=== ws2812b_rx ===
$ cat src/rtl/ws2812b_pkg.sv
// Shared WS2812B definitions: receiver FSM states and default timing at FCLK.
package ws2812b_pkg;

   typedef enum logic [1:0] {
      StSync,
      StIdle,
      StHigh,
      StLow
   } ws_state_e;

   localparam int unsigned FclkHz = 17_000_000;

   // Transmit-side pulse widths, in clk cycles.
   localparam int unsigned CyclesShort = 6;
   localparam int unsigned CyclesLong  = 13;

   // Receive-side decoding limits, in clk cycles.
   localparam int unsigned CyclesMinHigh = 2;
   localparam int unsigned CyclesThresh  = (CyclesShort + CyclesLong + 1) / 2;
   localparam int unsigned CyclesMaxHigh = 40;
   localparam int unsigned CyclesRet     = FclkHz / 20_000;  // 50 us reset gap

   localparam int unsigned MaxLeds = 121;

   localparam int unsigned PixelBits = 24;

endpackage

$ cat src/rtl/ws2812b_pulse_meter.sv
// Synchronizes the serial line, detects edges and measures high/low run lengths.
module ws2812b_pulse_meter #(
   parameter int unsigned CYCLES_MAX_HIGH = 40,
   parameter int unsigned CYCLES_RET      = 850,
   localparam int unsigned HW = $clog2(CYCLES_MAX_HIGH + 2),
   localparam int unsigned LW = $clog2(CYCLES_RET + 1)
) (
   input  logic          clk_i,
   input  logic          resetn_i,
   input  logic          data_i,
   output logic          rise_o,
   output logic          fall_o,
   output logic [HW-1:0] hcnt_o,
   output logic          gap_reached_o
);

   localparam logic [HW-1:0] HSat = HW'(CYCLES_MAX_HIGH + 1);
   localparam logic [LW-1:0] LSat = LW'(CYCLES_RET);

   logic          sync1_q, sync2_q, prev_q;
   logic [HW-1:0] hcnt_q, hcnt_d;
   logic [LW-1:0] lcnt_q, lcnt_d;

   assign rise_o        = sync2_q & ~prev_q;
   assign fall_o        = ~sync2_q & prev_q;
   assign hcnt_o        = hcnt_q;
   assign gap_reached_o = (lcnt_q == LSat);

   // Two-flop synchronizer followed by the edge-detect register.
   always_ff @(posedge clk_i or negedge resetn_i) begin
      if (!resetn_i) begin
         sync1_q <= 1'b0;
         sync2_q <= 1'b0;
         prev_q  <= 1'b0;
      end else begin
         sync1_q <= data_i;
         sync2_q <= sync1_q;
         prev_q  <= sync2_q;
      end
   end

   // hcnt holds the number of high cycles of the current/last pulse; it restarts at 1
   // on the rising cycle so it equals the pulse width when the fall is seen.
   // lcnt counts consecutive low cycles and clears on any high cycle.
   always_comb begin
      hcnt_d = hcnt_q;
      if (rise_o) begin
         hcnt_d = HW'(1);
      end else if (sync2_q && (hcnt_q != HSat)) begin
         hcnt_d = hcnt_q + HW'(1);
      end

      lcnt_d = lcnt_q;
      if (sync2_q) begin
         lcnt_d = '0;
      end else if (lcnt_q != LSat) begin
         lcnt_d = lcnt_q + LW'(1);
      end
   end

   // Run-length counter registers.
   always_ff @(posedge clk_i or negedge resetn_i) begin
      if (!resetn_i) begin
         hcnt_q <= '0;
         lcnt_q <= '0;
      end else begin
         hcnt_q <= hcnt_d;
         lcnt_q <= lcnt_d;
      end
   end

endmodule

$ cat src/rtl/ws2812b_rx.sv
// WS2812B receiver: decodes pulses into 24-bit GRB words and tracks frame boundaries.
module ws2812b_rx
   import ws2812b_pkg::*;
#(
   parameter int unsigned CYCLES_MIN_HIGH = CyclesMinHigh,
   parameter int unsigned CYCLES_THRESH   = CyclesThresh,
   parameter int unsigned CYCLES_MAX_HIGH = CyclesMaxHigh,
   parameter int unsigned CYCLES_RET      = CyclesRet,
   parameter int unsigned MAX_LEDS        = MaxLeds,
   localparam int unsigned IW = $clog2(MAX_LEDS + 1)
) (
   input  logic          clk_i,
   input  logic          resetn_i,
   input  logic          ws2812b_data_i,
   output logic [23:0]   pixel_o,
   output logic          pixel_valid_o,
   output logic [IW-1:0] pixel_index_o,
   output logic          frame_done_o,
   output logic [IW-1:0] frame_pixels_o,
   output logic          error_o,
   output logic          busy_o
);

   localparam int unsigned HW = $clog2(CYCLES_MAX_HIGH + 2);
   localparam logic [HW-1:0] HMin    = HW'(CYCLES_MIN_HIGH);
   localparam logic [HW-1:0] HThresh = HW'(CYCLES_THRESH);
   localparam logic [HW-1:0] HMax    = HW'(CYCLES_MAX_HIGH);
   localparam logic [IW-1:0] PixMax  = IW'(MAX_LEDS);
   localparam logic [4:0]    LastBit = 5'(PixelBits - 1);

   logic          rise, fall, gap_reached;
   logic [HW-1:0] hcnt;

   ws_state_e     state_q, state_d;
   logic [23:0]   shift_q, shift_d;
   logic [4:0]    bit_cnt_q, bit_cnt_d;
   logic [IW-1:0] pix_cnt_q, pix_cnt_d;
   logic [23:0]   pixel_q, pixel_d;
   logic          pixel_valid_q, pixel_valid_d;
   logic [IW-1:0] pixel_index_q, pixel_index_d;
   logic          frame_done_q, frame_done_d;
   logic [IW-1:0] frame_pixels_q, frame_pixels_d;
   logic          error_q, error_d;
   logic          busy_q, busy_d;

   logic          bit_val, bit_bad;
   logic [23:0]   word;

   ws2812b_pulse_meter #(
      .CYCLES_MAX_HIGH (CYCLES_MAX_HIGH),
      .CYCLES_RET      (CYCLES_RET)
   ) u_meter (
      .clk_i         (clk_i),
      .resetn_i      (resetn_i),
      .data_i        (ws2812b_data_i),
      .rise_o        (rise),
      .fall_o        (fall),
      .hcnt_o        (hcnt),
      .gap_reached_o (gap_reached)
   );

   assign bit_val = (hcnt >= HThresh);
   assign bit_bad = (hcnt < HMin) || (hcnt > HMax);
   assign word    = {shift_q[22:0], bit_val};

   // Next-state logic: FSM transitions, bit shifting, pixel and frame bookkeeping.
   always_comb begin
      state_d        = state_q;
      shift_d        = shift_q;
      bit_cnt_d      = bit_cnt_q;
      pix_cnt_d      = pix_cnt_q;
      pixel_d        = pixel_q;
      pixel_valid_d  = 1'b0;
      pixel_index_d  = pixel_index_q;
      frame_done_d   = 1'b0;
      frame_pixels_d = frame_pixels_q;
      error_d        = 1'b0;
      busy_d         = busy_q;

      unique case (state_q)
         // Wait for a full reset gap so decoding never starts mid-frame.
         StSync: begin
            if (gap_reached) begin
               state_d = StIdle;
            end
         end

         StIdle: begin
            if (rise) begin
               state_d = StHigh;
               busy_d  = 1'b1;
            end
         end

         StHigh: begin
            if (fall) begin
               state_d = StLow;
               if (bit_bad) begin
                  error_d = 1'b1;
               end else if (bit_cnt_q == LastBit) begin
                  bit_cnt_d = '0;
                  shift_d   = '0;
                  if (pix_cnt_q == PixMax) begin
                     error_d = 1'b1;
                  end else begin
                     pixel_d       = word;
                     pixel_valid_d = 1'b1;
                     pixel_index_d = pix_cnt_q;
                     pix_cnt_d     = pix_cnt_q + IW'(1);
                  end
               end else begin
                  shift_d   = word;
                  bit_cnt_d = bit_cnt_q + 5'd1;
               end
            end
         end

         // A rise coinciding with the gap closes this frame and opens the next one.
         StLow: begin
            if (gap_reached) begin
               frame_done_d   = 1'b1;
               frame_pixels_d = pix_cnt_q;
               error_d        = (bit_cnt_q != 5'd0);
               pix_cnt_d      = '0;
               bit_cnt_d      = '0;
               shift_d        = '0;
               busy_d         = rise;
               state_d        = rise ? StHigh : StIdle;
            end else if (rise) begin
               state_d = StHigh;
            end
         end

         default: state_d = StSync;
      endcase
   end

   // State and output registers.
   always_ff @(posedge clk_i or negedge resetn_i) begin
      if (!resetn_i) begin
         state_q        <= StSync;
         shift_q        <= '0;
         bit_cnt_q      <= '0;
         pix_cnt_q      <= '0;
         pixel_q        <= '0;
         pixel_valid_q  <= 1'b0;
         pixel_index_q  <= '0;
         frame_done_q   <= 1'b0;
         frame_pixels_q <= '0;
         error_q        <= 1'b0;
         busy_q         <= 1'b0;
      end else begin
         state_q        <= state_d;
         shift_q        <= shift_d;
         bit_cnt_q      <= bit_cnt_d;
         pix_cnt_q      <= pix_cnt_d;
         pixel_q        <= pixel_d;
         pixel_valid_q  <= pixel_valid_d;
         pixel_index_q  <= pixel_index_d;
         frame_done_q   <= frame_done_d;
         frame_pixels_q <= frame_pixels_d;
         error_q        <= error_d;
         busy_q         <= busy_d;
      end
   end

   assign pixel_o        = pixel_q;
   assign pixel_valid_o  = pixel_valid_q;
   assign pixel_index_o  = pixel_index_q;
   assign frame_done_o   = frame_done_q;
   assign frame_pixels_o = frame_pixels_q;
   assign error_o        = error_q;
   assign busy_o         = busy_q;

endmodule
$ cat config.mk
export PLATFORM = sky130hd
export DESIGN_NAME = ws2812b_rx
export DESIGN_NICKNAME = d
export VERILOG_FILES = /design/src/rtl/ws2812b_pkg.sv /design/src/rtl/ws2812b_pulse_meter.sv /design/src/rtl/ws2812b_rx.sv
export SDC_FILE = /design/constraint.sdc
export NUM_CORES = 1
export LEC_CHECK = 0
export CORE_ASPECT_RATIO = 1.2
export CORE_MARGIN = 2
export CORE_UTILIZATION = 46
export CTS_CLUSTER_DIAMETER = 60
export DETAILED_ROUTE_END_ITERATION = 8
export PLACE_DENSITY_LB_ADDON = 0.08
export SLEW_MARGIN = 20
export SYNTH_ARGS = -nofsm -noshare
export SYNTH_HDL_FRONTEND = slang
export SYNTH_SLANG_ARGS = --single-unit
$ cat constraint.sdc
create_clock -name clk_i -period 5.65 [get_ports clk_i]
set_input_delay 1.13 -clock clk_i [delete_from_list [all_inputs] [get_ports clk_i]]
set_output_delay 1.13 -clock clk_i [all_outputs]
set_load 0.05 [all_outputs]
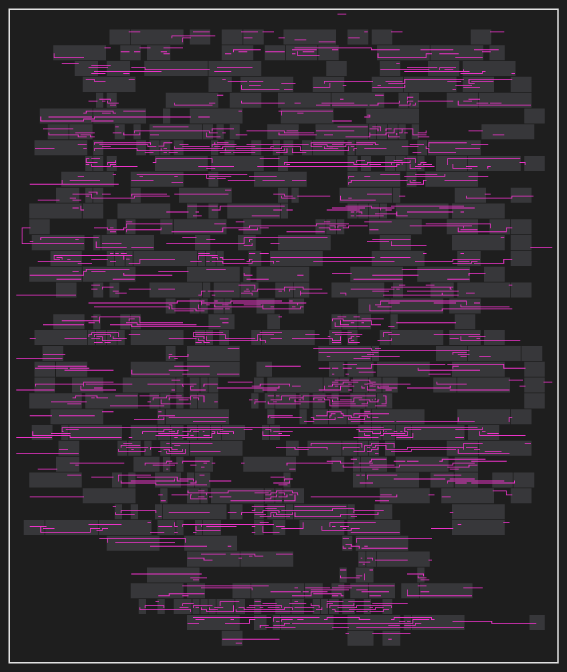
**Above:** ws2812b_rx (signal wires on met1).
main direction: horizontal
nets with wire on the layer: 383
wire length on this layer: 3,980 µm
longest straight run: 55.2 µm
share of all routed wire: 47%

==> flow_results.xml <==
<?xml version="1.0" encoding="UTF-8"?>
<metrics>
  <group name="final_layout">
    <metric name="largest_register_ff_count" unit="">24</metric>
    <metric name="buffers" unit="">46</metric>
    <metric name="numSequentialCells" unit="">98</metric>
    <metric name="clock_area_share" unit="%">6.90</metric>
    <metric name="fin_nets" unit="">440</metric>
  </group>
  <group name="global_route">
    <metric name="grt_first_pass_wirelength" unit="mm">14.7</metric>
    <metric name="groute.layer.met3.usage" unit="%">4.56</metric>
  </group>
  <group name="setup_path">
    <metric name="critical_path.cell_chain" unit="">inv_1 -&gt; ha_1 -&gt; nand4b_4 -&gt; nor4_4 -&gt; a21oi_4 -&gt; or3_2 -&gt; inv_1 -&gt; mux2_1</metric>
    <metric name="worstReg2RegStart" unit="">u_meter.lcnt_q[0]</metric>
  </group>
  <group name="sta">
    <metric name="fin_tns_setup" unit="ns">0</metric>
    <metric name="finalSetupViolations" unit="">0</metric>
    <metric name="tightestPinTransition" unit="ns">1.09</metric>
  </group>
  <group name="power_and_ir_drop">
    <metric name="static-leakage-power" unit="nW">2.48</metric>
    <metric name="comb_power_share" unit="%">3.5</metric>
  </group>
  <group name="run_status">
    <metric name="outcome" unit="">completed</metric>
  </group>
  <group name="detailed_routing">
    <metric name="wirelength_met1" unit="mm">3.98</metric>
  </group>
</metrics>
[power by group through the flow]
stage	sequential (W)	combinational (W)	clock (W)
finish	0.000725	0.0000525	0.000740
global route	0.000726	0.0000618	0.000788
CTS	0.000725	0.0000547	0.000754
detailed placement	0.000738	0.0000542	0
global placement	0.000737	0.0000527	0
floorplan	0.000732	0.0000347	0
[synthesized netlist by cell type (all sizes together)]
cell type,count,area [µm²]
nor4b,2,17.5
a21oi,6,41.3
nand4b,2,32.5
nand3b,1,7.51
buf,7,75.1
a211o,2,17.5
nand3,37,185
dfrtp,98,2450
a31oi,2,12.5
o21ai,40,200
nor4,1,21.3
o41ai,1,8.76
nor2,22,82.6
nor3,3,15.0
o31ai,9,67.6
a21o,1,7.51
mux2,37,507
or2,1,6.26
and3,8,50.1
or4,1,11.3
mux2i,1,10.0
nand2b,6,37.5
a311oi,1,26.3
clkbuf,16,61.3
nor3b,2,15.0
o22ai,1,6.26
or3,1,6.26
nand2,43,164
inv,12,45.0
a221o,1,10.0
ha,9,113
o31a,1,8.76
a22o,1,8.76
xnor2,7,61.3
and2,3,18.8
nor2b,1,6.26
o21ba,1,10.0
xor2,4,35.0
nand4,1,6.26
o311ai,1,8.76

=== div_issue_ctrl_flat ===
**div_issue_ctrl_flat: clock routing**

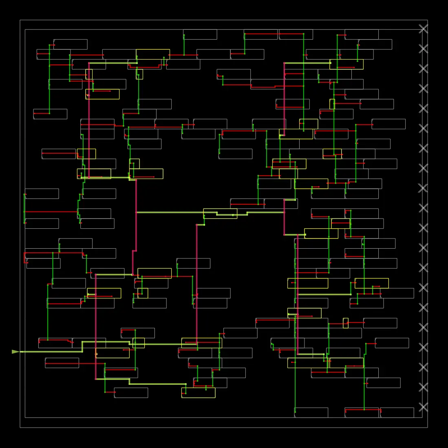
**div_issue_ctrl_flat: metal 2**

Scale bar: 20 µm.
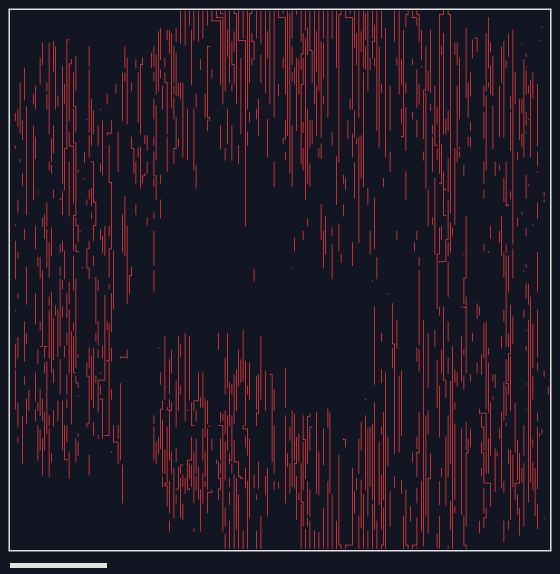
**div_issue_ctrl_flat: signal wires on met1**

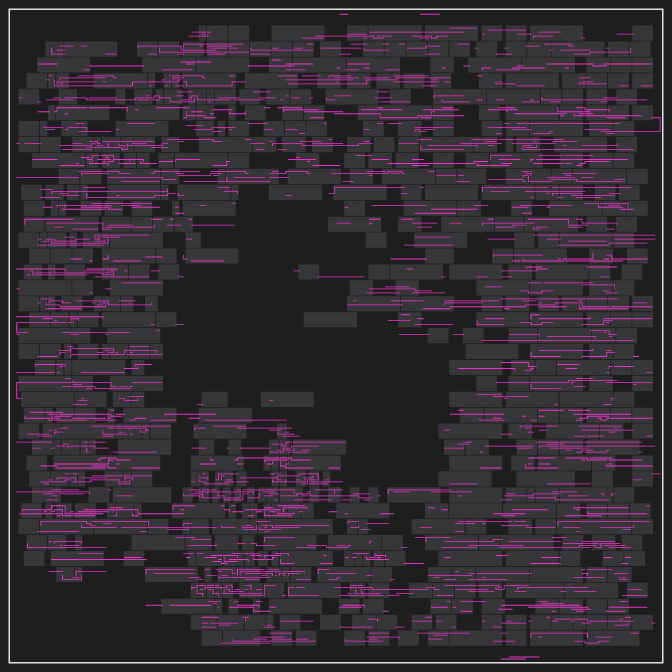
**config.mk**
```make
export PLATFORM = sky130hd
export DESIGN_NAME = div_issue_ctrl_flat
export DESIGN_NICKNAME = d
export VERILOG_FILES = /design/src/rtl/div_issue_ctrl_if.sv /design/src/rtl/div_issue_ctrl.sv /design/src/flat_wrapper.sv
export SDC_FILE = /design/constraint.sdc
export NUM_CORES = 1
export LEC_CHECK = 0
export ABC_AREA = 1
export CAP_MARGIN = 30
export CORE_UTILIZATION = 40
export DETAILED_ROUTE_END_ITERATION = 6
export GPL_TIMING_DRIVEN = 1
export PLACE_DENSITY = 0.88
export SLEW_MARGIN = 20
export SYNTH_ARGS = -nofsm -noshare
export SYNTH_HDL_FRONTEND = slang
export SYNTH_SLANG_ARGS = --single-unit
```
**constraint.sdc**
```tcl
create_clock -name clk_i -period 4.28 [get_ports clk_i]
set_input_delay 0.642 -clock clk_i [delete_from_list [all_inputs] [get_ports clk_i]]
set_output_delay 0.642 -clock clk_i [all_outputs]
set_load 0.01 [all_outputs]
```
**src/rtl/div_issue_ctrl_if.sv**
```systemverilog
// Execute/divider/writeback bundle around the divider issue controller.
// The slave view belongs to the controller; the master view belongs to everything around it.
interface div_issue_ctrl_if;
    logic        req_valid_i;
    logic        req_ready_o;
    logic [2:0]  funct3_i;
    logic [31:0] rs1_val_i;
    logic [31:0] rs2_val_i;
    logic [4:0]  rd_i;
    logic        flush_i;
    logic        div_start_o;
    logic [31:0] div_op1_o;
    logic [31:0] div_op2_o;
    logic        div_is_div_o;
    logic        div_is_divu_o;
    logic        div_is_rem_o;
    logic        div_is_remu_o;
    logic        div_valid_i;
    logic [31:0] div_result_i;
    logic        resp_valid_o;
    logic        resp_ready_i;
    logic [31:0] resp_data_o;
    logic [4:0]  resp_rd_o;
    logic        stall_o;
    logic        illegal_o;
    logic        timeout_o;

    modport slave (
        input  req_valid_i, funct3_i, rs1_val_i, rs2_val_i, rd_i, flush_i,
               div_valid_i, div_result_i, resp_ready_i,
        output req_ready_o, div_start_o, div_op1_o, div_op2_o,
               div_is_div_o, div_is_divu_o, div_is_rem_o, div_is_remu_o,
               resp_valid_o, resp_data_o, resp_rd_o, stall_o, illegal_o, timeout_o
    );

    modport master (
        output req_valid_i, funct3_i, rs1_val_i, rs2_val_i, rd_i, flush_i,
               div_valid_i, div_result_i, resp_ready_i,
        input  req_ready_o, div_start_o, div_op1_o, div_op2_o,
               div_is_div_o, div_is_divu_o, div_is_rem_o, div_is_remu_o,
               resp_valid_o, resp_data_o, resp_rd_o, stall_o, illegal_o, timeout_o
    );
endinterface

```
**src/rtl/div_issue_ctrl.sv**
```systemverilog
// RV32M divide issue/sequencer: start at N+1, response the cycle after div_valid (N+1 for illegal/fast path);
// one op in flight, stalls execute until writeback takes the response. DIV_SPECIAL_CASE_FASTPATH_EN resolves x/0 and overflow locally.
module div_issue_ctrl #(
    parameter int TIMEOUT_CYCLES = 64,
    parameter int CNT_W          = 7
) (
    input  logic              clk_i,
    input  logic              rst_i,
    div_issue_ctrl_if.slave   bus
);

    typedef enum logic [1:0] {IDLE, ISSUE, WAIT, RESP} state_t;

    state_t             state_q, state_d;
    logic [CNT_W-1:0]   cnt_q, cnt_d;
    logic [31:0]        op1_q, op2_q;
    logic [1:0]         op_q;
    logic [4:0]         rd_q;
    logic [31:0]        data_q, data_d;
    logic               illegal_q, illegal_d;
    logic               timeout_q, timeout_d;
    logic               ld_req;
    logic               strobe_en;

    logic               fast_hit;
    logic [31:0]        fast_data;

`ifdef DIV_SPECIAL_CASE_FASTPATH_EN
    // Divide-by-zero and signed overflow have fixed RISC-V results; no need to occupy the divider.
    always_comb begin
        fast_hit  = 1'b0;
        fast_data = '0;
        if (bus.rs2_val_i == 32'h0) begin
            fast_hit  = 1'b1;
            fast_data = bus.funct3_i[1] ? bus.rs1_val_i : 32'hFFFF_FFFF;
        end else if (!bus.funct3_i[0] && bus.rs1_val_i == 32'h8000_0000
                     && bus.rs2_val_i == 32'hFFFF_FFFF) begin
            fast_hit  = 1'b1;
            fast_data = bus.funct3_i[1] ? 32'h0 : 32'h8000_0000;
        end
    end
`else
    assign fast_hit  = 1'b0;
    assign fast_data = '0;
`endif

    always_ff @(posedge clk_i or posedge rst_i) begin
        if (rst_i) begin
            state_q <= IDLE;
        end else begin
            state_q <= state_d;
        end
    end

    always_comb begin
        state_d   = state_q;
        cnt_d     = cnt_q;
        data_d    = data_q;
        illegal_d = 1'b0;
        timeout_d = 1'b0;
        ld_req    = 1'b0;
        case (state_q)
            IDLE: begin
                if (bus.req_valid_i && !bus.flush_i) begin
                    ld_req = 1'b1;
                    if (!bus.funct3_i[2]) begin
                        state_d   = RESP;
                        data_d    = '0;
                        illegal_d = 1'b1;
                    end else if (fast_hit) begin
                        state_d = RESP;
                        data_d  = fast_data;
                    end else begin
                        state_d = ISSUE;
                        data_d  = '0;
                    end
                end
            end
            ISSUE: begin
                cnt_d   = '0;
                state_d = WAIT;
            end
            WAIT: begin
                cnt_d = cnt_q + CNT_W'(1);
                // A result landing on the last allowed cycle still counts.
                if (bus.div_valid_i) begin
                    data_d  = bus.div_result_i;
                    state_d = RESP;
                end else if (cnt_q == CNT_W'(TIMEOUT_CYCLES - 1)) begin
                    data_d    = '0;
                    timeout_d = 1'b1;
                    state_d   = RESP;
                end
            end
            RESP: begin
                if (bus.resp_ready_i) begin
                    state_d = IDLE;
                end
            end
            default: state_d = IDLE;
        endcase
        if (bus.flush_i && state_q != IDLE) begin
            state_d   = IDLE;
            timeout_d = 1'b0;
        end
    end

    always_ff @(posedge clk_i or posedge rst_i) begin
        if (rst_i) begin
            cnt_q     <= '0;
            op1_q     <= '0;
            op2_q     <= '0;
            op_q      <= '0;
            rd_q      <= '0;
            data_q    <= '0;
            illegal_q <= 1'b0;
            timeout_q <= 1'b0;
        end else begin
            cnt_q     <= cnt_d;
            data_q    <= data_d;
            illegal_q <= illegal_d;
            timeout_q <= timeout_d;
            if (ld_req) begin
                op1_q <= bus.rs1_val_i;
                op2_q <= bus.rs2_val_i;
                op_q  <= bus.funct3_i[1:0];
                rd_q  <= bus.rd_i;
            end
        end
    end

    assign strobe_en = (state_q == ISSUE) || (state_q == WAIT);

    assign bus.req_ready_o   = (state_q == IDLE);
    assign bus.stall_o       = (state_q != IDLE);
    assign bus.div_start_o   = (state_q == ISSUE);
    assign bus.div_op1_o     = op1_q;
    assign bus.div_op2_o     = op2_q;
    assign bus.div_is_div_o  = strobe_en && (op_q == 2'b00);
    assign bus.div_is_divu_o = strobe_en && (op_q == 2'b01);
    assign bus.div_is_rem_o  = strobe_en && (op_q == 2'b10);
    assign bus.div_is_remu_o = strobe_en && (op_q == 2'b11);
    assign bus.resp_valid_o  = (state_q == RESP);
    assign bus.resp_data_o   = data_q;
    assign bus.resp_rd_o     = rd_q;
    assign bus.illegal_o     = illegal_q;
    assign bus.timeout_o     = timeout_q;

endmodule

```
**src/flat_wrapper.sv**
```systemverilog
// flat-port wrapper written by rule: the top's interface ports become plain ports
module div_issue_ctrl_flat 
#(
    parameter int TIMEOUT_CYCLES = 64,
    parameter int CNT_W          = 7
)
  (clk_i, rst_i, bus_req_valid_i, bus_funct3_i, bus_rs1_val_i, bus_rs2_val_i, bus_rd_i, bus_flush_i, bus_div_valid_i, bus_div_result_i, bus_resp_ready_i, bus_req_ready_o, bus_div_start_o, bus_div_op1_o, bus_div_op2_o, bus_div_is_div_o, bus_div_is_divu_o, bus_div_is_rem_o, bus_div_is_remu_o, bus_resp_valid_o, bus_resp_data_o, bus_resp_rd_o, bus_stall_o, bus_illegal_o, bus_timeout_o);
  div_issue_ctrl_if bus_i ();
  input  logic clk_i;
  input  logic rst_i;
  input wire logic [$bits(bus_i.req_valid_i)-1:0] bus_req_valid_i;
  input wire logic [$bits(bus_i.funct3_i)-1:0] bus_funct3_i;
  input wire logic [$bits(bus_i.rs1_val_i)-1:0] bus_rs1_val_i;
  input wire logic [$bits(bus_i.rs2_val_i)-1:0] bus_rs2_val_i;
  input wire logic [$bits(bus_i.rd_i)-1:0] bus_rd_i;
  input wire logic [$bits(bus_i.flush_i)-1:0] bus_flush_i;
  input wire logic [$bits(bus_i.div_valid_i)-1:0] bus_div_valid_i;
  input wire logic [$bits(bus_i.div_result_i)-1:0] bus_div_result_i;
  input wire logic [$bits(bus_i.resp_ready_i)-1:0] bus_resp_ready_i;
  output wire logic [$bits(bus_i.req_ready_o)-1:0] bus_req_ready_o;
  output wire logic [$bits(bus_i.div_start_o)-1:0] bus_div_start_o;
  output wire logic [$bits(bus_i.div_op1_o)-1:0] bus_div_op1_o;
  output wire logic [$bits(bus_i.div_op2_o)-1:0] bus_div_op2_o;
  output wire logic [$bits(bus_i.div_is_div_o)-1:0] bus_div_is_div_o;
  output wire logic [$bits(bus_i.div_is_divu_o)-1:0] bus_div_is_divu_o;
  output wire logic [$bits(bus_i.div_is_rem_o)-1:0] bus_div_is_rem_o;
  output wire logic [$bits(bus_i.div_is_remu_o)-1:0] bus_div_is_remu_o;
  output wire logic [$bits(bus_i.resp_valid_o)-1:0] bus_resp_valid_o;
  output wire logic [$bits(bus_i.resp_data_o)-1:0] bus_resp_data_o;
  output wire logic [$bits(bus_i.resp_rd_o)-1:0] bus_resp_rd_o;
  output wire logic [$bits(bus_i.stall_o)-1:0] bus_stall_o;
  output wire logic [$bits(bus_i.illegal_o)-1:0] bus_illegal_o;
  output wire logic [$bits(bus_i.timeout_o)-1:0] bus_timeout_o;
  assign bus_i.req_valid_i = bus_req_valid_i;
  assign bus_i.funct3_i = bus_funct3_i;
  assign bus_i.rs1_val_i = bus_rs1_val_i;
  assign bus_i.rs2_val_i = bus_rs2_val_i;
  assign bus_i.rd_i = bus_rd_i;
  assign bus_i.flush_i = bus_flush_i;
  assign bus_i.div_valid_i = bus_div_valid_i;
  assign bus_i.div_result_i = bus_div_result_i;
  assign bus_i.resp_ready_i = bus_resp_ready_i;
  assign bus_req_ready_o = bus_i.req_ready_o;
  assign bus_div_start_o = bus_i.div_start_o;
  assign bus_div_op1_o = bus_i.div_op1_o;
  assign bus_div_op2_o = bus_i.div_op2_o;
  assign bus_div_is_div_o = bus_i.div_is_div_o;
  assign bus_div_is_divu_o = bus_i.div_is_divu_o;
  assign bus_div_is_rem_o = bus_i.div_is_rem_o;
  assign bus_div_is_remu_o = bus_i.div_is_remu_o;
  assign bus_resp_valid_o = bus_i.resp_valid_o;
  assign bus_resp_data_o = bus_i.resp_data_o;
  assign bus_resp_rd_o = bus_i.resp_rd_o;
  assign bus_stall_o = bus_i.stall_o;
  assign bus_illegal_o = bus_i.illegal_o;
  assign bus_timeout_o = bus_i.timeout_o;
  div_issue_ctrl #(.TIMEOUT_CYCLES(TIMEOUT_CYCLES), .CNT_W(CNT_W)) u_core (.clk_i(clk_i), .rst_i(rst_i), .bus(bus_i));
endmodule
```
==> flow_results.xml <==
<?xml version="1.0" encoding="UTF-8"?>
<metrics>
  <group name="worst_hold_path">
    <metric name="hold_wc_path_type" unit="">reg -&gt; reg</metric>
  </group>
  <group name="synthesis">
    <metric name="count_of_library_flops_with_an_enable_pin" unit="">0</metric>
    <metric name="aoi_share" unit="%">7.24</metric>
    <metric name="xor_area_share" unit="%">0</metric>
    <metric name="flop_cell" unit="">sky130_fd_sc_hd__dfrtp_1</metric>
    <metric name="asr_flop_ratio_synth" unit="%">100</metric>
    <metric name="synth_flop_count" unit="">114</metric>
  </group>
  <group name="clocking">
    <metric name="worstSkewPairLatency" unit="ns">0.41</metric>
    <metric name="cts_tree" unit="">yes</metric>
    <metric name="cts.repair.resized" unit="">0</metric>
    <metric name="post-cts-setup-buffers" unit="">0</metric>
  </group>
  <group name="floorplanning">
    <metric name="fp.dieArea" unit="µm²">12400</metric>
    <metric name="initial_utilization" unit="%">41.6</metric>
  </group>
  <group name="placed_design">
    <metric name="placed_wire_length_estimate_after_detailed_placement" unit="mm">8.65</metric>
  </group>
  <group name="global_route">
    <metric name="grt_pass1_vias" unit="">3845</metric>
    <metric name="groute.layer.met3.usage" unit="%">8.49</metric>
    <metric name="globalRouteTotalUtil" unit="%">20.3</metric>
  </group>
  <group name="detailed_routing">
    <metric name="drc" unit="">40</metric>
    <metric name="dr_wl_met3" unit="mm">1.26</metric>
    <metric name="wirelength_met1" unit="mm">4.41</metric>
  </group>
  <group name="run_status">
    <metric name="outcome" unit="">complete, but fails checks</metric>
    <metric name="violations" unit="">DRC</metric>
  </group>
  <group name="final_layout">
    <metric name="utilization" unit="%">67.2</metric>
  </group>
  <group name="setup_path">
    <metric name="critical_path.cell_chain" unit="">inv_1 -&gt; ha_1 -&gt; clkinv_1 -&gt; nor3_1 -&gt; clkdlybuf4s50_1</metric>
  </group>
  <group name="power_and_ir_drop">
    <metric name="power.total" unit="W">0.00558</metric>
    <metric name="static-leakage-power" unit="nW">3.28</metric>
  </group>
  <group name="sta">
    <metric name="period_minus_slack" unit="ns">3.09</metric>
  </group>
  <group name="run">
    <metric name="drv_cap" unit="">0</metric>
  </group>
</metrics>
Notes on 'clock routing' of div_issue_ctrl_flat above:
Worst Skew: 0.00708 ns
total CTS buffers: 17

Notes on 'metal 2' of div_issue_ctrl_flat above:
longest straight run: 46.6 µm
nets with wire on the layer: 632
share of all routed wire: 50%

Notes on 'signal wires on met1' of div_issue_ctrl_flat above:
longest straight run: 25.8 µm
wire length on this layer: 4,410 µm
nets with wire on the layer: 594
wirelength, routed: 11.8 mm
met1 usage: 23.0%
total vias in the final route: 3,626

==> final cells by class <==
cell class | count | area (µm²)
Clock buffer | 24 | 502
Clock inverter | 8 | 124
Fill cell | 838 | 3780
Inverter | 13 | 51.3
Multi-Input combinational cell | 233 | 1720
Sequential cell | 114 | 2850
Tap cell | 143 | 179
Timing Repair Buffer | 225 | 2310
==> worst max-delay path by stage <==
stage,from,endpoint,slack [ns],cells after the start
CTS,u_core.state_q[1],bus_div_is_remu_o,1.14,5
global placement,bus_flush_i,u_core.bus.div_op1_o[30],1.63,4
finish,u_core.state_q[1],bus_div_is_remu_o,1.19,5
detailed placement,bus_flush_i,u_core.bus.div_op2_o[19],1.52,4
global route,u_core.state_q[0],bus_div_is_rem_o,0.98,5
floorplan,rst_i,u_core.bus.div_op1_o[0],0.62,1
==> power by group through the flow <==
| stage | Combinational, W | Clock, W | Sequential (W) |
|---|---|---|---|
| after floorplan | 0.00100 | 0 | 0.00196 |
| after global placement | 0.00224 | 0 | 0.00176 |
| after detailed placement | 0.00231 | 0 | 0.00179 |
| after CTS | 0.00232 | 0.00149 | 0.00178 |
| after global routing | 0.00250 | 0.00154 | 0.00184 |
| final | 0.00235 | 0.00146 | 0.00178 |

=== ts_poll_master_flat ===
## src/rtl/ts_pkg.sv

```systemverilog
// Shared types and constants for the TS bus poll master.
// The master's state encoding is fixed here so any block that logs or
// decodes the poller state sees the same values.
package ts_pkg;

    typedef enum logic [1:0] {
        TS_IDLE,
        TS_DRIVE,
        TS_SAMPLE,
        TS_REPORT
    } ts_poll_state_e;

    localparam int unsigned TS_ADRS_W = 8;
    localparam logic [TS_ADRS_W-1:0] TS_IDLE_ADRS = 8'hFF;

    // Plain-vector state constants for blocks that keep state in logic registers
    localparam logic [1:0] ST_IDLE   = TS_IDLE;
    localparam logic [1:0] ST_DRIVE  = TS_DRIVE;
    localparam logic [1:0] ST_SAMPLE = TS_SAMPLE;
    localparam logic [1:0] ST_REPORT = TS_REPORT;

endpackage

```

## src/rtl/ts_poll_master_if.sv

```systemverilog
// TS bus plus snapshot handshake seen by the poll master.
// master: the sequencer end (drives adrs, samples data, offers the snapshot).
// slave:  the bus/consumer end (answers on data, accepts the snapshot).
interface ts_poll_master_if
    import ts_pkg::*;
#(
    parameter int unsigned N_SLAVES = 2,
    parameter int unsigned ADRS_W   = TS_ADRS_W
);

    logic                start;
    logic                busy;
    logic [ADRS_W-1:0]   adrs;
    logic                data;
    logic                snap_valid;
    logic                snap_ready;
    logic [N_SLAVES-1:0] snap_data;

    modport master (
        input  start,
        output busy,
        output adrs,
        input  data,
        output snap_valid,
        input  snap_ready,
        output snap_data
    );

    modport slave (
        output start,
        input  busy,
        input  adrs,
        output data,
        input  snap_valid,
        output snap_ready,
        input  snap_data
    );

endinterface

```

## src/rtl/ts_sync2.sv

```systemverilog
// Two-flop synchronizer for the asynchronous wired-OR data line.
// Both stages reset to 0.
module ts_sync2 (
    input  logic clk,
    input  logic rst_n,
    input  logic d,
    output logic q
);

    logic meta_q;
    logic sync_q;

    // Shift the raw line through two stages to settle metastability
    always_ff @(posedge clk or negedge rst_n) begin
        if (!rst_n) begin
            meta_q <= 1'b0;
            sync_q <= 1'b0;
        end else begin
            meta_q <= d;
            sync_q <= meta_q;
        end
    end

    assign q = sync_q;

endmodule

```

## src/rtl/ts_poll_master.sv

```systemverilog
// TS bus poll master: walks ADRS_TABLE, holds each address for a settle
// window, samples the wired-OR data line, and hands the collected bits
// downstream as one snapshot over a valid/ready handshake.
//
// Build option: define TS_POLL_DATA_SYNC_EN to route data through a
// two-flop synchronizer; each address is then held two extra cycles so the
// sampled value belongs to the address being driven.
module ts_poll_master
    import ts_pkg::*;
#(
    parameter int unsigned                   N_SLAVES   = 2,
    parameter int unsigned                   ADRS_W     = TS_ADRS_W,
    // Entry i occupies bits [i*ADRS_W +: ADRS_W]; entry 0 (42) is polled first
    parameter logic [N_SLAVES*ADRS_W-1:0]    ADRS_TABLE = {8'd50, 8'd42},
    parameter logic [ADRS_W-1:0]             IDLE_ADRS  = TS_IDLE_ADRS,
    parameter int unsigned                   SETTLE     = 2
) (
    input  logic              clk,
    input  logic              rst_n,
    ts_poll_master_if.master  bus
);

`ifdef TS_POLL_DATA_SYNC_EN
    localparam int unsigned EFF_SETTLE = SETTLE + 2;
`else
    localparam int unsigned EFF_SETTLE = SETTLE;
`endif

    localparam int unsigned IDX_W = (N_SLAVES > 1) ? $clog2(N_SLAVES) : 1;
    localparam int unsigned CNT_W = (EFF_SETTLE > 1) ? $clog2(EFF_SETTLE) : 1;

    localparam logic [IDX_W-1:0] LAST_IDX = IDX_W'(N_SLAVES - 1);
    localparam logic [CNT_W-1:0] CNT_LAST = CNT_W'(EFF_SETTLE - 1);

    logic [ADRS_W-1:0] adrs_tab [N_SLAVES];

    for (genvar gi = 0; gi < N_SLAVES; gi++) begin : g_tab
        assign adrs_tab[gi] = ADRS_TABLE[gi*ADRS_W +: ADRS_W];
    end

    // Data line as seen by the sampler
    logic data_smp;

`ifdef TS_POLL_DATA_SYNC_EN
    ts_sync2 u_sync (
        .clk   (clk),
        .rst_n (rst_n),
        .d     (bus.data),
        .q     (data_smp)
    );
`else
    assign data_smp = bus.data;
`endif

    logic [1:0]          state_q,      state_d;
    logic [IDX_W-1:0]    idx_q,        idx_d;
    logic [CNT_W-1:0]    cnt_q,        cnt_d;
    logic [ADRS_W-1:0]   adrs_q,       adrs_d;
    logic                busy_q,       busy_d;
    logic                snap_valid_q, snap_valid_d;
    logic [N_SLAVES-1:0] snap_data_q,  snap_data_d;
    logic [N_SLAVES-1:0] shadow_q,     shadow_d;

    // Scan sequencing: next state, address, capture and handshake
    always_comb begin
        state_d      = state_q;
        idx_d        = idx_q;
        cnt_d        = cnt_q;
        adrs_d       = adrs_q;
        busy_d       = busy_q;
        snap_valid_d = snap_valid_q;
        snap_data_d  = snap_data_q;
        shadow_d     = shadow_q;

        unique case (state_q)
            ST_IDLE: begin
                if (bus.start) begin
                    state_d  = ST_DRIVE;
                    idx_d    = '0;
                    cnt_d    = '0;
                    adrs_d   = adrs_tab[0];
                    busy_d   = 1'b1;
                    // Fresh snapshot each scan; nothing carries over
                    shadow_d = '0;
                end
            end

            ST_DRIVE: begin
                if (cnt_q == CNT_LAST) begin
                    state_d = ST_SAMPLE;
                end else begin
                    cnt_d = cnt_q + 1'b1;
                end
            end

            ST_SAMPLE: begin
                shadow_d[idx_q] = data_smp;
                if (idx_q == LAST_IDX) begin
                    state_d      = ST_REPORT;
                    adrs_d       = IDLE_ADRS;
                    snap_valid_d = 1'b1;
                    snap_data_d  = shadow_d;
                end else begin
                    // Step straight to the next entry, no idle address between
                    state_d = ST_DRIVE;
                    idx_d   = idx_q + 1'b1;
                    cnt_d   = '0;
                    adrs_d  = adrs_tab[idx_d];
                end
            end

            ST_REPORT: begin
                // snap_valid is high throughout REPORT, so ready completes it
                if (bus.snap_ready) begin
                    state_d      = ST_IDLE;
                    snap_valid_d = 1'b0;
                    busy_d       = 1'b0;
                end
            end

            default: begin
                state_d = ST_IDLE;
            end
        endcase
    end

    // State and output registers; reset drops any partial scan at once
    always_ff @(posedge clk or negedge rst_n) begin
        if (!rst_n) begin
            state_q      <= ST_IDLE;
            idx_q        <= '0;
            cnt_q        <= '0;
            adrs_q       <= IDLE_ADRS;
            busy_q       <= 1'b0;
            snap_valid_q <= 1'b0;
            snap_data_q  <= '0;
            shadow_q     <= '0;
        end else begin
            state_q      <= state_d;
            idx_q        <= idx_d;
            cnt_q        <= cnt_d;
            adrs_q       <= adrs_d;
            busy_q       <= busy_d;
            snap_valid_q <= snap_valid_d;
            snap_data_q  <= snap_data_d;
            shadow_q     <= shadow_d;
        end
    end

    assign bus.adrs       = adrs_q;
    assign bus.busy       = busy_q;
    assign bus.snap_valid = snap_valid_q;
    assign bus.snap_data  = snap_data_q;

endmodule

```

## src/flat_wrapper.sv

```systemverilog
// flat-port wrapper written by rule: the top's interface ports become plain ports
module ts_poll_master_flat import ts_pkg::*;
#(
    parameter int unsigned                   N_SLAVES   = 2,
    parameter int unsigned                   ADRS_W     = TS_ADRS_W,
                                                                               
    parameter logic [N_SLAVES*ADRS_W-1:0]    ADRS_TABLE = {8'd50, 8'd42},
    parameter logic [ADRS_W-1:0]             IDLE_ADRS  = TS_IDLE_ADRS,
    parameter int unsigned                   SETTLE     = 2
)
  (clk, rst_n, bus_start, bus_busy, bus_adrs, bus_data, bus_snap_valid, bus_snap_ready, bus_snap_data);
  ts_poll_master_if #(.N_SLAVES(N_SLAVES), .ADRS_W(ADRS_W)) bus_i ();
  input  logic clk;
  input  logic rst_n;
  input wire logic [$bits(bus_i.start)-1:0] bus_start;
  output wire logic [$bits(bus_i.busy)-1:0] bus_busy;
  output wire logic [$bits(bus_i.adrs)-1:0] bus_adrs;
  input wire logic [$bits(bus_i.data)-1:0] bus_data;
  output wire logic [$bits(bus_i.snap_valid)-1:0] bus_snap_valid;
  input wire logic [$bits(bus_i.snap_ready)-1:0] bus_snap_ready;
  output wire logic [$bits(bus_i.snap_data)-1:0] bus_snap_data;
  assign bus_i.start = bus_start;
  assign bus_busy = bus_i.busy;
  assign bus_adrs = bus_i.adrs;
  assign bus_i.data = bus_data;
  assign bus_snap_valid = bus_i.snap_valid;
  assign bus_i.snap_ready = bus_snap_ready;
  assign bus_snap_data = bus_i.snap_data;
  ts_poll_master #(.N_SLAVES(N_SLAVES), .ADRS_W(ADRS_W), .ADRS_TABLE(ADRS_TABLE), .IDLE_ADRS(IDLE_ADRS), .SETTLE(SETTLE)) u_core (.clk(clk), .rst_n(rst_n), .bus(bus_i));
endmodule
```

## config.mk

```make
export PLATFORM = sky130hd
export DESIGN_NAME = ts_poll_master_flat
export DESIGN_NICKNAME = d
export VERILOG_FILES = /design/src/rtl/ts_pkg.sv /design/src/rtl/ts_poll_master_if.sv /design/src/rtl/ts_sync2.sv /design/src/rtl/ts_poll_master.sv /design/src/flat_wrapper.sv
export SDC_FILE = /design/constraint.sdc
export NUM_CORES = 1
export LEC_CHECK = 0
export CORE_MARGIN = 5
export CORE_UTILIZATION = 44
export DETAILED_ROUTE_END_ITERATION = 10
export PLACE_DENSITY = 0.75
export SETUP_SLACK_MARGIN = 0.1
export SLEW_MARGIN = 5
export SYNTH_ARGS = -nofsm -noshare
export SYNTH_HDL_FRONTEND = slang
export SYNTH_SLANG_ARGS = --single-unit
```

## constraint.sdc

```tcl
create_clock -name clk -period 1.5 [get_ports clk]
set_clock_uncertainty 0.15 [all_clocks]
set_input_delay 0.45 -clock clk [delete_from_list [all_inputs] [get_ports clk]]
set_output_delay 0.45 -clock clk [all_outputs]
set_load 0.01 [all_outputs]
```

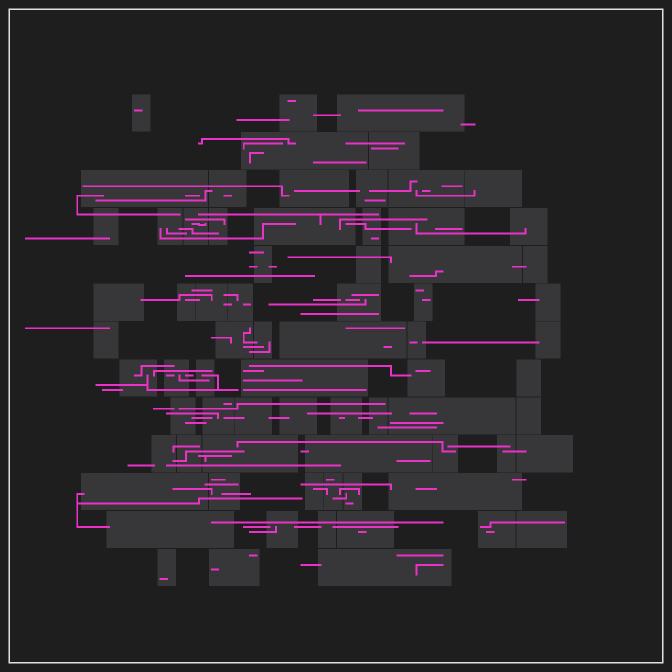
**Above:** ts_poll_master_flat (signal wires on met1).
main direction: horizontal
longest straight run: 16.6 µm
share of all routed wire: 46%
total vias in the final route: 411
wirelength, routed: 1.00 mm
met1 usage: 14.3%

==> flow_results.xml <==
<?xml version="1.0" encoding="UTF-8"?>
<metrics>
  <group name="synthesis">
    <metric name="area_leaders" unit="">sky130_fd_sc_hd__dfrtp_1 38%, sky130_fd_sc_hd__dfstp_2 13%, sky130_fd_sc_hd__buf_4 7.5%, sky130_fd_sc_hd__nand2_1 6.9%, sky130_fd_sc_hd__mux2_4 5.0%</metric>
    <metric name="synth.mux.area_fraction" unit="%">5.03</metric>
    <metric name="synth_flop_count" unit="">12</metric>
    <metric name="ys_warn_count" unit="">0</metric>
    <metric name="synth.cellmix.simpleShare" unit="%">18.4</metric>
    <metric name="asr_flop_ratio_synth" unit="%">100</metric>
    <metric name="flop_cell" unit="">sky130_fd_sc_hd__dfrtp_1</metric>
  </group>
  <group name="floorplanning">
    <metric name="fp.dieArea" unit="µm²">2190</metric>
    <metric name="initial_utilization" unit="%">46.4</metric>
  </group>
  <group name="final_layout">
    <metric name="fill_cells" unit="">125</metric>
    <metric name="area_dominant_class" unit="">registers</metric>
    <metric name="antenna_cells" unit="">0</metric>
    <metric name="fin_nets" unit="">78</metric>
  </group>
  <group name="power_and_ir_drop">
    <metric name="power.switching_fraction" unit="%">34.6</metric>
  </group>
  <group name="sta">
    <metric name="postLayoutSetupSlackWorst" unit="ns">-0.0523</metric>
    <metric name="finalSetupViolations" unit="">6</metric>
  </group>
  <group name="detailed_routing">
    <metric name="drt_pass1_iterations" unit="">3</metric>
  </group>
  <group name="run">
    <metric name="openroad.warnings" unit="">28</metric>
  </group>
  <group name="worst_hold_path">
    <metric name="hold_wc_path_type" unit="">reg -&gt; reg</metric>
  </group>
  <group name="run_status">
    <metric name="outcome" unit="">complete, but fails checks</metric>
    <metric name="violations" unit="">setup timing</metric>
  </group>
  <group name="setup_path">
    <metric name="worstReg2RegStart" unit="">u_core.state_q[1]</metric>
  </group>
  <group name="global_route">
    <metric name="grt_antenna_before_repair" unit="">0</metric>
  </group>
  <group name="placed_design">
    <metric name="routabilityCongestion" unit="">0.691</metric>
  </group>
</metrics>
metrics by stage:
step	instance area, µm²	utilization [%]	std cells	hold WS (ns)	setup WS (ns)
finish	733	57.1	87	0.318	-0.0523
detailed placement	721	56.1	82	0.303	-0.181
CTS	727	56.6	87	0.323	-0.0684
floorplan	601	-	58	0.00441	0.214
global route	733	57.1	87	0.338	-0.0966
global placement	721	56.1	82	0.295	-0.165
per-layer routing:
metal	part of all wire, %	track usage (%)
met3	9.3	2.68
met2	41	16.8
met4	3.0	8.29
met5	0	0
met1	46	14.3
worst min-delay path, stage by stage, from the launching register on:
cell	delay (ns)
sky130_fd_sc_hd__dfstp_2	0.38
sky130_fd_sc_hd__inv_1	0.04
sky130_fd_sc_hd__a21oi_1	0.05
placed cells by master, fill, tap and decap left out, drive strengths merged:
cell type      netlist  layout
a22o                 1       1
nand2               11      11
nor2b                2       2
o21ai                4       4
o21bai               1       1
buf                  8      14
a21o                 1       1
dfrtp                9       9
nand2b               4       4
clkdlybuf4s50        0       4
conb                 1       2
clkbuf               0       4
a21oi                5       5
nor2                 1       1
dfstp                3       3
inv                  2       2
mux2                 2       2
nand3b               2       2

=== mem_arbiter ===
--- src/rtl/mem_arb_pkg.sv ---
// Shared types and defaults for the CPU/display memory arbiter.
package mem_arb_pkg;

    typedef enum logic {
        IDLE  = 1'b0,
        BURST = 1'b1
    } arb_state_t;

    localparam int DEF_ADDR_W    = 16;
    localparam int DEF_DATA_W    = 16;
    localparam int DEF_BURST_LEN = 32;
    localparam int DEF_MAX_WAIT  = 4;

    // Starvation counter holds 0..MAX_WAIT, MAX_WAIT <= 15
    localparam int STARVE_W = 4;

    localparam int STAT_W = 16;

    function automatic logic [STAT_W-1:0] sat_inc(input logic [STAT_W-1:0] v);
        return (v == '1) ? v : v + STAT_W'(1);
    endfunction

endpackage

--- src/rtl/mem_arb_burst_gen.sv ---
// Display burst address generator: base pointer, words remaining, last flag.
module mem_arb_burst_gen
    import mem_arb_pkg::*;
#(
    parameter int ADDR_W    = DEF_ADDR_W,
    parameter int BURST_LEN = DEF_BURST_LEN,
    localparam int REM_W    = $clog2(BURST_LEN + 1)
)(
    input  logic              clk,
    input  logic              reset,
    input  logic              i_load,
    input  logic [ADDR_W-1:0] i_base,
    input  logic              i_advance,
    output logic [ADDR_W-1:0] o_ptr,
    output logic [REM_W-1:0]  o_remaining,
    output logic              o_last
);

    logic [ADDR_W-1:0] r_ptr;
    logic [REM_W-1:0]  r_remaining;

    always_ff @(posedge clk or posedge reset) begin
        if (reset) begin
            r_ptr       <= '0;
            r_remaining <= '0;
        end else if (i_load) begin
            r_ptr       <= i_base;
            r_remaining <= REM_W'(BURST_LEN);
        end else if (i_advance) begin
            r_ptr       <= r_ptr + ADDR_W'(1);
            r_remaining <= r_remaining - REM_W'(1);
        end
    end

    assign o_ptr       = r_ptr;
    assign o_remaining = r_remaining;
    assign o_last      = (r_remaining == REM_W'(1));

endmodule

--- src/rtl/mem_arbiter.sv ---
// CPU-priority arbiter sharing one memory with a read-only display burst engine.
// Optional MEM_ARB_STATS_EN adds saturating stall/force counters.
module mem_arbiter
    import mem_arb_pkg::*;
#(
    parameter int ADDR_W    = DEF_ADDR_W,
    parameter int DATA_W    = DEF_DATA_W,
    parameter int BURST_LEN = DEF_BURST_LEN,
    parameter int MAX_WAIT  = DEF_MAX_WAIT
)(
    input  logic              clk,
    input  logic              reset,
    input  logic              a_req,
    input  logic              a_we,
    input  logic [ADDR_W-1:0] a_addr,
    input  logic [DATA_W-1:0] a_wdata,
    output logic              a_gnt,
    output logic              a_rvalid,
    output logic [DATA_W-1:0] a_rdata,
    input  logic              b_req,
    input  logic [ADDR_W-1:0] b_addr,
    output logic              b_ack,
    output logic              b_rvalid,
    output logic [DATA_W-1:0] b_rdata,
    output logic              b_done,
    output logic [ADDR_W-1:0] mem_address,
    output logic              mem_load,
    output logic [DATA_W-1:0] mem_wdata,
    input  logic [DATA_W-1:0] mem_rdata
`ifdef MEM_ARB_STATS_EN
    ,
    output logic [15:0]       stall_cnt,
    output logic [15:0]       force_cnt
`endif
);

    localparam int REM_W = $clog2(BURST_LEN + 1);

    arb_state_t          r_state;
    logic [STARVE_W-1:0] r_starve;
    logic                r_b_ack;
    logic                r_a_rvalid;
    logic                r_b_rvalid;
    logic                r_b_done;
    logic [DATA_W-1:0]   r_rdata;

    logic                w_accept;
    logic                w_forced;
    logic                w_disp_slot;
    logic                w_cpu_slot;
    logic                w_cpu_read;
    logic [ADDR_W-1:0]   w_ptr;
    logic [REM_W-1:0]    w_remaining;
    logic                w_last;

    mem_arb_burst_gen #(
        .ADDR_W    (ADDR_W),
        .BURST_LEN (BURST_LEN)
    ) u_burst_gen (
        .clk         (clk),
        .reset       (reset),
        .i_load      (w_accept),
        .i_base      (b_addr),
        .i_advance   (w_disp_slot),
        .o_ptr       (w_ptr),
        .o_remaining (w_remaining),
        .o_last      (w_last)
    );

    // Slot decision; everything is gated by reset so memory sees no access while held
    always_comb begin
        w_accept    = !reset && (r_state == IDLE) && b_req;
        w_forced    = (r_starve == STARVE_W'(MAX_WAIT));
        w_disp_slot = !reset && (r_state == BURST) && (w_remaining != '0)
                      && (!a_req || w_forced);
        w_cpu_slot  = !reset && a_req && !w_disp_slot;
        w_cpu_read  = w_cpu_slot && !a_we;
    end

    always_comb begin
        mem_address = '0;
        mem_load    = 1'b0;
        mem_wdata   = '0;
        if (w_cpu_slot) begin
            mem_address = a_addr;
            mem_load    = a_we;
            mem_wdata   = a_wdata;
        end else if (w_disp_slot) begin
            mem_address = w_ptr;
        end
    end

    always_ff @(posedge clk or posedge reset) begin
        if (reset) begin
            r_state  <= IDLE;
            r_starve <= '0;
            r_b_ack  <= 1'b0;
        end else begin
            r_b_ack <= 1'b0;
            unique case (r_state)
                IDLE: begin
                    if (w_accept) begin
                        r_state  <= BURST;
                        r_starve <= '0;
                        r_b_ack  <= 1'b1;
                    end
                end
                BURST: begin
                    if (w_disp_slot) begin
                        r_starve <= '0;
                        if (w_last)
                            r_state <= IDLE;
                    end else if (w_cpu_slot) begin
                        r_starve <= r_starve + STARVE_W'(1);
                    end
                end
                default: r_state <= IDLE;
            endcase
        end
    end

    // Memory returns data by the edge closing the slot; one shared capture register
    always_ff @(posedge clk or posedge reset) begin
        if (reset) begin
            r_a_rvalid <= 1'b0;
            r_b_rvalid <= 1'b0;
            r_b_done   <= 1'b0;
            r_rdata    <= '0;
        end else begin
            r_a_rvalid <= w_cpu_read;
            r_b_rvalid <= w_disp_slot;
            r_b_done   <= w_disp_slot && w_last;
            if (w_cpu_read || w_disp_slot)
                r_rdata <= mem_rdata;
        end
    end

    assign a_gnt    = w_cpu_slot;
    assign a_rvalid = r_a_rvalid;
    assign a_rdata  = r_rdata;
    assign b_ack    = r_b_ack;
    assign b_rvalid = r_b_rvalid;
    assign b_rdata  = r_rdata;
    assign b_done   = r_b_done;

`ifdef MEM_ARB_STATS_EN
    logic [STAT_W-1:0] r_stall_cnt;
    logic [STAT_W-1:0] r_force_cnt;

    always_ff @(posedge clk or posedge reset) begin
        if (reset) begin
            r_stall_cnt <= '0;
            r_force_cnt <= '0;
        end else begin
            if (a_req && !w_cpu_slot)
                r_stall_cnt <= sat_inc(r_stall_cnt);
            if (w_disp_slot && w_forced)
                r_force_cnt <= sat_inc(r_force_cnt);
        end
    end

    assign stall_cnt = r_stall_cnt;
    assign force_cnt = r_force_cnt;
`endif

endmodule

--- config.mk ---
export PLATFORM = sky130hd
export DESIGN_NAME = mem_arbiter
export DESIGN_NICKNAME = d
export VERILOG_FILES = /design/src/rtl/mem_arb_pkg.sv /design/src/rtl/mem_arb_burst_gen.sv /design/src/rtl/mem_arbiter.sv
export SDC_FILE = /design/constraint.sdc
export NUM_CORES = 1
export LEC_CHECK = 0
export ABC_AREA = 1
export CAP_MARGIN = 20
export CELL_PAD_IN_SITES_DETAIL_PLACEMENT = 0
export CELL_PAD_IN_SITES_GLOBAL_PLACEMENT = 1
export CORE_MARGIN = 4
export CORE_UTILIZATION = 29
export DETAILED_ROUTE_END_ITERATION = 6
export PLACE_DENSITY_LB_ADDON = 0.2
export SLEW_MARGIN = 40
export SYNTH_ARGS = -nofsm -noshare
export SYNTH_HDL_FRONTEND = slang
export SYNTH_HIERARCHICAL = 1
export SYNTH_SLANG_ARGS = --single-unit
--- constraint.sdc ---
create_clock -name clk -period 2.3 [get_ports clk]
set_input_delay 0.46 -clock clk [delete_from_list [all_inputs] [get_ports clk]]
set_output_delay 0.46 -clock clk [all_outputs]
set_load 0.02 [all_outputs]
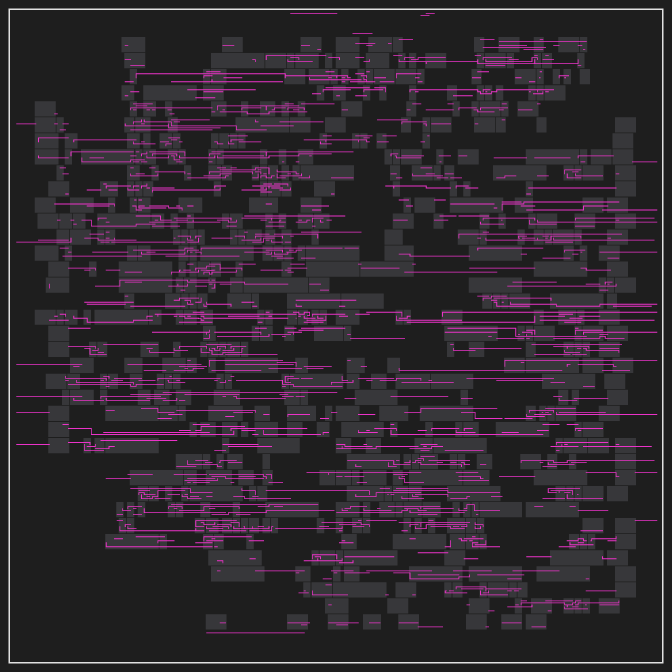
**Above:** mem_arbiter (signal wires on met1).
main direction: horizontal
share of all routed wire: 46%
longest straight run: 36.3 µm
nets with wire on the layer: 564

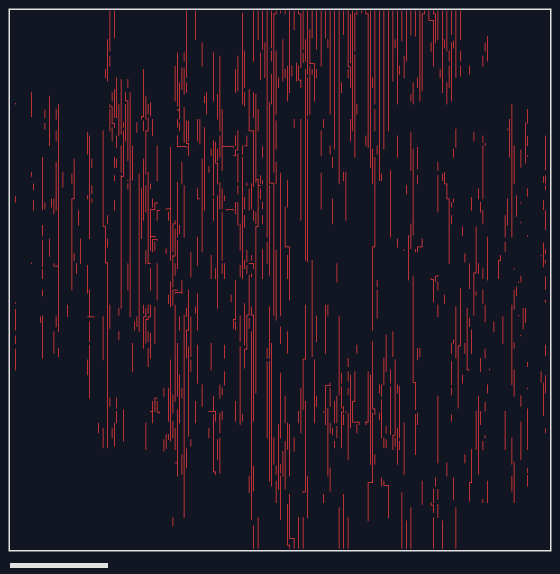
**Above:** mem_arbiter (metal 2).
Scale bar: 20 µm.
share of all routed wire: 49%
longest straight run: 46.6 µm
nets with wire on the layer: 492
main direction: vertical
wirelength, routed: 8.99 mm
total vias in the final route: 3,044
routing usage on met2: 25.1%

==> flow_results.xml <==
<?xml version="1.0" encoding="UTF-8"?>
<metrics>
  <group name="run_status">
    <metric name="outcome" unit="">completed</metric>
  </group>
  <group name="synthesis">
    <metric name="synth.cellmix.simpleShare" unit="%">32.5</metric>
    <metric name="synthDistinctLibCells" unit="">32</metric>
    <metric name="cells_yosys" unit="">422</metric>
    <metric name="synth.net_count" unit="">496</metric>
    <metric name="yosys.area.top_type_share" unit="%">38.5</metric>
  </group>
  <group name="detailed_routing">
    <metric name="antenna_nets_post_route" unit="">0</metric>
  </group>
  <group name="sta">
    <metric name="tightestPinTransition" unit="ns">0.397</metric>
  </group>
  <group name="power_and_ir_drop">
    <metric name="power_frac_clock" unit="%">15.0</metric>
    <metric name="seq-power" unit="W">0.00145</metric>
    <metric name="worst_ir_drop_vdd" unit="µV">322</metric>
  </group>
  <group name="setup_path">
    <metric name="critical_path.cell_chain" unit="">clkdlybuf4s50_1 -&gt; inv_1 -&gt; nor2_4 -&gt; nand2_8 -&gt; inv_8 -&gt; clkdlybuf4s15_1</metric>
    <metric name="cp.buffers_inverters" unit="">4</metric>
    <metric name="setup.worst_path.start_class" unit="">input pin</metric>
  </group>
  <group name="clocking">
    <metric name="clk_root_buf" unit="">sky130_fd_sc_hd__clkbuf_8</metric>
    <metric name="cts_tree" unit="">yes</metric>
    <metric name="clkSlewWorstSetupHoldPaths" unit="ns">0.10</metric>
  </group>
  <group name="placed_design">
    <metric name="routabilityCongestion" unit="">0.802</metric>
  </group>
  <group name="final_layout">
    <metric name="flow.area_growth_from_synthesis" unit="%">57.6</metric>
    <metric name="antenna_cells" unit="">0</metric>
  </group>
</metrics>
-- area by class of cell --
class,instances,area (µm²)
Fill cell,1061,5470
Multi-Input combinational cell,278,1460
Inverter,71,279
Sequential cell,47,1180
Clock inverter,3,46.3
Clock buffer,5,68.8
Timing Repair Buffer,167,1610
Tap cell,136,170
-- cells in the mapped netlist, drive strengths merged --
library cell    n
nor3            2
o21bai          2
a21oi          10
nand3          26
o211ai          1
ha              5
inv            71
o22ai           1
xnor2           2
xor2            2
nand4           8
o21ai          23
nand2         131
buf            26
a22oi           7
o2111ai         4
dfrtp          47
nor2           54
-- routing by layer --
| layer | GRT usage, % | wire (µm) | vias to the layer above |
|---|---|---|---|
| li1 | - | - | 1586 |
| met3 | 3.23 | 437 | 4 |
| met4 | 3.04 | 67 | 0 |
| met5 | 0 | 0 | - |
| met1 | 18.2 | 4090 | 1360 |
| met2 | 25.1 | 4400 | 94 |
-- timing repair --
action / in CTS / in global routing
gates resized: 130 / 64
buffers inserted: 1 / 1
gates cloned: 0 / 1
pin swaps: 0 / 18
endpoints found under the setup margin: 34 / 34

=== bsv_top ===
[src/rtl/bsv_pkg.sv]
// Shared constants and state encodings for the UART multiply-accumulate block.
// Holds the bit-period default, clear command, accumulator width, RX/TX states.
package bsv_pkg;

    localparam int         CLKS_PER_BIT_DEF = 417;
    localparam logic [7:0] CLEAR_CMD        = 8'h80;
    localparam int         ACC_W            = 16;

    typedef enum logic [1:0] {
        RX_IDLE,
        RX_START,
        RX_DATA,
        RX_STOP
    } rx_state_e;

    typedef enum logic [1:0] {
        TX_IDLE,
        TX_START,
        TX_DATA,
        TX_STOP
    } tx_state_e;

endpackage

[src/rtl/bsv_top_rx.sv]
// 8N1 UART receiver with 2-flop synchronizer and start-bit glitch rejection.
// Ports: clk, rst_n, rxd in; data byte, valid pulse, frame_err pulse out.
module uart_rx
    import bsv_pkg::*;
#(
    parameter int CLKS_PER_BIT = CLKS_PER_BIT_DEF
) (
    input  logic       clk,
    input  logic       rst_n,
    input  logic       rxd,
    output logic [7:0] data,
    output logic       valid,
    output logic       frame_err
);

    localparam int            CW   = $clog2(CLKS_PER_BIT);
    localparam logic [CW-1:0] HALF = CW'(CLKS_PER_BIT / 2 - 1);
    localparam logic [CW-1:0] LAST = CW'(CLKS_PER_BIT - 1);

    logic          sync1_q, sync2_q, prev_q;
    rx_state_e     state_q, state_d;
    logic [CW-1:0] cnt_q, cnt_d;
    logic [2:0]    bit_q, bit_d;
    logic [7:0]    shift_q, shift_d;
    logic          valid_q, valid_d;
    logic          ferr_q, ferr_d;

    // Sync flops reset high so the first falling edge after reset starts a frame.
    always_ff @(posedge clk or negedge rst_n) begin
        if (!rst_n) begin
            sync1_q <= 1'b1;
            sync2_q <= 1'b1;
            prev_q  <= 1'b1;
            state_q <= RX_IDLE;
            cnt_q   <= '0;
            bit_q   <= '0;
            shift_q <= '0;
            valid_q <= 1'b0;
            ferr_q  <= 1'b0;
        end else begin
            sync1_q <= rxd;
            sync2_q <= sync1_q;
            prev_q  <= sync2_q;
            state_q <= state_d;
            cnt_q   <= cnt_d;
            bit_q   <= bit_d;
            shift_q <= shift_d;
            valid_q <= valid_d;
            ferr_q  <= ferr_d;
        end
    end

    always_comb begin
        state_d = state_q;
        cnt_d   = cnt_q + 1'b1;
        bit_d   = bit_q;
        shift_d = shift_q;
        valid_d = 1'b0;
        ferr_d  = 1'b0;
        unique case (state_q)
            RX_IDLE: begin
                cnt_d = '0;
                if (prev_q && !sync2_q) state_d = RX_START;
            end
            RX_START: begin
                // Line back high at mid start bit: treat as a glitch.
                if (cnt_q == HALF) begin
                    cnt_d   = '0;
                    bit_d   = '0;
                    state_d = sync2_q ? RX_IDLE : RX_DATA;
                end
            end
            RX_DATA: begin
                if (cnt_q == LAST) begin
                    cnt_d   = '0;
                    shift_d = {sync2_q, shift_q[7:1]};
                    bit_d   = bit_q + 3'd1;
                    if (bit_q == 3'd7) state_d = RX_STOP;
                end
            end
            RX_STOP: begin
                if (cnt_q == LAST) begin
                    cnt_d   = '0;
                    state_d = RX_IDLE;
                    valid_d = sync2_q;
                    ferr_d  = !sync2_q;
                end
            end
        endcase
    end

    assign data      = shift_q;
    assign valid     = valid_q;
    assign frame_err = ferr_q;

endmodule

[src/rtl/bsv_top.sv]
// UART signed 4x4 multiply-accumulate: RX byte -> MAC -> 1-entry hold -> TX.
// Ports: CLK, RST_N, serial_rxd in; serial_txd, red/green/blue LEDs out.
module bsv_top
    import bsv_pkg::*;
#(
    parameter int CLKS_PER_BIT = CLKS_PER_BIT_DEF
) (
    input  logic CLK,
    input  logic RST_N,
    input  logic serial_rxd,
    output logic serial_txd,
    output logic red,
    output logic green,
    output logic blue
);

    localparam int            CW   = $clog2(CLKS_PER_BIT);
    localparam logic [CW-1:0] LAST = CW'(CLKS_PER_BIT - 1);

    logic [7:0] rx_data;
    logic       rx_valid, rx_ferr;

    uart_rx #(.CLKS_PER_BIT(CLKS_PER_BIT)) u_rx (
        .clk       (CLK),
        .rst_n     (RST_N),
        .rxd       (serial_rxd),
        .data      (rx_data),
        .valid     (rx_valid),
        .frame_err (rx_ferr)
    );

    logic [ACC_W-1:0] acc_q, acc_d;
    logic             ferr_q, ferr_d;
    logic             green_q, green_d;
    logic [7:0]       hold_q, hold_d;
    logic             hold_full_q, hold_full_d;
    tx_state_e        tx_state_q, tx_state_d;
    logic [CW-1:0]    tx_cnt_q, tx_cnt_d;
    logic [2:0]       tx_bit_q, tx_bit_d;
    logic [7:0]       tx_data_q, tx_data_d;
    logic             txd_q, txd_d;

    logic signed [7:0] op_hi, op_lo, prod;
    logic [ACC_W-1:0]  acc_sum;
    logic              tx_done, tx_load;

    always_ff @(posedge CLK or negedge RST_N) begin
        if (!RST_N) begin
            acc_q       <= '0;
            ferr_q      <= 1'b0;
            green_q     <= 1'b1;
            hold_q      <= '0;
            hold_full_q <= 1'b0;
            tx_state_q  <= TX_IDLE;
            tx_cnt_q    <= '0;
            tx_bit_q    <= '0;
            tx_data_q   <= '0;
            txd_q       <= 1'b1;
        end else begin
            acc_q       <= acc_d;
            ferr_q      <= ferr_d;
            green_q     <= green_d;
            hold_q      <= hold_d;
            hold_full_q <= hold_full_d;
            tx_state_q  <= tx_state_d;
            tx_cnt_q    <= tx_cnt_d;
            tx_bit_q    <= tx_bit_d;
            tx_data_q   <= tx_data_d;
            txd_q       <= txd_d;
        end
    end

    always_comb begin
        op_hi   = {{4{rx_data[7]}}, rx_data[7:4]};
        op_lo   = {{4{rx_data[3]}}, rx_data[3:0]};
        prod    = op_hi * op_lo;
        acc_sum = acc_q + {{(ACC_W - 8){prod[7]}}, prod};

        acc_d       = acc_q;
        ferr_d      = ferr_q;
        green_d     = green_q;
        hold_d      = hold_q;
        hold_full_d = hold_full_q;
        tx_state_d  = tx_state_q;
        tx_cnt_d    = tx_cnt_q + 1'b1;
        tx_bit_d    = tx_bit_q;
        tx_data_d   = tx_data_q;
        txd_d       = txd_q;

        tx_done = (tx_cnt_q == LAST);
        // Chaining straight from STOP keeps back-to-back frames gap-free.
        tx_load = hold_full_q &&
                  ((tx_state_q == TX_IDLE) ||
                   (tx_state_q == TX_STOP && tx_done));

        unique case (tx_state_q)
            TX_IDLE: tx_cnt_d = '0;
            TX_START: begin
                if (tx_done) begin
                    tx_cnt_d   = '0;
                    tx_bit_d   = '0;
                    tx_state_d = TX_DATA;
                    txd_d      = tx_data_q[0];
                end
            end
            TX_DATA: begin
                if (tx_done) begin
                    tx_cnt_d = '0;
                    if (tx_bit_q == 3'd7) begin
                        tx_state_d = TX_STOP;
                        txd_d      = 1'b1;
                    end else begin
                        tx_bit_d = tx_bit_q + 3'd1;
                        txd_d    = tx_data_q[tx_bit_q + 3'd1];
                    end
                end
            end
            TX_STOP: begin
                if (tx_done) begin
                    tx_cnt_d   = '0;
                    tx_state_d = TX_IDLE;
                end
            end
        endcase

        if (tx_load) begin
            tx_state_d  = TX_START;
            tx_cnt_d    = '0;
            tx_data_d   = hold_q;
            txd_d       = 1'b0;
            hold_full_d = 1'b0;
        end

        // Written after the load so a same-cycle result refills the register.
        if (rx_valid) begin
            green_d     = ~green_q;
            hold_full_d = 1'b1;
            if (rx_data == CLEAR_CMD) begin
                acc_d  = '0;
                ferr_d = 1'b0;
                hold_d = 8'h00;
            end else begin
                acc_d  = acc_sum;
                hold_d = acc_sum[7:0];
            end
        end

        if (rx_ferr) ferr_d = 1'b1;
    end

    assign serial_txd = txd_q;
    assign red        = ~ferr_q;
    assign green      = green_q;
    assign blue       = (tx_state_q == TX_IDLE);

endmodule

[config.mk]
export PLATFORM = sky130hd
export DESIGN_NAME = bsv_top
export DESIGN_NICKNAME = d
export VERILOG_FILES = /design/src/rtl/bsv_pkg.sv /design/src/rtl/bsv_top_rx.sv /design/src/rtl/bsv_top.sv
export SDC_FILE = /design/constraint.sdc
export NUM_CORES = 1
export LEC_CHECK = 0
export CAP_MARGIN = 20
export CORE_AREA = 5 5 89 91
export DETAILED_ROUTE_END_ITERATION = 12
export DIE_AREA = 0 0 94 96
export PLACE_DENSITY = 0.7
export SLEW_MARGIN = 5
export SYNTH_ARGS = -nofsm -noshare
export SYNTH_HDL_FRONTEND = slang
export SYNTH_SLANG_ARGS = --single-unit
export TNS_END_PERCENT = 20
[constraint.sdc]
create_clock -name CLK -period 6 [get_ports CLK]
set_input_delay 1.2 -clock CLK [delete_from_list [all_inputs] [get_ports CLK]]
set_output_delay 1.2 -clock CLK [all_outputs]
set_load 0.05 [all_outputs]
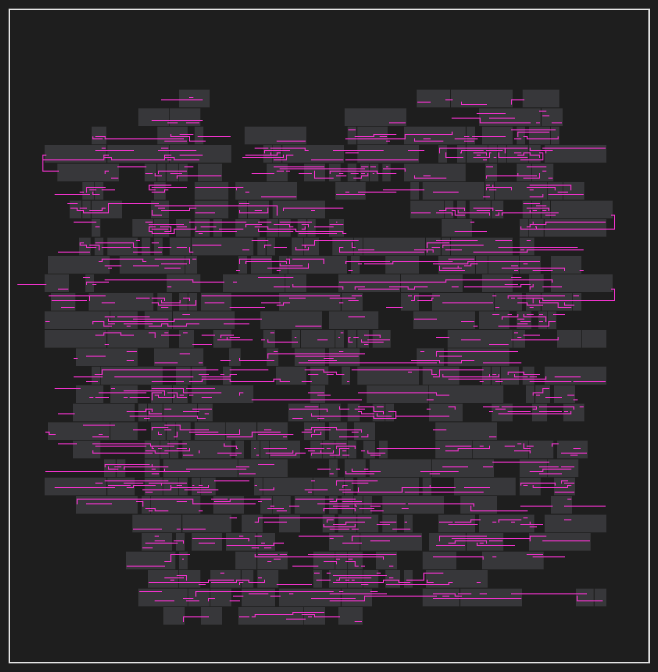
**Above:** bsv_top (signal wires on met1).
longest straight run: 21.2 µm
wire length on this layer: 2,840 µm
nets with wire on the layer: 368
share of all routed wire: 46%
total vias in the final route: 2,365
wirelength, routed: 6.11 mm
met1 usage: 19.4%

==> flow_results.xml <==
<?xml version="1.0" encoding="UTF-8"?>
<metrics>
  <group name="synthesis">
    <metric name="ys_warn_count" unit="">0</metric>
    <metric name="fa_ha_area_share" unit="%">17.3</metric>
    <metric name="area_leaders" unit="">sky130_fd_sc_hd__dfrtp_1 37%, sky130_fd_sc_hd__ha_1 12%, sky130_fd_sc_hd__fa_1 5.3%, sky130_fd_sc_hd__xnor2_1 3.7%, sky130_fd_sc_hd__dfstp_2 3.5%</metric>
    <metric name="xor_area_share" unit="%">6.07</metric>
    <metric name="top_logic_cell_family_in_the_synthesized_netlist" unit="">adder cells</metric>
  </group>
  <group name="power_and_ir_drop">
    <metric name="power.clock.total" unit="W">0.000419</metric>
    <metric name="power.total" unit="W">0.000999</metric>
    <metric name="static-leakage-power" unit="nW">1.99</metric>
    <metric name="power.group.top" unit="">sequential cells</metric>
    <metric name="p_switching" unit="W">0.000265</metric>
  </group>
  <group name="detailed_routing">
    <metric name="drc" unit="">0</metric>
  </group>
  <group name="run_status">
    <metric name="outcome" unit="">completed</metric>
  </group>
  <group name="clocking">
    <metric name="cts.repair.resized" unit="">0</metric>
    <metric name="clock_sink_count" unit="">61</metric>
    <metric name="worstSkewPairLatency" unit="ns">0.35</metric>
  </group>
  <group name="setup_path">
    <metric name="crit_path_max_incr_delay" unit="ns">0.58</metric>
    <metric name="crit_path_end" unit="">acc_q[7]</metric>
    <metric name="worst-path-stages" unit="">13</metric>
    <metric name="worst_ep_arrival_time" unit="ns">4.32</metric>
  </group>
  <group name="sta">
    <metric name="finalMaxSlewViolations" unit="">0</metric>
    <metric name="fmax" unit="MHz">244</metric>
  </group>
  <group name="final_layout">
    <metric name="fin_nets" unit="">403</metric>
    <metric name="regArea" unit="µm²">1530</metric>
  </group>
  <group name="global_route">
    <metric name="groute.layer.met3.usage" unit="%">2.97</metric>
  </group>
  <group name="placed_design">
    <metric name="pre_cts_ws" unit="ns">1.88</metric>
  </group>
</metrics>
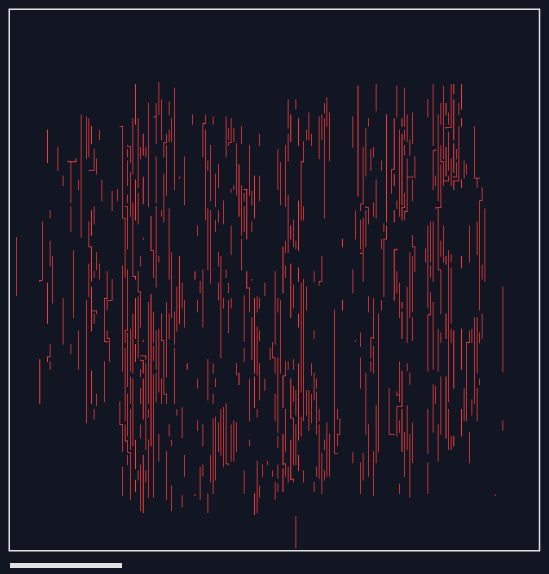
**Above:** bsv_top (metal 2).
Scale bar: 20 µm.
share of all routed wire: 49%
longest straight run: 26.9 µm
main direction: vertical
nets with wire on the layer: 334
routing usage on met2: 26.7%

[cell usage in the layout, fill, tap and decap left out, types with 9 or more instances in the layout]
cell type and count:
sky130_fd_sc_hd__mux2_2 10, sky130_fd_sc_hd__inv_1 32, sky130_fd_sc_hd__fa_1 10, sky130_fd_sc_hd__dfrtp_1 56, sky130_fd_sc_hd__xnor2_1 16, sky130_fd_sc_hd__nand2_1 19, sky130_fd_sc_hd__nand2b_1 9, sky130_fd_sc_hd__o21ai_0 13
sky130_fd_sc_hd__clkbuf_8 11, sky130_fd_sc_hd__ha_1 36, sky130_fd_sc_hd__nor2_1 29, sky130_fd_sc_hd__and2_1 9, sky130_fd_sc_hd__xor2_1 10, sky130_fd_sc_hd__nand3_1 10
[area by class of cell]
| type | instances | share of cell area [%] |
|---|---|---|
| Clock buffer | 13 | 3.85 |
| Inverter | 33 | 3.00 |
| Timing Repair Buffer | 7 | 1.52 |
| Clock inverter | 3 | 1.67 |
| Tap cell | 99 | 3.00 |
| Multi-Input combinational cell | 242 | 49.8 |
| Sequential cell | 61 | 37.1 |

=== alu_mult_issue_arbiter_flat ===
===== src/rtl/alu_mult_issue_arbiter_if.sv =====
// Issue-side bundle between the operand collectors and the ALU/MULT arbiter.
// Requests flow in from the OCs; grants, selects and CDB source flow out.
interface alu_mult_issue_arbiter_if #(
    parameter int NUM_OC = 4,
    parameter int SEL_W  = 2
);
    logic [NUM_OC-1:0] Req_OC_Arb;
    logic [NUM_OC-1:0] IsMult_OC_Arb;
    logic [NUM_OC-1:0] Grant_Arb_OC;
    logic              Valid_Arb_ALU;
    logic [SEL_W-1:0]  Sel_Arb_ALU;
    logic              Valid_Arb_MULT;
    logic [SEL_W-1:0]  Sel_Arb_MULT;
    logic              MultBusy_Arb;
    logic [1:0]        CdbSel_Arb_CDB;

    modport master (
        output Req_OC_Arb, IsMult_OC_Arb,
        input  Grant_Arb_OC, Valid_Arb_ALU, Sel_Arb_ALU,
        input  Valid_Arb_MULT, Sel_Arb_MULT, MultBusy_Arb, CdbSel_Arb_CDB
    );

    modport slave (
        input  Req_OC_Arb, IsMult_OC_Arb,
        output Grant_Arb_OC, Valid_Arb_ALU, Sel_Arb_ALU,
        output Valid_Arb_MULT, Sel_Arb_MULT, MultBusy_Arb, CdbSel_Arb_CDB
    );
endinterface


===== src/rtl/alu_mult_issue_arbiter.sv =====
// Round-robin issue of one ALU op and one MULT op per cycle from the OCs.
// Tracks MULT occupancy and owns the single CDB write slot.
module alu_mult_issue_arbiter #(
    parameter int NUM_OC       = 4,
    parameter int MULT_LATENCY = 4,
    parameter int SEL_W        = 2
) (
    input logic               clk,
    input logic               rst_n,
    alu_mult_issue_arbiter_if.slave arb
);
    localparam int CNT_W = $clog2(MULT_LATENCY + 1);
    localparam logic [CNT_W-1:0] LAT = CNT_W'(MULT_LATENCY);
    localparam logic [CNT_W-1:0] ONE = CNT_W'(1);

    logic [SEL_W-1:0]  alu_ptr;
    logic [SEL_W-1:0]  mult_ptr;
    logic [CNT_W-1:0]  mult_cnt;

    logic [NUM_OC-1:0] alu_req;
    logic [NUM_OC-1:0] mult_req;
    logic [SEL_W:0]    alu_pick;
    logic [SEL_W:0]    mult_pick;
    logic              mult_wb;
    logic              alu_go;
    logic              mult_go;

    // First set bit at or after ptr, wrapping; MSB of result is the hit flag.
    function automatic logic [SEL_W:0] rr_pick(
        input logic [NUM_OC-1:0] r,
        input logic [SEL_W-1:0]  p
    );
        logic [2*NUM_OC-1:0] dbl;
        logic [SEL_W:0]      res;
        int                  idx;
        dbl = {r, r} >> p;
        res = '0;
        for (int i = NUM_OC - 1; i >= 0; i--) begin
            idx = int'(p) + i;
            if (idx >= NUM_OC) idx = idx - NUM_OC;
            if (dbl[i]) res = {1'b1, SEL_W'(idx)};
        end
        return res;
    endfunction

    function automatic logic [SEL_W-1:0] ptr_next(input logic [SEL_W-1:0] s);
        return (s == SEL_W'(NUM_OC - 1)) ? '0 : s + SEL_W'(1);
    endfunction

    // Class split, RR selection, CDB ownership and gated outputs.
    always_comb begin
        alu_req  = arb.Req_OC_Arb & ~arb.IsMult_OC_Arb;
        mult_req = arb.Req_OC_Arb & arb.IsMult_OC_Arb;
        alu_pick  = rr_pick(alu_req, alu_ptr);
        mult_pick = rr_pick(mult_req, mult_ptr);
        mult_wb = (mult_cnt == ONE);
        alu_go  = rst_n & alu_pick[SEL_W] & ~mult_wb;
        mult_go = rst_n & mult_pick[SEL_W] & (mult_cnt <= ONE);

        arb.Grant_Arb_OC   = '0;
        arb.Valid_Arb_ALU  = alu_go;
        arb.Sel_Arb_ALU    = '0;
        arb.Valid_Arb_MULT = mult_go;
        arb.Sel_Arb_MULT   = '0;
        arb.MultBusy_Arb   = rst_n & (mult_cnt > ONE);
        arb.CdbSel_Arb_CDB = 2'b00;

        if (alu_go) begin
            arb.Sel_Arb_ALU  = alu_pick[SEL_W-1:0];
            arb.Grant_Arb_OC = arb.Grant_Arb_OC
                             | (NUM_OC'(1) << alu_pick[SEL_W-1:0]);
        end
        if (mult_go) begin
            arb.Sel_Arb_MULT = mult_pick[SEL_W-1:0];
            arb.Grant_Arb_OC = arb.Grant_Arb_OC
                             | (NUM_OC'(1) << mult_pick[SEL_W-1:0]);
        end
        if (rst_n && mult_wb)
            arb.CdbSel_Arb_CDB = 2'b10;
        else if (alu_go)
            arb.CdbSel_Arb_CDB = 2'b01;
    end

    // Advance RR pointers past each grant; count down MULT occupancy.
    always_ff @(posedge clk or negedge rst_n) begin
        if (!rst_n) begin
            alu_ptr  <= '0;
            mult_ptr <= '0;
            mult_cnt <= '0;
        end else begin
            if (alu_go)
                alu_ptr <= ptr_next(alu_pick[SEL_W-1:0]);
            if (mult_go) begin
                mult_ptr <= ptr_next(mult_pick[SEL_W-1:0]);
                mult_cnt <= LAT;
            end else if (mult_cnt != '0) begin
                mult_cnt <= mult_cnt - ONE;
            end
        end
    end
endmodule


===== src/flat_wrapper.sv =====
// flat-port wrapper written by rule: the top's interface ports become plain ports
module alu_mult_issue_arbiter_flat 
#(
    parameter int NUM_OC       = 4,
    parameter int MULT_LATENCY = 4,
    parameter int SEL_W        = 2
)
  (clk, rst_n, arb_Req_OC_Arb, arb_IsMult_OC_Arb, arb_Grant_Arb_OC, arb_Valid_Arb_ALU, arb_Sel_Arb_ALU, arb_Valid_Arb_MULT, arb_Sel_Arb_MULT, arb_MultBusy_Arb, arb_CdbSel_Arb_CDB);
  alu_mult_issue_arbiter_if #(.NUM_OC(NUM_OC), .SEL_W(SEL_W)) arb_i ();
  input logic clk;
  input logic rst_n;
  input wire logic [$bits(arb_i.Req_OC_Arb)-1:0] arb_Req_OC_Arb;
  input wire logic [$bits(arb_i.IsMult_OC_Arb)-1:0] arb_IsMult_OC_Arb;
  output wire logic [$bits(arb_i.Grant_Arb_OC)-1:0] arb_Grant_Arb_OC;
  output wire logic [$bits(arb_i.Valid_Arb_ALU)-1:0] arb_Valid_Arb_ALU;
  output wire logic [$bits(arb_i.Sel_Arb_ALU)-1:0] arb_Sel_Arb_ALU;
  output wire logic [$bits(arb_i.Valid_Arb_MULT)-1:0] arb_Valid_Arb_MULT;
  output wire logic [$bits(arb_i.Sel_Arb_MULT)-1:0] arb_Sel_Arb_MULT;
  output wire logic [$bits(arb_i.MultBusy_Arb)-1:0] arb_MultBusy_Arb;
  output wire logic [$bits(arb_i.CdbSel_Arb_CDB)-1:0] arb_CdbSel_Arb_CDB;
  assign arb_i.Req_OC_Arb = arb_Req_OC_Arb;
  assign arb_i.IsMult_OC_Arb = arb_IsMult_OC_Arb;
  assign arb_Grant_Arb_OC = arb_i.Grant_Arb_OC;
  assign arb_Valid_Arb_ALU = arb_i.Valid_Arb_ALU;
  assign arb_Sel_Arb_ALU = arb_i.Sel_Arb_ALU;
  assign arb_Valid_Arb_MULT = arb_i.Valid_Arb_MULT;
  assign arb_Sel_Arb_MULT = arb_i.Sel_Arb_MULT;
  assign arb_MultBusy_Arb = arb_i.MultBusy_Arb;
  assign arb_CdbSel_Arb_CDB = arb_i.CdbSel_Arb_CDB;
  alu_mult_issue_arbiter #(.NUM_OC(NUM_OC), .MULT_LATENCY(MULT_LATENCY), .SEL_W(SEL_W)) u_core (.clk(clk), .rst_n(rst_n), .arb(arb_i));
endmodule

===== config.mk =====
export PLATFORM = sky130hd
export DESIGN_NAME = alu_mult_issue_arbiter_flat
export DESIGN_NICKNAME = d
export VERILOG_FILES = /design/src/rtl/alu_mult_issue_arbiter_if.sv /design/src/rtl/alu_mult_issue_arbiter.sv /design/src/flat_wrapper.sv
export SDC_FILE = /design/constraint.sdc
export NUM_CORES = 1
export LEC_CHECK = 0
export ABC_AREA = 0
export CAP_MARGIN = 10
export CORE_MARGIN = 10
export CORE_UTILIZATION = 30
export CTS_CLUSTER_SIZE = 8
export DETAILED_ROUTE_END_ITERATION = 8
export GPL_TIMING_DRIVEN = 1
export HOLD_SLACK_MARGIN = 0.12
export PLACE_DENSITY_LB_ADDON = 0.15
export SLEW_MARGIN = 0
export SYNTH_ARGS = -nofsm -noshare
export SYNTH_HDL_FRONTEND = slang
export SYNTH_SLANG_ARGS = --single-unit

===== constraint.sdc =====
create_clock -name clk -period 2.4 [get_ports clk]
set_input_delay 0.36 -clock clk [delete_from_list [all_inputs] [get_ports clk]]
set_output_delay 0.36 -clock clk [all_outputs]
set_load 0.05 [all_outputs]

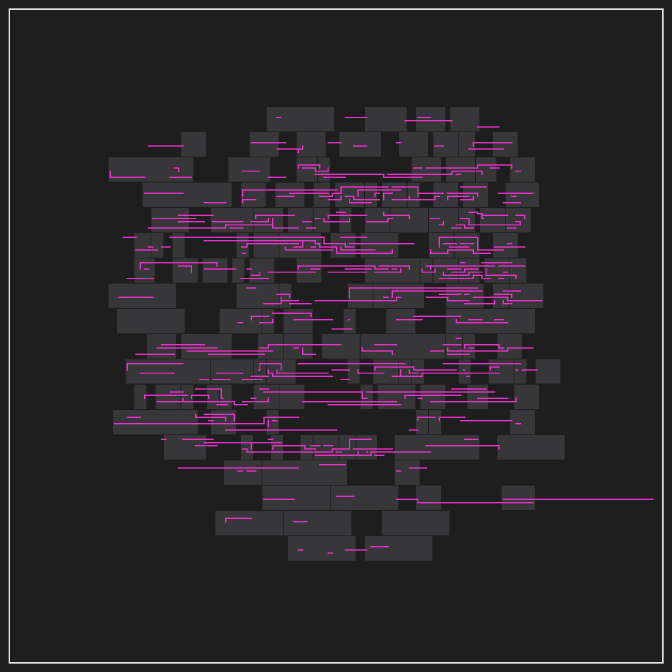
**Above:** alu_mult_issue_arbiter_flat (signal wires on met1).
longest straight run: 16.6 µm
nets with wire on the layer: 138

==> flow_results.xml <==
<?xml version="1.0" encoding="UTF-8"?>
<metrics>
  <group name="clocking">
    <metric name="cts_tree" unit="">yes</metric>
    <metric name="worstSkewPairLatency" unit="ns">0.26</metric>
    <metric name="clkSlewWorstSetupHoldPaths" unit="ns">0.06</metric>
    <metric name="total_cts_buffers" unit="">3</metric>
  </group>
  <group name="floorplanning">
    <metric name="die-width" unit="µm">70.2</metric>
    <metric name="core_region_area" unit="µm²">2430</metric>
    <metric name="die-height" unit="µm">70.2</metric>
  </group>
  <group name="final_layout">
    <metric name="numSequentialCells" unit="">7</metric>
    <metric name="count_of_inverters_other_than_clock_inverters_in_the_layout" unit="">10</metric>
    <metric name="post_layout_nonfiller_instances" unit="">171</metric>
    <metric name="largest_register_ff_count" unit="">3</metric>
    <metric name="final_layout_top_logic_cell" unit="">sky130_fd_sc_hd__buf_4</metric>
    <metric name="comb-cell-share" unit="%">42.7</metric>
    <metric name="clock_area_share" unit="%">1.94</metric>
    <metric name="utilization" unit="%">55.8</metric>
    <metric name="fill_cells" unit="">252</metric>
  </group>
  <group name="synthesis">
    <metric name="avgSynthCellArea" unit="µm²">8.05</metric>
    <metric name="synth.cellmix.simpleShare" unit="%">25.1</metric>
    <metric name="count_of_library_flops_with_an_enable_pin" unit="">0</metric>
    <metric name="asr_flop_ratio_synth" unit="%">100</metric>
    <metric name="synth.net_count" unit="">111</metric>
  </group>
  <group name="setup_path">
    <metric name="reg2reg_slack" unit="ns">0.53</metric>
    <metric name="worst_ep_arrival_time" unit="ns">1.97</metric>
    <metric name="cpMostUsedCell" unit="">sky130_fd_sc_hd__buf_4</metric>
    <metric name="setup.worst_path.start_class" unit="">input pin</metric>
    <metric name="worstSetupStartpoint" unit="">arb_Req_OC_Arb[2]</metric>
    <metric name="critical_path.top_delay_family" unit="">buffers and inverters</metric>
    <metric name="critical_path.cell_chain" unit="">dlygate4sd2_1 -&gt; buf_4 -&gt; and2b_4 -&gt; buf_4 -&gt; o311ai_4 -&gt; nor2_4 -&gt; a22o_1 -&gt; buf_12</metric>
  </group>
  <group name="power_and_ir_drop">
    <metric name="share_seq_of_total_power" unit="%">21.5</metric>
    <metric name="p_switching" unit="W">0.000548</metric>
    <metric name="power.group.top" unit="">combinational cells</metric>
    <metric name="power.total" unit="W">0.00117</metric>
    <metric name="power_frac_clock" unit="%">9.6</metric>
    <metric name="worst_ir_drop_vdd" unit="µV">574</metric>
  </group>
  <group name="sta">
    <metric name="finalSetupViolations" unit="">0</metric>
    <metric name="tightestPinTransition" unit="ns">0.404</metric>
  </group>
  <group name="detailed_routing">
    <metric name="total_vias_in_the_final_route" unit="">819</metric>
    <metric name="route.met2.wl" unit="mm">1.24</metric>
    <metric name="maxUsedRoutingLayer" unit="">met3</metric>
    <metric name="antenna_nets_post_route" unit="">0</metric>
  </group>
  <group name="worst_hold_path">
    <metric name="hold_wc_path_type" unit="">in -&gt; async</metric>
  </group>
  <group name="run">
    <metric name="openroad.warnings" unit="">31</metric>
    <metric name="drv_cap" unit="">0</metric>
  </group>
  <group name="run_status">
    <metric name="outcome" unit="">completed</metric>
  </group>
  <group name="global_route">
    <metric name="grt_util_met1" unit="%">10.5</metric>
  </group>
</metrics>
-- synth_stat cells, types with 2 or more instances --
| master | number | share of area [%] |
|---|---|---|
| sky130_fd_sc_hd__nand3_1 | 3 | 2.0 |
| sky130_fd_sc_hd__o211ai_1 | 2 | 2.0 |
| sky130_fd_sc_hd__nand2_1 | 12 | 5.9 |
| sky130_fd_sc_hd__nor2_1 | 10 | 5.0 |
| sky130_fd_sc_hd__inv_1 | 9 | 4.5 |
| sky130_fd_sc_hd__o21ai_0 | 4 | 2.6 |
| sky130_fd_sc_hd__a21oi_1 | 3 | 2.0 |
| sky130_fd_sc_hd__and2_1 | 3 | 2.5 |
| sky130_fd_sc_hd__a21boi_0 | 2 | 2.0 |
| sky130_fd_sc_hd__ha_1 | 7 | 12 |
| sky130_fd_sc_hd__mux2_2 | 2 | 3.0 |
| sky130_fd_sc_hd__a22o_1 | 2 | 2.3 |
| sky130_fd_sc_hd__dfrtp_1 | 7 | 23 |
-- worst reg2reg max path, delay by kind of cell (launching register included) --
family,cells,cell delay [ns]
AND-OR/OR-AND,2,0.33
buffers and inverters,3,0.37
adder cells (fa/ha/maj),1,0.20
AND/OR/NAND/NOR,1,0.13
flip-flops,1,0.40
multiplexers,1,0.32

=== serial_tx_fifo ===
**serial_tx_fifo: signal wires on met1**

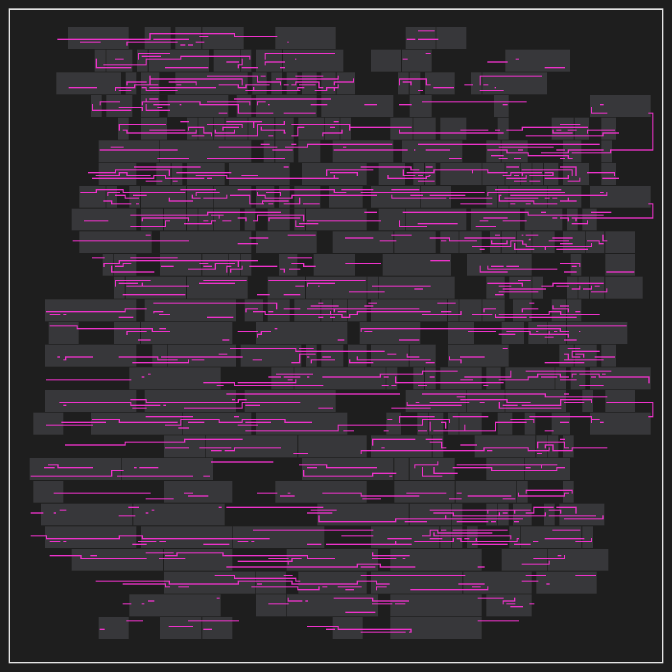
**serial_tx_fifo: metal 2**

Scale bar: 20 µm.
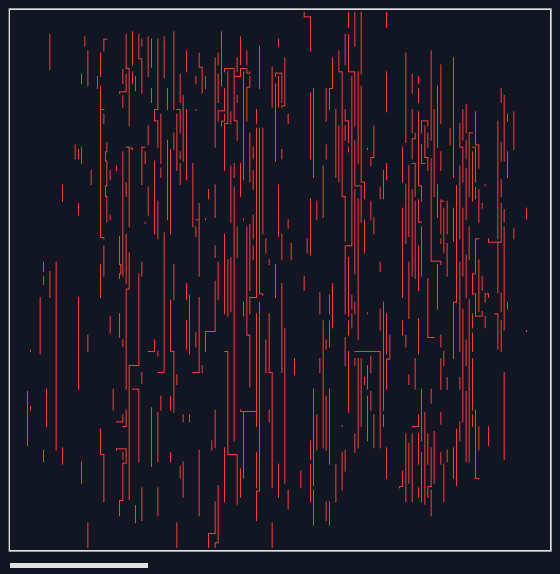
**config.mk**
```make
export PLATFORM = sky130hd
export DESIGN_NAME = serial_tx_fifo
export DESIGN_NICKNAME = d
export VERILOG_FILES = /design/src/rtl/serial_tx_fifo.sv
export SDC_FILE = /design/constraint.sdc
export NUM_CORES = 1
export LEC_CHECK = 0
export CORE_UTILIZATION = 55
export CTS_BUF_LIST = sky130_fd_sc_hd__clkbuf_8
export CTS_CLUSTER_SIZE = 14
export DETAILED_ROUTE_END_ITERATION = 12
export PLACE_DENSITY = 0.78
export SETUP_SLACK_MARGIN = 0.3
export SLEW_MARGIN = 20
export SYNTH_ARGS = -nofsm -noshare
export SYNTH_HDL_FRONTEND = slang
export SYNTH_SLANG_ARGS = --single-unit
```
**constraint.sdc**
```tcl
create_clock -name m_clock -period 2.9 [get_ports m_clock]
set_clock_uncertainty 0.1 [all_clocks]
set_input_delay 0.435 -clock m_clock [delete_from_list [all_inputs] [get_ports m_clock]]
set_output_delay 0.435 -clock m_clock [all_outputs]
set_load 0.005 [all_outputs]
```
**src/rtl/serial_tx_fifo.sv**
```systemverilog
// serial_tx_fifo: UART transmitter fed by a DEPTH-entry FIFO, zero-gap frames; parity bit only when SERIAL_TX_PARITY_EN is defined
module serial_tx_fifo #(
  parameter int DATA_BITS  = 8,
  parameter int BIT_CYCLES = 5201,
  parameter int STOP_BITS  = 1,
  parameter int DEPTH      = 4,
  localparam int AW = $clog2(DEPTH),
  localparam int LW = $clog2(DEPTH + 1)
) (
  input  logic                 m_clock,
  input  logic                 p_reset,
  input  logic [DATA_BITS-1:0] datain,
  input  logic                 launch,
  output logic                 ready,
  input  logic                 parity_odd,
  output logic                 TDX,
  output logic                 busy,
  output logic                 complete,
  output logic [LW-1:0]        level
);
  typedef enum logic [2:0] {IDLE, START, DATA, PARITY, STOP} state_t;
`ifdef SERIAL_TX_PARITY_EN
  localparam state_t AFTER_DATA = PARITY;
`else
  localparam state_t AFTER_DATA = STOP;
`endif
  state_t state_q, state_d;
  logic [15:0] cnt_q, cnt_d;
  logic [3:0] idx_q, idx_d;
  logic [AW-1:0] wr_q, rd_q;
  logic [LW-1:0] level_q, level_d;
  logic [DATA_BITS-1:0] mem [DEPTH];
  logic [DATA_BITS-1:0] sh_q, sh_d;
  logic tdx_q, tdx_d;
  logic bit_end, push, pop;
  assign bit_end  = cnt_q == 16'(BIT_CYCLES - 1);
  assign complete = state_q == STOP && bit_end && idx_q == 4'(STOP_BITS - 1);
  assign push     = launch && ready;
  assign pop      = level_q != '0 && (state_q == IDLE || complete);
  assign ready    = level_q != LW'(DEPTH);
  assign busy     = state_q != IDLE;
  assign level    = level_q;
  assign TDX      = tdx_q;
  assign level_d  = level_q + LW'(push) - LW'(pop);
  assign cnt_d    = (state_q == IDLE || bit_end) ? '0 : cnt_q + 16'd1;
  assign idx_d    = bit_end ? (state_d == state_q ? idx_q + 4'd1 : '0) : idx_q;
  assign sh_d     = pop ? mem[rd_q] : (state_q == DATA && bit_end) ? sh_q >> 1 : sh_q;
`ifdef SERIAL_TX_PARITY_EN
  logic par_q, par_d;
  assign par_d = pop ? (^mem[rd_q]) ^ parity_odd : par_q;
  assign tdx_d = state_q == START ? 1'b0 : state_q == DATA ? sh_q[0] : state_q == PARITY ? par_q : 1'b1;
  always_ff @(posedge m_clock)
    par_q <= p_reset ? 1'b0 : par_d;
`else
  logic unused_parity;
  assign unused_parity = parity_odd;
  assign tdx_d = state_q == START ? 1'b0 : state_q == DATA ? sh_q[0] : 1'b1;
`endif
  always_comb begin
    state_d = state_q;
    case (state_q)
      IDLE:   state_d = pop ? START : IDLE;
      START:  state_d = bit_end ? DATA : START;
      DATA:   state_d = (bit_end && idx_q == 4'(DATA_BITS - 1)) ? AFTER_DATA : DATA;
`ifdef SERIAL_TX_PARITY_EN
      PARITY: state_d = bit_end ? STOP : PARITY;
`endif
      STOP:   state_d = complete ? (pop ? START : IDLE) : STOP;
      default: state_d = IDLE;
    endcase
  end
  always_ff @(posedge m_clock)
    if (push) mem[wr_q] <= datain;
  always_ff @(posedge m_clock)
    if (p_reset) begin
      state_q <= IDLE;
      cnt_q   <= '0;
      idx_q   <= '0;
      wr_q    <= '0;
      rd_q    <= '0;
      level_q <= '0;
      sh_q    <= '0;
      tdx_q   <= 1'b1;
    end else begin
      state_q <= state_d;
      cnt_q   <= cnt_d;
      idx_q   <= idx_d;
      wr_q    <= wr_q + AW'(push);
      rd_q    <= rd_q + AW'(pop);
      level_q <= level_d;
      sh_q    <= sh_d;
      tdx_q   <= tdx_d;
    end
endmodule
```
==> flow_results.xml <==
<?xml version="1.0" encoding="UTF-8"?>
<metrics>
  <group name="clocking">
    <metric name="worstSkewPairLatency" unit="ns">0.34</metric>
    <metric name="maximum_buffer_depth_of_the_clock_tree" unit="">2</metric>
    <metric name="cts_hold_buffers" unit="">0</metric>
  </group>
  <group name="global_route">
    <metric name="largest_net_degree_at_the_start_of_global_routing" unit="">24</metric>
    <metric name="grt_antenna_before_repair" unit="">0</metric>
    <metric name="grt_first_pass_wirelength" unit="mm">9.59</metric>
  </group>
  <group name="detailed_routing">
    <metric name="detailedRoute.firstIterationViolations" unit="">92</metric>
    <metric name="viasPerCell" unit="">5.41</metric>
    <metric name="total_vias_in_the_final_route" unit="">2000</metric>
    <metric name="drt_pass1_iterations" unit="">4</metric>
  </group>
  <group name="power_and_ir_drop">
    <metric name="power.switching_fraction" unit="%">29.4</metric>
    <metric name="cellPowerDensity" unit="nW/µm²">799</metric>
    <metric name="power.group.top" unit="">sequential cells</metric>
    <metric name="power_frac_clock" unit="%">29.0</metric>
  </group>
  <group name="run">
    <metric name="drv_cap" unit="">0</metric>
    <metric name="openroad.warnings" unit="">31</metric>
  </group>
  <group name="sta">
    <metric name="finalSetupViolations" unit="">0</metric>
    <metric name="grt_setup_unrepaired" unit="">yes</metric>
    <metric name="tightestPinTransition" unit="ns">0.617</metric>
    <metric name="fin_tns_setup" unit="ns">0</metric>
    <metric name="finalClockPeriodUsage" unit="%">88.3</metric>
  </group>
  <group name="synthesis">
    <metric name="top_logic_cell_family_in_the_synthesized_netlist" unit="">simple AND/OR/NAND/NOR gates</metric>
    <metric name="area_leaders" unit="">sky130_fd_sc_hd__edfxtp_1 30%, sky130_fd_sc_hd__dfxtp_1 24%, sky130_fd_sc_hd__mux4_2 5.6%, sky130_fd_sc_hd__nor2_1 4.0%, sky130_fd_sc_hd__ha_1 3.1%</metric>
    <metric name="flop_cell" unit="">sky130_fd_sc_hd__dfxtp_1</metric>
    <metric name="synthesis.area" unit="µm²">3190</metric>
    <metric name="avgSynthCellArea" unit="µm²">12.1</metric>
    <metric name="synth_flop_count" unit="">71</metric>
  </group>
  <group name="setup_path">
    <metric name="setup.worst_path.end_class" unit="">flop</metric>
    <metric name="critical_path.cell_chain" unit="">inv_2 -&gt; ha_2 -&gt; and4bb_2 -&gt; and4_4 -&gt; a21oi_4 -&gt; clkinv_4 -&gt; ha_4 -&gt; inv_2 -&gt; ha_4 -&gt; fa_2 -&gt; xnor2_2 -&gt; xnor2_1 -&gt; nor2_1</metric>
    <metric name="critical_setup_path_kind" unit="">reg -&gt; reg</metric>
  </group>
  <group name="floorplanning">
    <metric name="fp.dieArea" unit="µm²">6110</metric>
    <metric name="tapcell.inserted" unit="">72</metric>
  </group>
  <group name="run_status">
    <metric name="outcome" unit="">completed</metric>
  </group>
  <group name="final_layout">
    <metric name="multi_input_comb_cells" unit="">172</metric>
  </group>
</metrics>
Notes on 'signal wires on met1' of serial_tx_fifo above:
nets with wire on the layer: 286
longest straight run: 23.9 µm

Notes on 'metal 2' of serial_tx_fifo above:
longest straight run: 36.7 µm
main direction: vertical
nets with wire on the layer: 264

[layer usage]
layer | GRT usage, % | share of wire [%] | up-vias
li1 | - | - | 997
met1 | 28.1 | 49 | 966
met5 | 0 | 0 | -
met3 | 3.95 | 2.1 | 12
met2 | 32.0 | 47 | 25
met4 | 11.7 | 2.2 | 0
[stage by stage]
| stage | power, W | cell area (µm²) |
|---|---|---|
| 3_3_place_gp | 0.00210 | 3450 |
| 4_1_cts | 0.00301 | 3710 |
| 5_1_grt | 0.00316 | 3720 |
| 2_1_floorplan | 0.00193 | 3230 |
| 3_5_place_dp | 0.00212 | 3450 |
| 6_report | 0.00297 | 3720 |
[registers in the layout, summed over array words and instances, names as in the netlist]
register  cells
TDX           1
cnt_q        16
state_q       3
mem          32
wr_q          2
idx_q         4
level         3
sh_q          8
rd_q          2
[worst paths after layout]
path	slack, ns	start	endpoint
hold reg to reg	0.38	sh_q[7]	sh_q[7]
setup / recovery	0.34	cnt_q[1]	level[2]
hold / removal	0.38	sh_q[7]	sh_q[7]
setup reg to reg	0.34	cnt_q[1]	level[2]
[timing repair]
item	in CTS	in global routing
gates cloned	0	0
pin swaps	3	3
setup endpoints to repair	2	2
gates resized	3	3
setup buffers	5	1

=== s_machine_core ===
**s_machine_core: signal wires on met1**

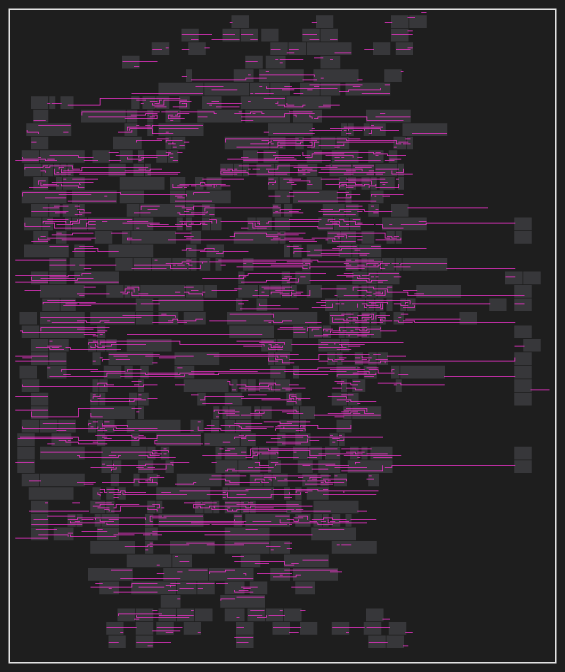
**s_machine_core: metal 2**

Scale bar: 20 µm.
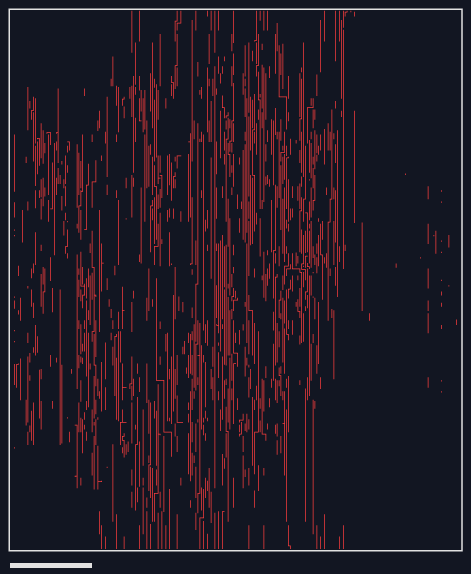
**src/rtl/s_machine_core.sv**
```systemverilog
// Accumulator core with ready/valid instruction fetch and data memory ports.
// Run control and instruction execution share one FSM: IDLE, FETCH, DECODE, MEM, EXEC, HALT.
module s_machine_core #(
   parameter int DATA_W = 16,
   parameter int ADDR_W = 8,
   parameter int CNT_W  = 8
) (
   input  logic              clk,
   input  logic              reset,
   input  logic              enable,
   output logic              inst_req,
   output logic [ADDR_W-1:0] inst_addr,
   input  logic              inst_valid,
   input  logic [DATA_W-1:0] inst,
   output logic              mem_req,
   output logic              mem_we,
   output logic [ADDR_W-1:0] mem_addr,
   output logic [DATA_W-1:0] mem_wdata,
   input  logic [DATA_W-1:0] mem_rdata,
   input  logic              mem_ready,
   output logic [ADDR_W-1:0] pc,
   output logic [DATA_W-1:0] acc,
   output logic              halted,
   output logic              illegal,
   output logic [CNT_W-1:0]  count
);

   typedef enum logic [2:0] {
      ST_IDLE   = 3'd0,
      ST_FETCH  = 3'd1,
      ST_DECODE = 3'd2,
      ST_MEM    = 3'd3,
      ST_EXEC   = 3'd4,
      ST_HALT   = 3'd5
   } state_t;

   localparam logic [3:0] OP_NOP   = 4'd0;
   localparam logic [3:0] OP_LDI   = 4'd1;
   localparam logic [3:0] OP_LOAD  = 4'd2;
   localparam logic [3:0] OP_STORE = 4'd3;
   localparam logic [3:0] OP_ADD   = 4'd4;
   localparam logic [3:0] OP_SUB   = 4'd5;
   localparam logic [3:0] OP_JMP   = 4'd6;
   localparam logic [3:0] OP_JZ    = 4'd7;
   localparam logic [3:0] OP_HALT  = 4'd8;

   state_t              state_r;
   state_t              state_s;
   logic [DATA_W-1:0]   ir_r;
   logic [DATA_W-1:0]   acc_r;
   logic [DATA_W-1:0]   mdr_r;
   logic [ADDR_W-1:0]   pc_r;
   logic [CNT_W-1:0]    count_r;
   logic                illegal_r;
   logic [3:0]          op_s;
   logic [ADDR_W-1:0]   k_s;
   logic [ADDR_W-1:0]   pc_inc_s;
   logic                is_mem_s;
   logic                ir_unused_s;

   assign op_s        = ir_r[DATA_W-1 -: 4];
   assign k_s         = ir_r[ADDR_W-1:0];
   assign pc_inc_s    = pc_r + ADDR_W'(1);
   assign is_mem_s    = (op_s == OP_LOAD) || (op_s == OP_STORE) ||
                        (op_s == OP_ADD)  || (op_s == OP_SUB);
   // Bits between the opcode and the operand field carry no meaning.
   assign ir_unused_s = ^ir_r;

   // State register.
   always_ff @(posedge clk or posedge reset) begin
      if (reset) begin
         state_r <= ST_IDLE;
      end else begin
         state_r <= state_s;
      end
   end

   // Next-state decode; enable is only consulted in IDLE and at the end of EXEC.
   always_comb begin
      state_s = state_r;
      case (state_r)
         ST_IDLE: begin
            if (enable) state_s = ST_FETCH;
            else        state_s = ST_IDLE;
         end
         ST_FETCH: begin
            if (inst_valid) state_s = ST_DECODE;
            else            state_s = ST_FETCH;
         end
         ST_DECODE: begin
            if (is_mem_s) state_s = ST_MEM;
            else          state_s = ST_EXEC;
         end
         ST_MEM: begin
            if (mem_ready) state_s = ST_EXEC;
            else           state_s = ST_MEM;
         end
         ST_EXEC: begin
            if (op_s == OP_HALT) state_s = ST_HALT;
            else if (enable)     state_s = ST_FETCH;
            else                 state_s = ST_IDLE;
         end
         ST_HALT: state_s = ST_HALT;
         default: state_s = ST_IDLE;
      endcase
   end

   // Datapath: instruction latch, memory holding register and retirement in EXEC.
   always_ff @(posedge clk or posedge reset) begin
      if (reset) begin
         ir_r      <= {DATA_W{1'b0}};
         acc_r     <= {DATA_W{1'b0}};
         mdr_r     <= {DATA_W{1'b0}};
         pc_r      <= {ADDR_W{1'b0}};
         count_r   <= {CNT_W{1'b0}};
         illegal_r <= 1'b0;
      end else begin
         case (state_r)
            ST_FETCH: begin
               if (inst_valid) ir_r <= inst;
            end
            ST_MEM: begin
               if (mem_ready) mdr_r <= mem_rdata;
            end
            ST_EXEC: begin
               count_r <= count_r + CNT_W'(1);
               pc_r    <= pc_inc_s;
               case (op_s)
                  OP_NOP, OP_STORE, OP_HALT: ;
                  OP_LDI:  acc_r <= DATA_W'(k_s);
                  OP_LOAD: acc_r <= mdr_r;
                  OP_ADD:  acc_r <= acc_r + mdr_r;
                  OP_SUB:  acc_r <= acc_r - mdr_r;
                  OP_JMP:  pc_r  <= k_s;
                  OP_JZ: begin
                     if (acc_r == {DATA_W{1'b0}}) pc_r <= k_s;
                  end
                  default: illegal_r <= 1'b1;
               endcase
            end
            default: ;
         endcase
      end
   end

   // Handshake outputs come from state and registers only, so reset drops them at once.
   assign inst_req  = (state_r == ST_FETCH);
   assign inst_addr = pc_r;
   assign mem_req   = (state_r == ST_MEM);
   assign mem_we    = (state_r == ST_MEM) && (op_s == OP_STORE);
   assign mem_addr  = k_s;
   assign mem_wdata = acc_r;
   assign pc        = pc_r;
   assign acc       = acc_r;
   assign halted    = (state_r == ST_HALT);
   assign illegal   = illegal_r;
   assign count     = count_r;

endmodule
```
**config.mk**
```make
export PLATFORM = sky130hd
export DESIGN_NAME = s_machine_core
export DESIGN_NICKNAME = d
export VERILOG_FILES = /design/src/rtl/s_machine_core.sv
export SDC_FILE = /design/constraint.sdc
export NUM_CORES = 1
export LEC_CHECK = 0
export CORE_ASPECT_RATIO = 1.2
export CORE_MARGIN = 1
export CORE_UTILIZATION = 30
export CTS_CLUSTER_DIAMETER = 60
export DETAILED_ROUTE_END_ITERATION = 6
export PLACE_DENSITY = 0.56
export SYNTH_ARGS = -nofsm -noshare
export SYNTH_HDL_FRONTEND = slang
export SYNTH_SLANG_ARGS = --single-unit
```
**constraint.sdc**
```tcl
create_clock -name clk -period 9.2 [get_ports clk]
set_clock_uncertainty 0.15 [all_clocks]
set_input_delay 0.92 -clock clk [delete_from_list [all_inputs] [get_ports clk]]
set_output_delay 0.92 -clock clk [all_outputs]
set_load 0.01 [all_outputs]
```
==> flow_results.xml <==
<?xml version="1.0" encoding="UTF-8"?>
<metrics>
  <group name="power_and_ir_drop">
    <metric name="static-leakage-power" unit="nW">2.31</metric>
    <metric name="share_seq_of_total_power" unit="%">41.8</metric>
    <metric name="power.total" unit="W">0.000674</metric>
  </group>
  <group name="final_layout">
    <metric name="fin_nets" unit="">564</metric>
    <metric name="buffers" unit="">104</metric>
    <metric name="regArea" unit="µm²">1600</metric>
    <metric name="layout-drive-gt1-share" unit="%">12.3</metric>
    <metric name="flow.area_growth_from_synthesis" unit="%">30.4</metric>
    <metric name="count_of_inverters_other_than_clock_inverters_in_the_layout" unit="">9</metric>
    <metric name="mostFrequentLayoutCells" unit="">101 x sky130_fd_sc_hd__clkdlybuf4s50_1, 64 x sky130_fd_sc_hd__dfrtp_1, 39 x sky130_fd_sc_hd__nand2_1</metric>
    <metric name="logic_area" unit="µm²">2270</metric>
  </group>
  <group name="sta">
    <metric name="fmax" unit="MHz">259</metric>
    <metric name="period_minus_slack" unit="ns">3.85</metric>
  </group>
  <group name="setup_path">
    <metric name="slowest_stage" unit="">sky130_fd_sc_hd__fa_1</metric>
    <metric name="crit_path_max_incr_delay" unit="ns">0.46</metric>
    <metric name="setup.worst_path.end_class" unit="">flop</metric>
    <metric name="setup.worst_path.start_class" unit="">flop</metric>
    <metric name="critical_setup_path_kind" unit="">reg -&gt; reg</metric>
    <metric name="worstSetupStartpoint" unit="">ir_r[14]</metric>
  </group>
  <group name="synthesis">
    <metric name="ys_warn_count" unit="">0</metric>
    <metric name="count_of_library_flops_with_an_enable_pin" unit="">0</metric>
    <metric name="avgSynthCellArea" unit="µm²">9.52</metric>
    <metric name="yosysSeqAreaShare" unit="%">38.2</metric>
    <metric name="synthMostInstantiatedCell" unit="">sky130_fd_sc_hd__dfrtp_1</metric>
    <metric name="synth.net_count" unit="">497</metric>
    <metric name="synth.cellmix.simpleShare" unit="%">16.3</metric>
    <metric name="top_logic_cell_family_in_the_synthesized_netlist" unit="">simple AND/OR/NAND/NOR gates</metric>
  </group>
  <group name="floorplanning">
    <metric name="placement_rows" unit="">47</metric>
    <metric name="top_level_ports" unit="">106</metric>
    <metric name="die-width" unit="µm">110</metric>
    <metric name="fp.dieArea" unit="µm²">14500</metric>
  </group>
  <group name="placed_design">
    <metric name="placedInstanceArea" unit="µm²">5150</metric>
    <metric name="placed_wire_length_estimate_after_detailed_placement" unit="mm">8.35</metric>
  </group>
  <group name="clocking">
    <metric name="worstSkewPairLatency" unit="ns">0.33</metric>
    <metric name="total_cts_buffers" unit="">9</metric>
    <metric name="clkSlewWorstSetupHoldPaths" unit="ns">0.06</metric>
  </group>
  <group name="run_status">
    <metric name="outcome" unit="">completed</metric>
  </group>
  <group name="detailed_routing">
    <metric name="maxUsedRoutingLayer" unit="">met4</metric>
    <metric name="drc" unit="">0</metric>
  </group>
  <group name="worst_hold_path">
    <metric name="launch_instance_of_the_worst_min_delay_path" unit="">count[7]</metric>
    <metric name="hold-path-endpoint" unit="">count[7]</metric>
  </group>
  <group name="global_route">
    <metric name="grt_antenna_before_repair" unit="">0</metric>
  </group>
  <group name="run">
    <metric name="drv_cap" unit="">0</metric>
  </group>
</metrics>
About 'signal wires on met1' of s_machine_core:
wire length on this layer: 5,010 µm
longest straight run: 27.1 µm
share of all routed wire: 44%
main direction: horizontal
nets with wire on the layer: 490
total vias in the final route: 3,517
met1 usage: 21.0%

About 'metal 2' of s_machine_core:
wire length on this layer: 5,650 µm
main direction: vertical

==> per-stage QoR <==
| step | std cells | setup slack (ns) |
|---|---|---|
| 2_1_floorplan | 441 | 5.90 |
| 3_3_place_gp | 668 | 5.36 |
| 3_5_place_dp | 668 | 5.33 |
| 4_1_cts | 684 | 5.30 |
| 5_1_grt | 684 | 5.04 |
| 6_report | 684 | 5.35 |
==> flip-flops by register name, summed over array words and instances, names as in the netlist <==
| signal | count |
|---|---|
| inst_addr | 8 |
| mdr_r | 16 |
| ir_r | 12 |
| illegal | 1 |
| count | 8 |
| acc | 16 |
| state_r | 3 |
==> power by group through the flow <==
| stage | registers (W) | logic [W] | clock network [W] |
|---|---|---|---|
| 2_1_floorplan | 0.000287 | 0.00000460 | 0 |
| 3_3_place_gp | 0.000287 | 0.0000205 | 0 |
| 3_5_place_dp | 0.000287 | 0.0000208 | 0 |
| 4_1_cts | 0.000282 | 0.0000208 | 0.000381 |
| 5_1_grt | 0.000281 | 0.0000224 | 0.000392 |
| 6_report | 0.000282 | 0.0000201 | 0.000372 |

=== sqrt_sched ===
<file path="src/rtl/sqrt_sched.sv">
// Round-robin front end that shares one square-root engine between four requesters.
// One engine operation is in flight at a time; a response is held until the consumer accepts it.
module sqrt_sched #(
    parameter int NREQ    = 4,
    parameter int TIMEOUT = 16
) (
    input  logic                 clk,
    input  logic                 rst,
    input  logic [NREQ-1:0]      req,
    input  logic [8*NREQ-1:0]    req_operand,
    output logic [NREQ-1:0]      gnt,
    output logic                 eng_start,
    output logic [7:0]           eng_operand,
    input  logic                 eng_done,
    input  logic [3:0]           eng_root,
    output logic                 resp_valid,
    input  logic                 resp_ready,
    output logic [1:0]           resp_id,
    output logic [3:0]           resp_root,
    output logic                 resp_err,
    output logic                 busy,
    output logic [1:0]           state_dbg
);

    // Handshakes: a grant pulse is the capture of that requester's operand; a response
    // transfers on a cycle where resp_valid and resp_ready are both high, and
    // resp_id/resp_root/resp_err stay stable while resp_valid is high and resp_ready low.

    typedef enum logic [1:0] {
        S_IDLE  = 2'd0,
        S_ISSUE = 2'd1,
        S_WAIT  = 2'd2,
        S_RESP  = 2'd3
    } state_t;

    state_t     state, state_n;
    logic [1:0] ptr;
    logic [7:0] timer;
    logic [7:0] op_q;
    logic [1:0] id_q;
    logic [3:0] root_q;
    logic       err_q;

    logic       win_found;
    logic [1:0] win_id;
    logic [1:0] idx;
    logic       timed_out;

    // Round-robin pick: ptr has top priority, then ptr+1, ptr+2, ptr+3 (mod 4).
    always_comb begin
        win_found = 1'b0;
        win_id    = ptr;
        idx       = '0;
        for (int k = 0; k < NREQ; k++) begin
            idx = ptr + 2'(k);
            if (!win_found && req[idx]) begin
                win_found = 1'b1;
                win_id    = idx;
            end
        end
    end

    assign timed_out = (timer == 8'(TIMEOUT - 1));

    always_ff @(posedge clk or posedge rst) begin
        if (rst) begin
            state <= S_IDLE;
        end else begin
            state <= state_n;
        end
    end

    always_comb begin
        state_n = state;
        gnt     = '0;
        case (state)
            S_IDLE: begin
                if (win_found && !rst) begin
                    gnt     = NREQ'(1) << win_id;
                    state_n = S_ISSUE;
                end
            end
            S_ISSUE: state_n = S_WAIT;
            S_WAIT: begin
                if (eng_done || timed_out) begin
                    state_n = S_RESP;
                end
            end
            S_RESP: begin
                if (resp_ready) begin
                    state_n = S_IDLE;
                end
            end
            default: state_n = S_IDLE;
        endcase
    end

    // Datapath registers; eng_done in the timeout cycle wins over the abort.
    always_ff @(posedge clk or posedge rst) begin
        if (rst) begin
            ptr    <= '0;
            timer  <= '0;
            op_q   <= '0;
            id_q   <= '0;
            root_q <= '0;
            err_q  <= 1'b0;
        end else begin
            case (state)
                S_IDLE: begin
                    if (win_found) begin
                        op_q <= req_operand[{win_id, 3'b000} +: 8];
                        id_q <= win_id;
                    end
                end
                S_ISSUE: timer <= '0;
                S_WAIT: begin
                    if (timer != 8'hFF) begin
                        timer <= timer + 8'd1;
                    end
                    if (eng_done) begin
                        root_q <= eng_root;
                        err_q  <= 1'b0;
                    end else if (timed_out) begin
                        root_q <= '0;
                        err_q  <= 1'b1;
                    end
                end
                S_RESP: begin
                    if (resp_ready) begin
                        ptr <= id_q + 2'd1;
                    end
                end
                default: ;
            endcase
        end
    end

    assign eng_start   = (state == S_ISSUE);
    assign eng_operand = op_q;
    assign resp_valid  = (state == S_RESP);
    assign resp_id     = id_q;
    assign resp_root   = root_q;
    assign resp_err    = err_q;
    assign busy        = (state != S_IDLE);
    assign state_dbg   = state;

endmodule

</file>
<file path="config.mk">
export PLATFORM = sky130hd
export DESIGN_NAME = sqrt_sched
export DESIGN_NICKNAME = d
export VERILOG_FILES = /design/src/rtl/sqrt_sched.sv
export SDC_FILE = /design/constraint.sdc
export NUM_CORES = 1
export LEC_CHECK = 0
export CORE_ASPECT_RATIO = 0.7
export CORE_UTILIZATION = 35
export CTS_CLUSTER_DIAMETER = 80
export CTS_CLUSTER_SIZE = 8
export DETAILED_ROUTE_END_ITERATION = 10
export MAX_ROUTING_LAYER = met4
export PLACE_DENSITY = 0.71
export SLEW_MARGIN = 20
export SYNTH_ARGS = -nofsm -noshare
export SYNTH_HDL_FRONTEND = slang
export SYNTH_SLANG_ARGS = --single-unit
</file>
<file path="constraint.sdc">
create_clock -name clk -period 2.72 [get_ports clk]
set_input_delay 0.272 -clock clk [delete_from_list [all_inputs] [get_ports clk]]
set_output_delay 0.272 -clock clk [all_outputs]
set_load 0.005 [all_outputs]
</file>
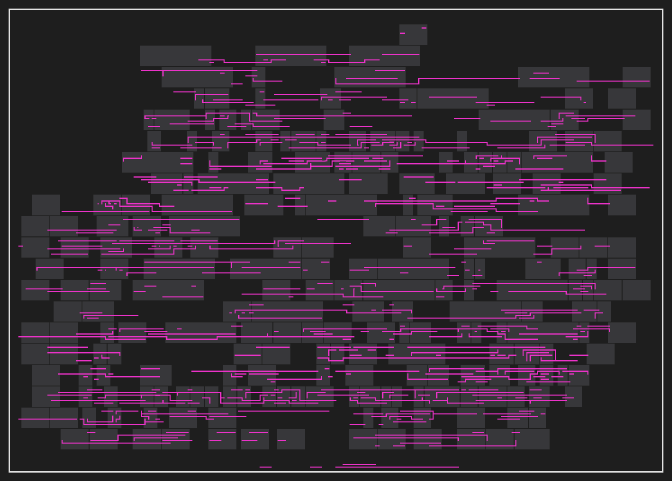
**Above:** sqrt_sched (signal wires on met1).
longest straight run: 29.4 µm
nets with wire on the layer: 237

==> flow_results.xml <==
<?xml version="1.0" encoding="UTF-8"?>
<metrics>
  <group name="synthesis">
    <metric name="cells_yosys" unit="">166</metric>
    <metric name="yosysSeqAreaShare" unit="%">41.7</metric>
    <metric name="flop_cell" unit="">sky130_fd_sc_hd__dfrtp_1</metric>
    <metric name="synthDistinctLibCells" unit="">43</metric>
  </group>
  <group name="power_and_ir_drop">
    <metric name="power.combinational.total" unit="W">0.00112</metric>
    <metric name="seq-power" unit="W">0.000691</metric>
    <metric name="power_frac_clock" unit="%">10.9</metric>
    <metric name="comb_power_share" unit="%">55.0</metric>
    <metric name="p_switching" unit="W">0.000746</metric>
    <metric name="cellPowerDensity" unit="nW/µm²">844</metric>
    <metric name="worst_ir_drop_vdd" unit="µV">476</metric>
    <metric name="power.total" unit="W">0.00203</metric>
  </group>
  <group name="clocking">
    <metric name="total_cts_buffers" unit="">3</metric>
    <metric name="cts_max_level" unit="">1</metric>
    <metric name="cts.repair.resized" unit="">0</metric>
    <metric name="cts_tree" unit="">yes</metric>
  </group>
  <group name="sta">
    <metric name="worst_slew_margin_rel" unit="%">60.3</metric>
    <metric name="final_hold_viol_count" unit="">0</metric>
    <metric name="grt_setup_unrepaired" unit="">no</metric>
    <metric name="tightestPinTransition" unit="ns">0.593</metric>
    <metric name="fin_skew" unit="ns">0.00499</metric>
  </group>
  <group name="global_route">
    <metric name="grt_util_met1" unit="%">26.7</metric>
    <metric name="globalRouteTotalUtil" unit="%">18.6</metric>
    <metric name="grt_first_pass_wirelength" unit="mm">6.91</metric>
  </group>
  <group name="final_layout">
    <metric name="fill_cells" unit="">402</metric>
    <metric name="antenna_cells" unit="">0</metric>
    <metric name="mostFrequentLayoutCells" unit="">66 x sky130_fd_sc_hd__clkdlybuf4s50_1, 27 x sky130_fd_sc_hd__dfrtp_1, 15 x sky130_fd_sc_hd__o21ai_0</metric>
    <metric name="finalInstanceArea" unit="µm²">2410</metric>
    <metric name="flow.area_growth_from_synthesis" unit="%">48.8</metric>
    <metric name="final_layout_top_logic_cell" unit="">sky130_fd_sc_hd__clkdlybuf4s50_1</metric>
  </group>
  <group name="setup_path">
    <metric name="critical_path.cell_chain" unit="">clkdlybuf4s50_1 -&gt; nor2b_1 -&gt; o21a_1 -&gt; nor2_1 -&gt; nor4_1 -&gt; clkdlybuf4s50_1</metric>
    <metric name="crit_path_max_incr_delay" unit="ns">0.54</metric>
    <metric name="critical_setup_path_kind" unit="">in -&gt; out</metric>
    <metric name="cp_max_fo" unit="">9</metric>
    <metric name="worst_r2r_path_depth" unit="">5</metric>
    <metric name="setup.worst_path.start_class" unit="">input pin</metric>
  </group>
  <group name="run_status">
    <metric name="outcome" unit="">completed</metric>
  </group>
  <group name="run">
    <metric name="drv_cap" unit="">0</metric>
  </group>
  <group name="detailed_routing">
    <metric name="post_drt_wl_per_cell" unit="µm">14.4</metric>
    <metric name="antenna_nets_post_route" unit="">0</metric>
    <metric name="maxUsedRoutingLayer" unit="">met4</metric>
  </group>
  <group name="worst_hold_path">
    <metric name="hold_wc_path_type" unit="">in -&gt; async</metric>
  </group>
  <group name="floorplanning">
    <metric name="core_region_area" unit="µm²">4380</metric>
  </group>
</metrics>
worst paths after layout:
check                             start              to  slack, ns
max                              req[2]          gnt[3]       0.24
min                                 rst      resp_id[1]       0.32
max reg2reg                      ptr[1]  eng_operand[3]       0.55
min reg2reg                resp_root[3]    resp_root[3]       0.50
max in group asynchronous           rst        timer[6]       1.88
min in group clk           resp_root[3]    resp_root[3]       0.50
cell families after synthesis:
group                      synth area share, %
buffers and inverters                     3.32
AOI/OAI and AO/OA                         21.4
xor gates and xnor gates                  2.16
and+or+nand+nor                           19.9
adders and majority gates                 3.86
muxes                                     7.57
DFF                                       41.7
state kept, by name, summed over array words and instances, names as in the netlist:
name and count:
resp_err 1, timer 8, eng_operand 8, state_dbg 2
ptr 2, resp_root 4, resp_id 2
area by class of cell:
type / instances / area (µm²) / share of cell area [%]
repair buffers: 72 / 711 / 29.5
clock buffers: 3 / 41.3 / 1.71
well taps: 55 / 68.8 / 2.86
clock inverters: 1 / 5.00 / 0.208
multi-input cells: 128 / 890 / 36.9
flip-flops and latches: 27 / 676 / 28.0
inverters: 5 / 18.8 / 0.779


==> screenshots <==
Metal 2.
(a)
Scale bar: 20 µm.
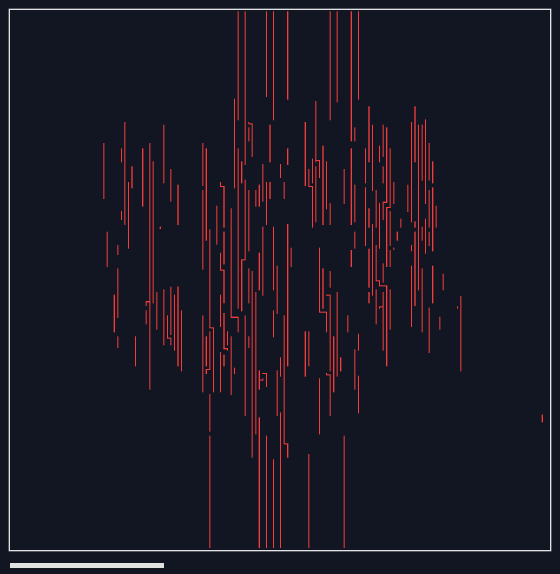
(b)
Scale bar: 20 µm.
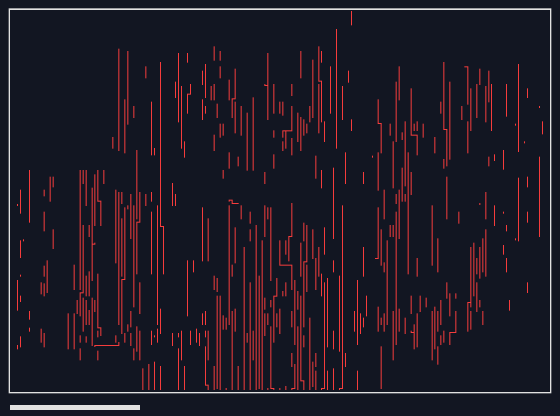
(c)
Scale bar: 20 µm.
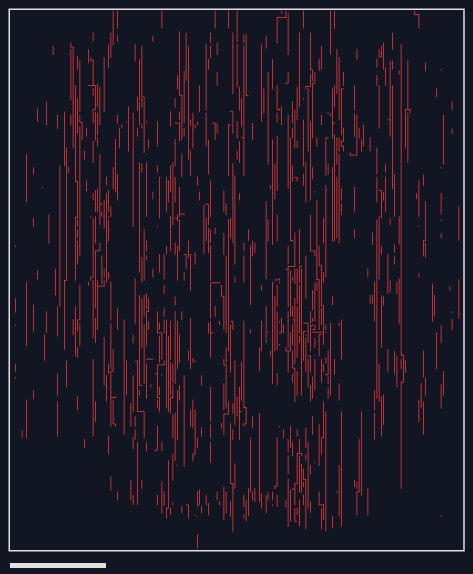
(d)
Scale bar: 10 µm.
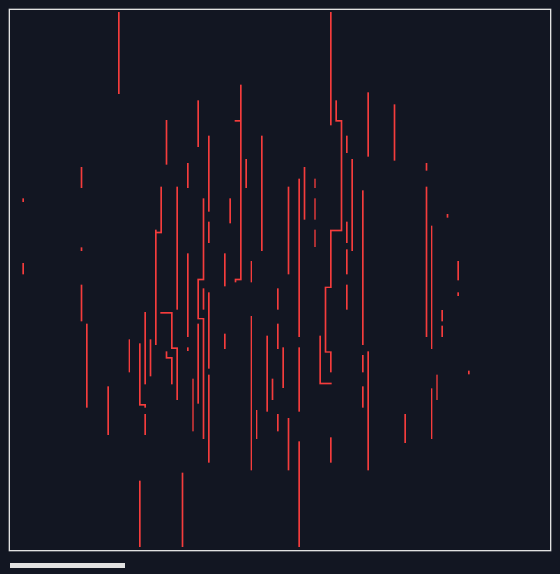
(a): alu_mult_issue_arbiter_flat
(b): sqrt_sched
(d): ts_poll_master_flat
(c): ws2812b_rx

Key to (a):
longest straight run: 32.0 µm
share of all routed wire: 53%
main direction: vertical
nets with wire on the layer: 138
wire length on this layer: 1,240 µm


==> layout pictures side by side <==
Clock routing.
picture 1
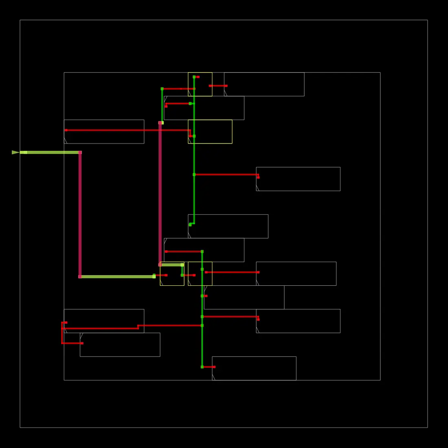
picture 2
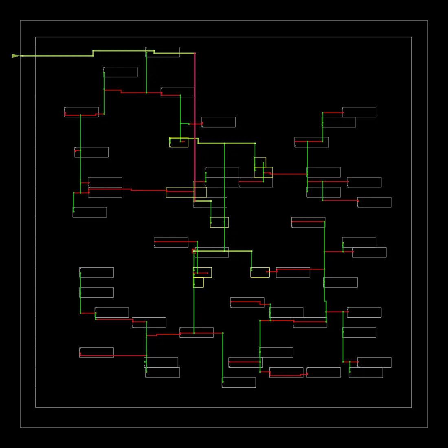
picture 3
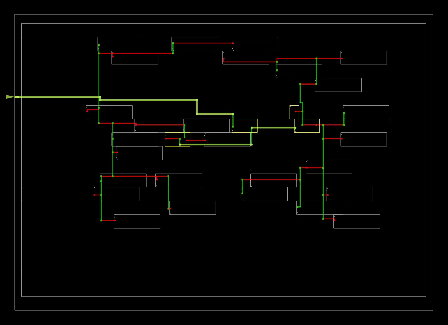
picture 4
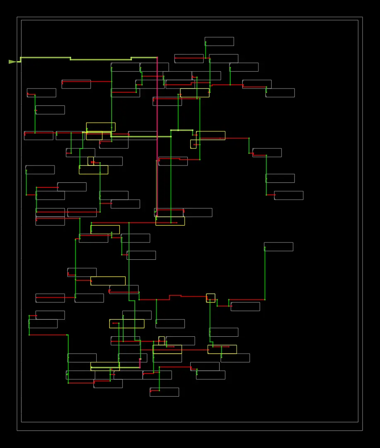
picture 5
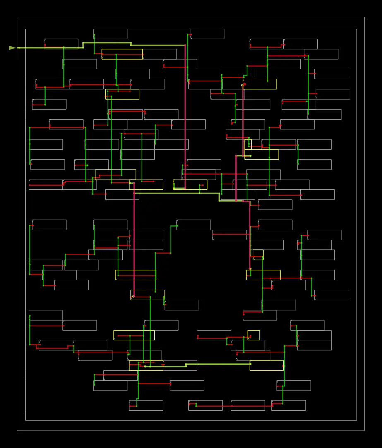
picture 6
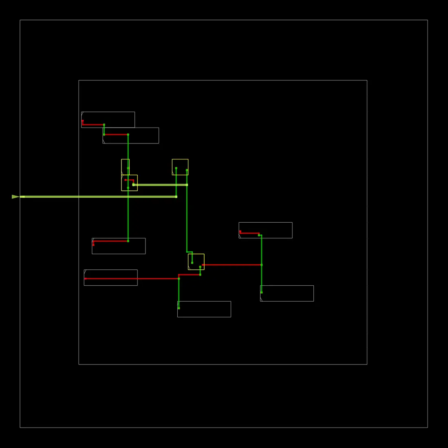
picture 5 -> ws2812b_rx
picture 3 -> sqrt_sched
picture 4 -> s_machine_core
picture 2 -> mem_arbiter
picture 6 -> alu_mult_issue_arbiter_flat
picture 1 -> ts_poll_master_flat
The one with the fewest sequential cells is picture 6.
The one with the most sequential cells is picture 5.

Power figures rest on the tool's default switching activity, not on a simulated workload.
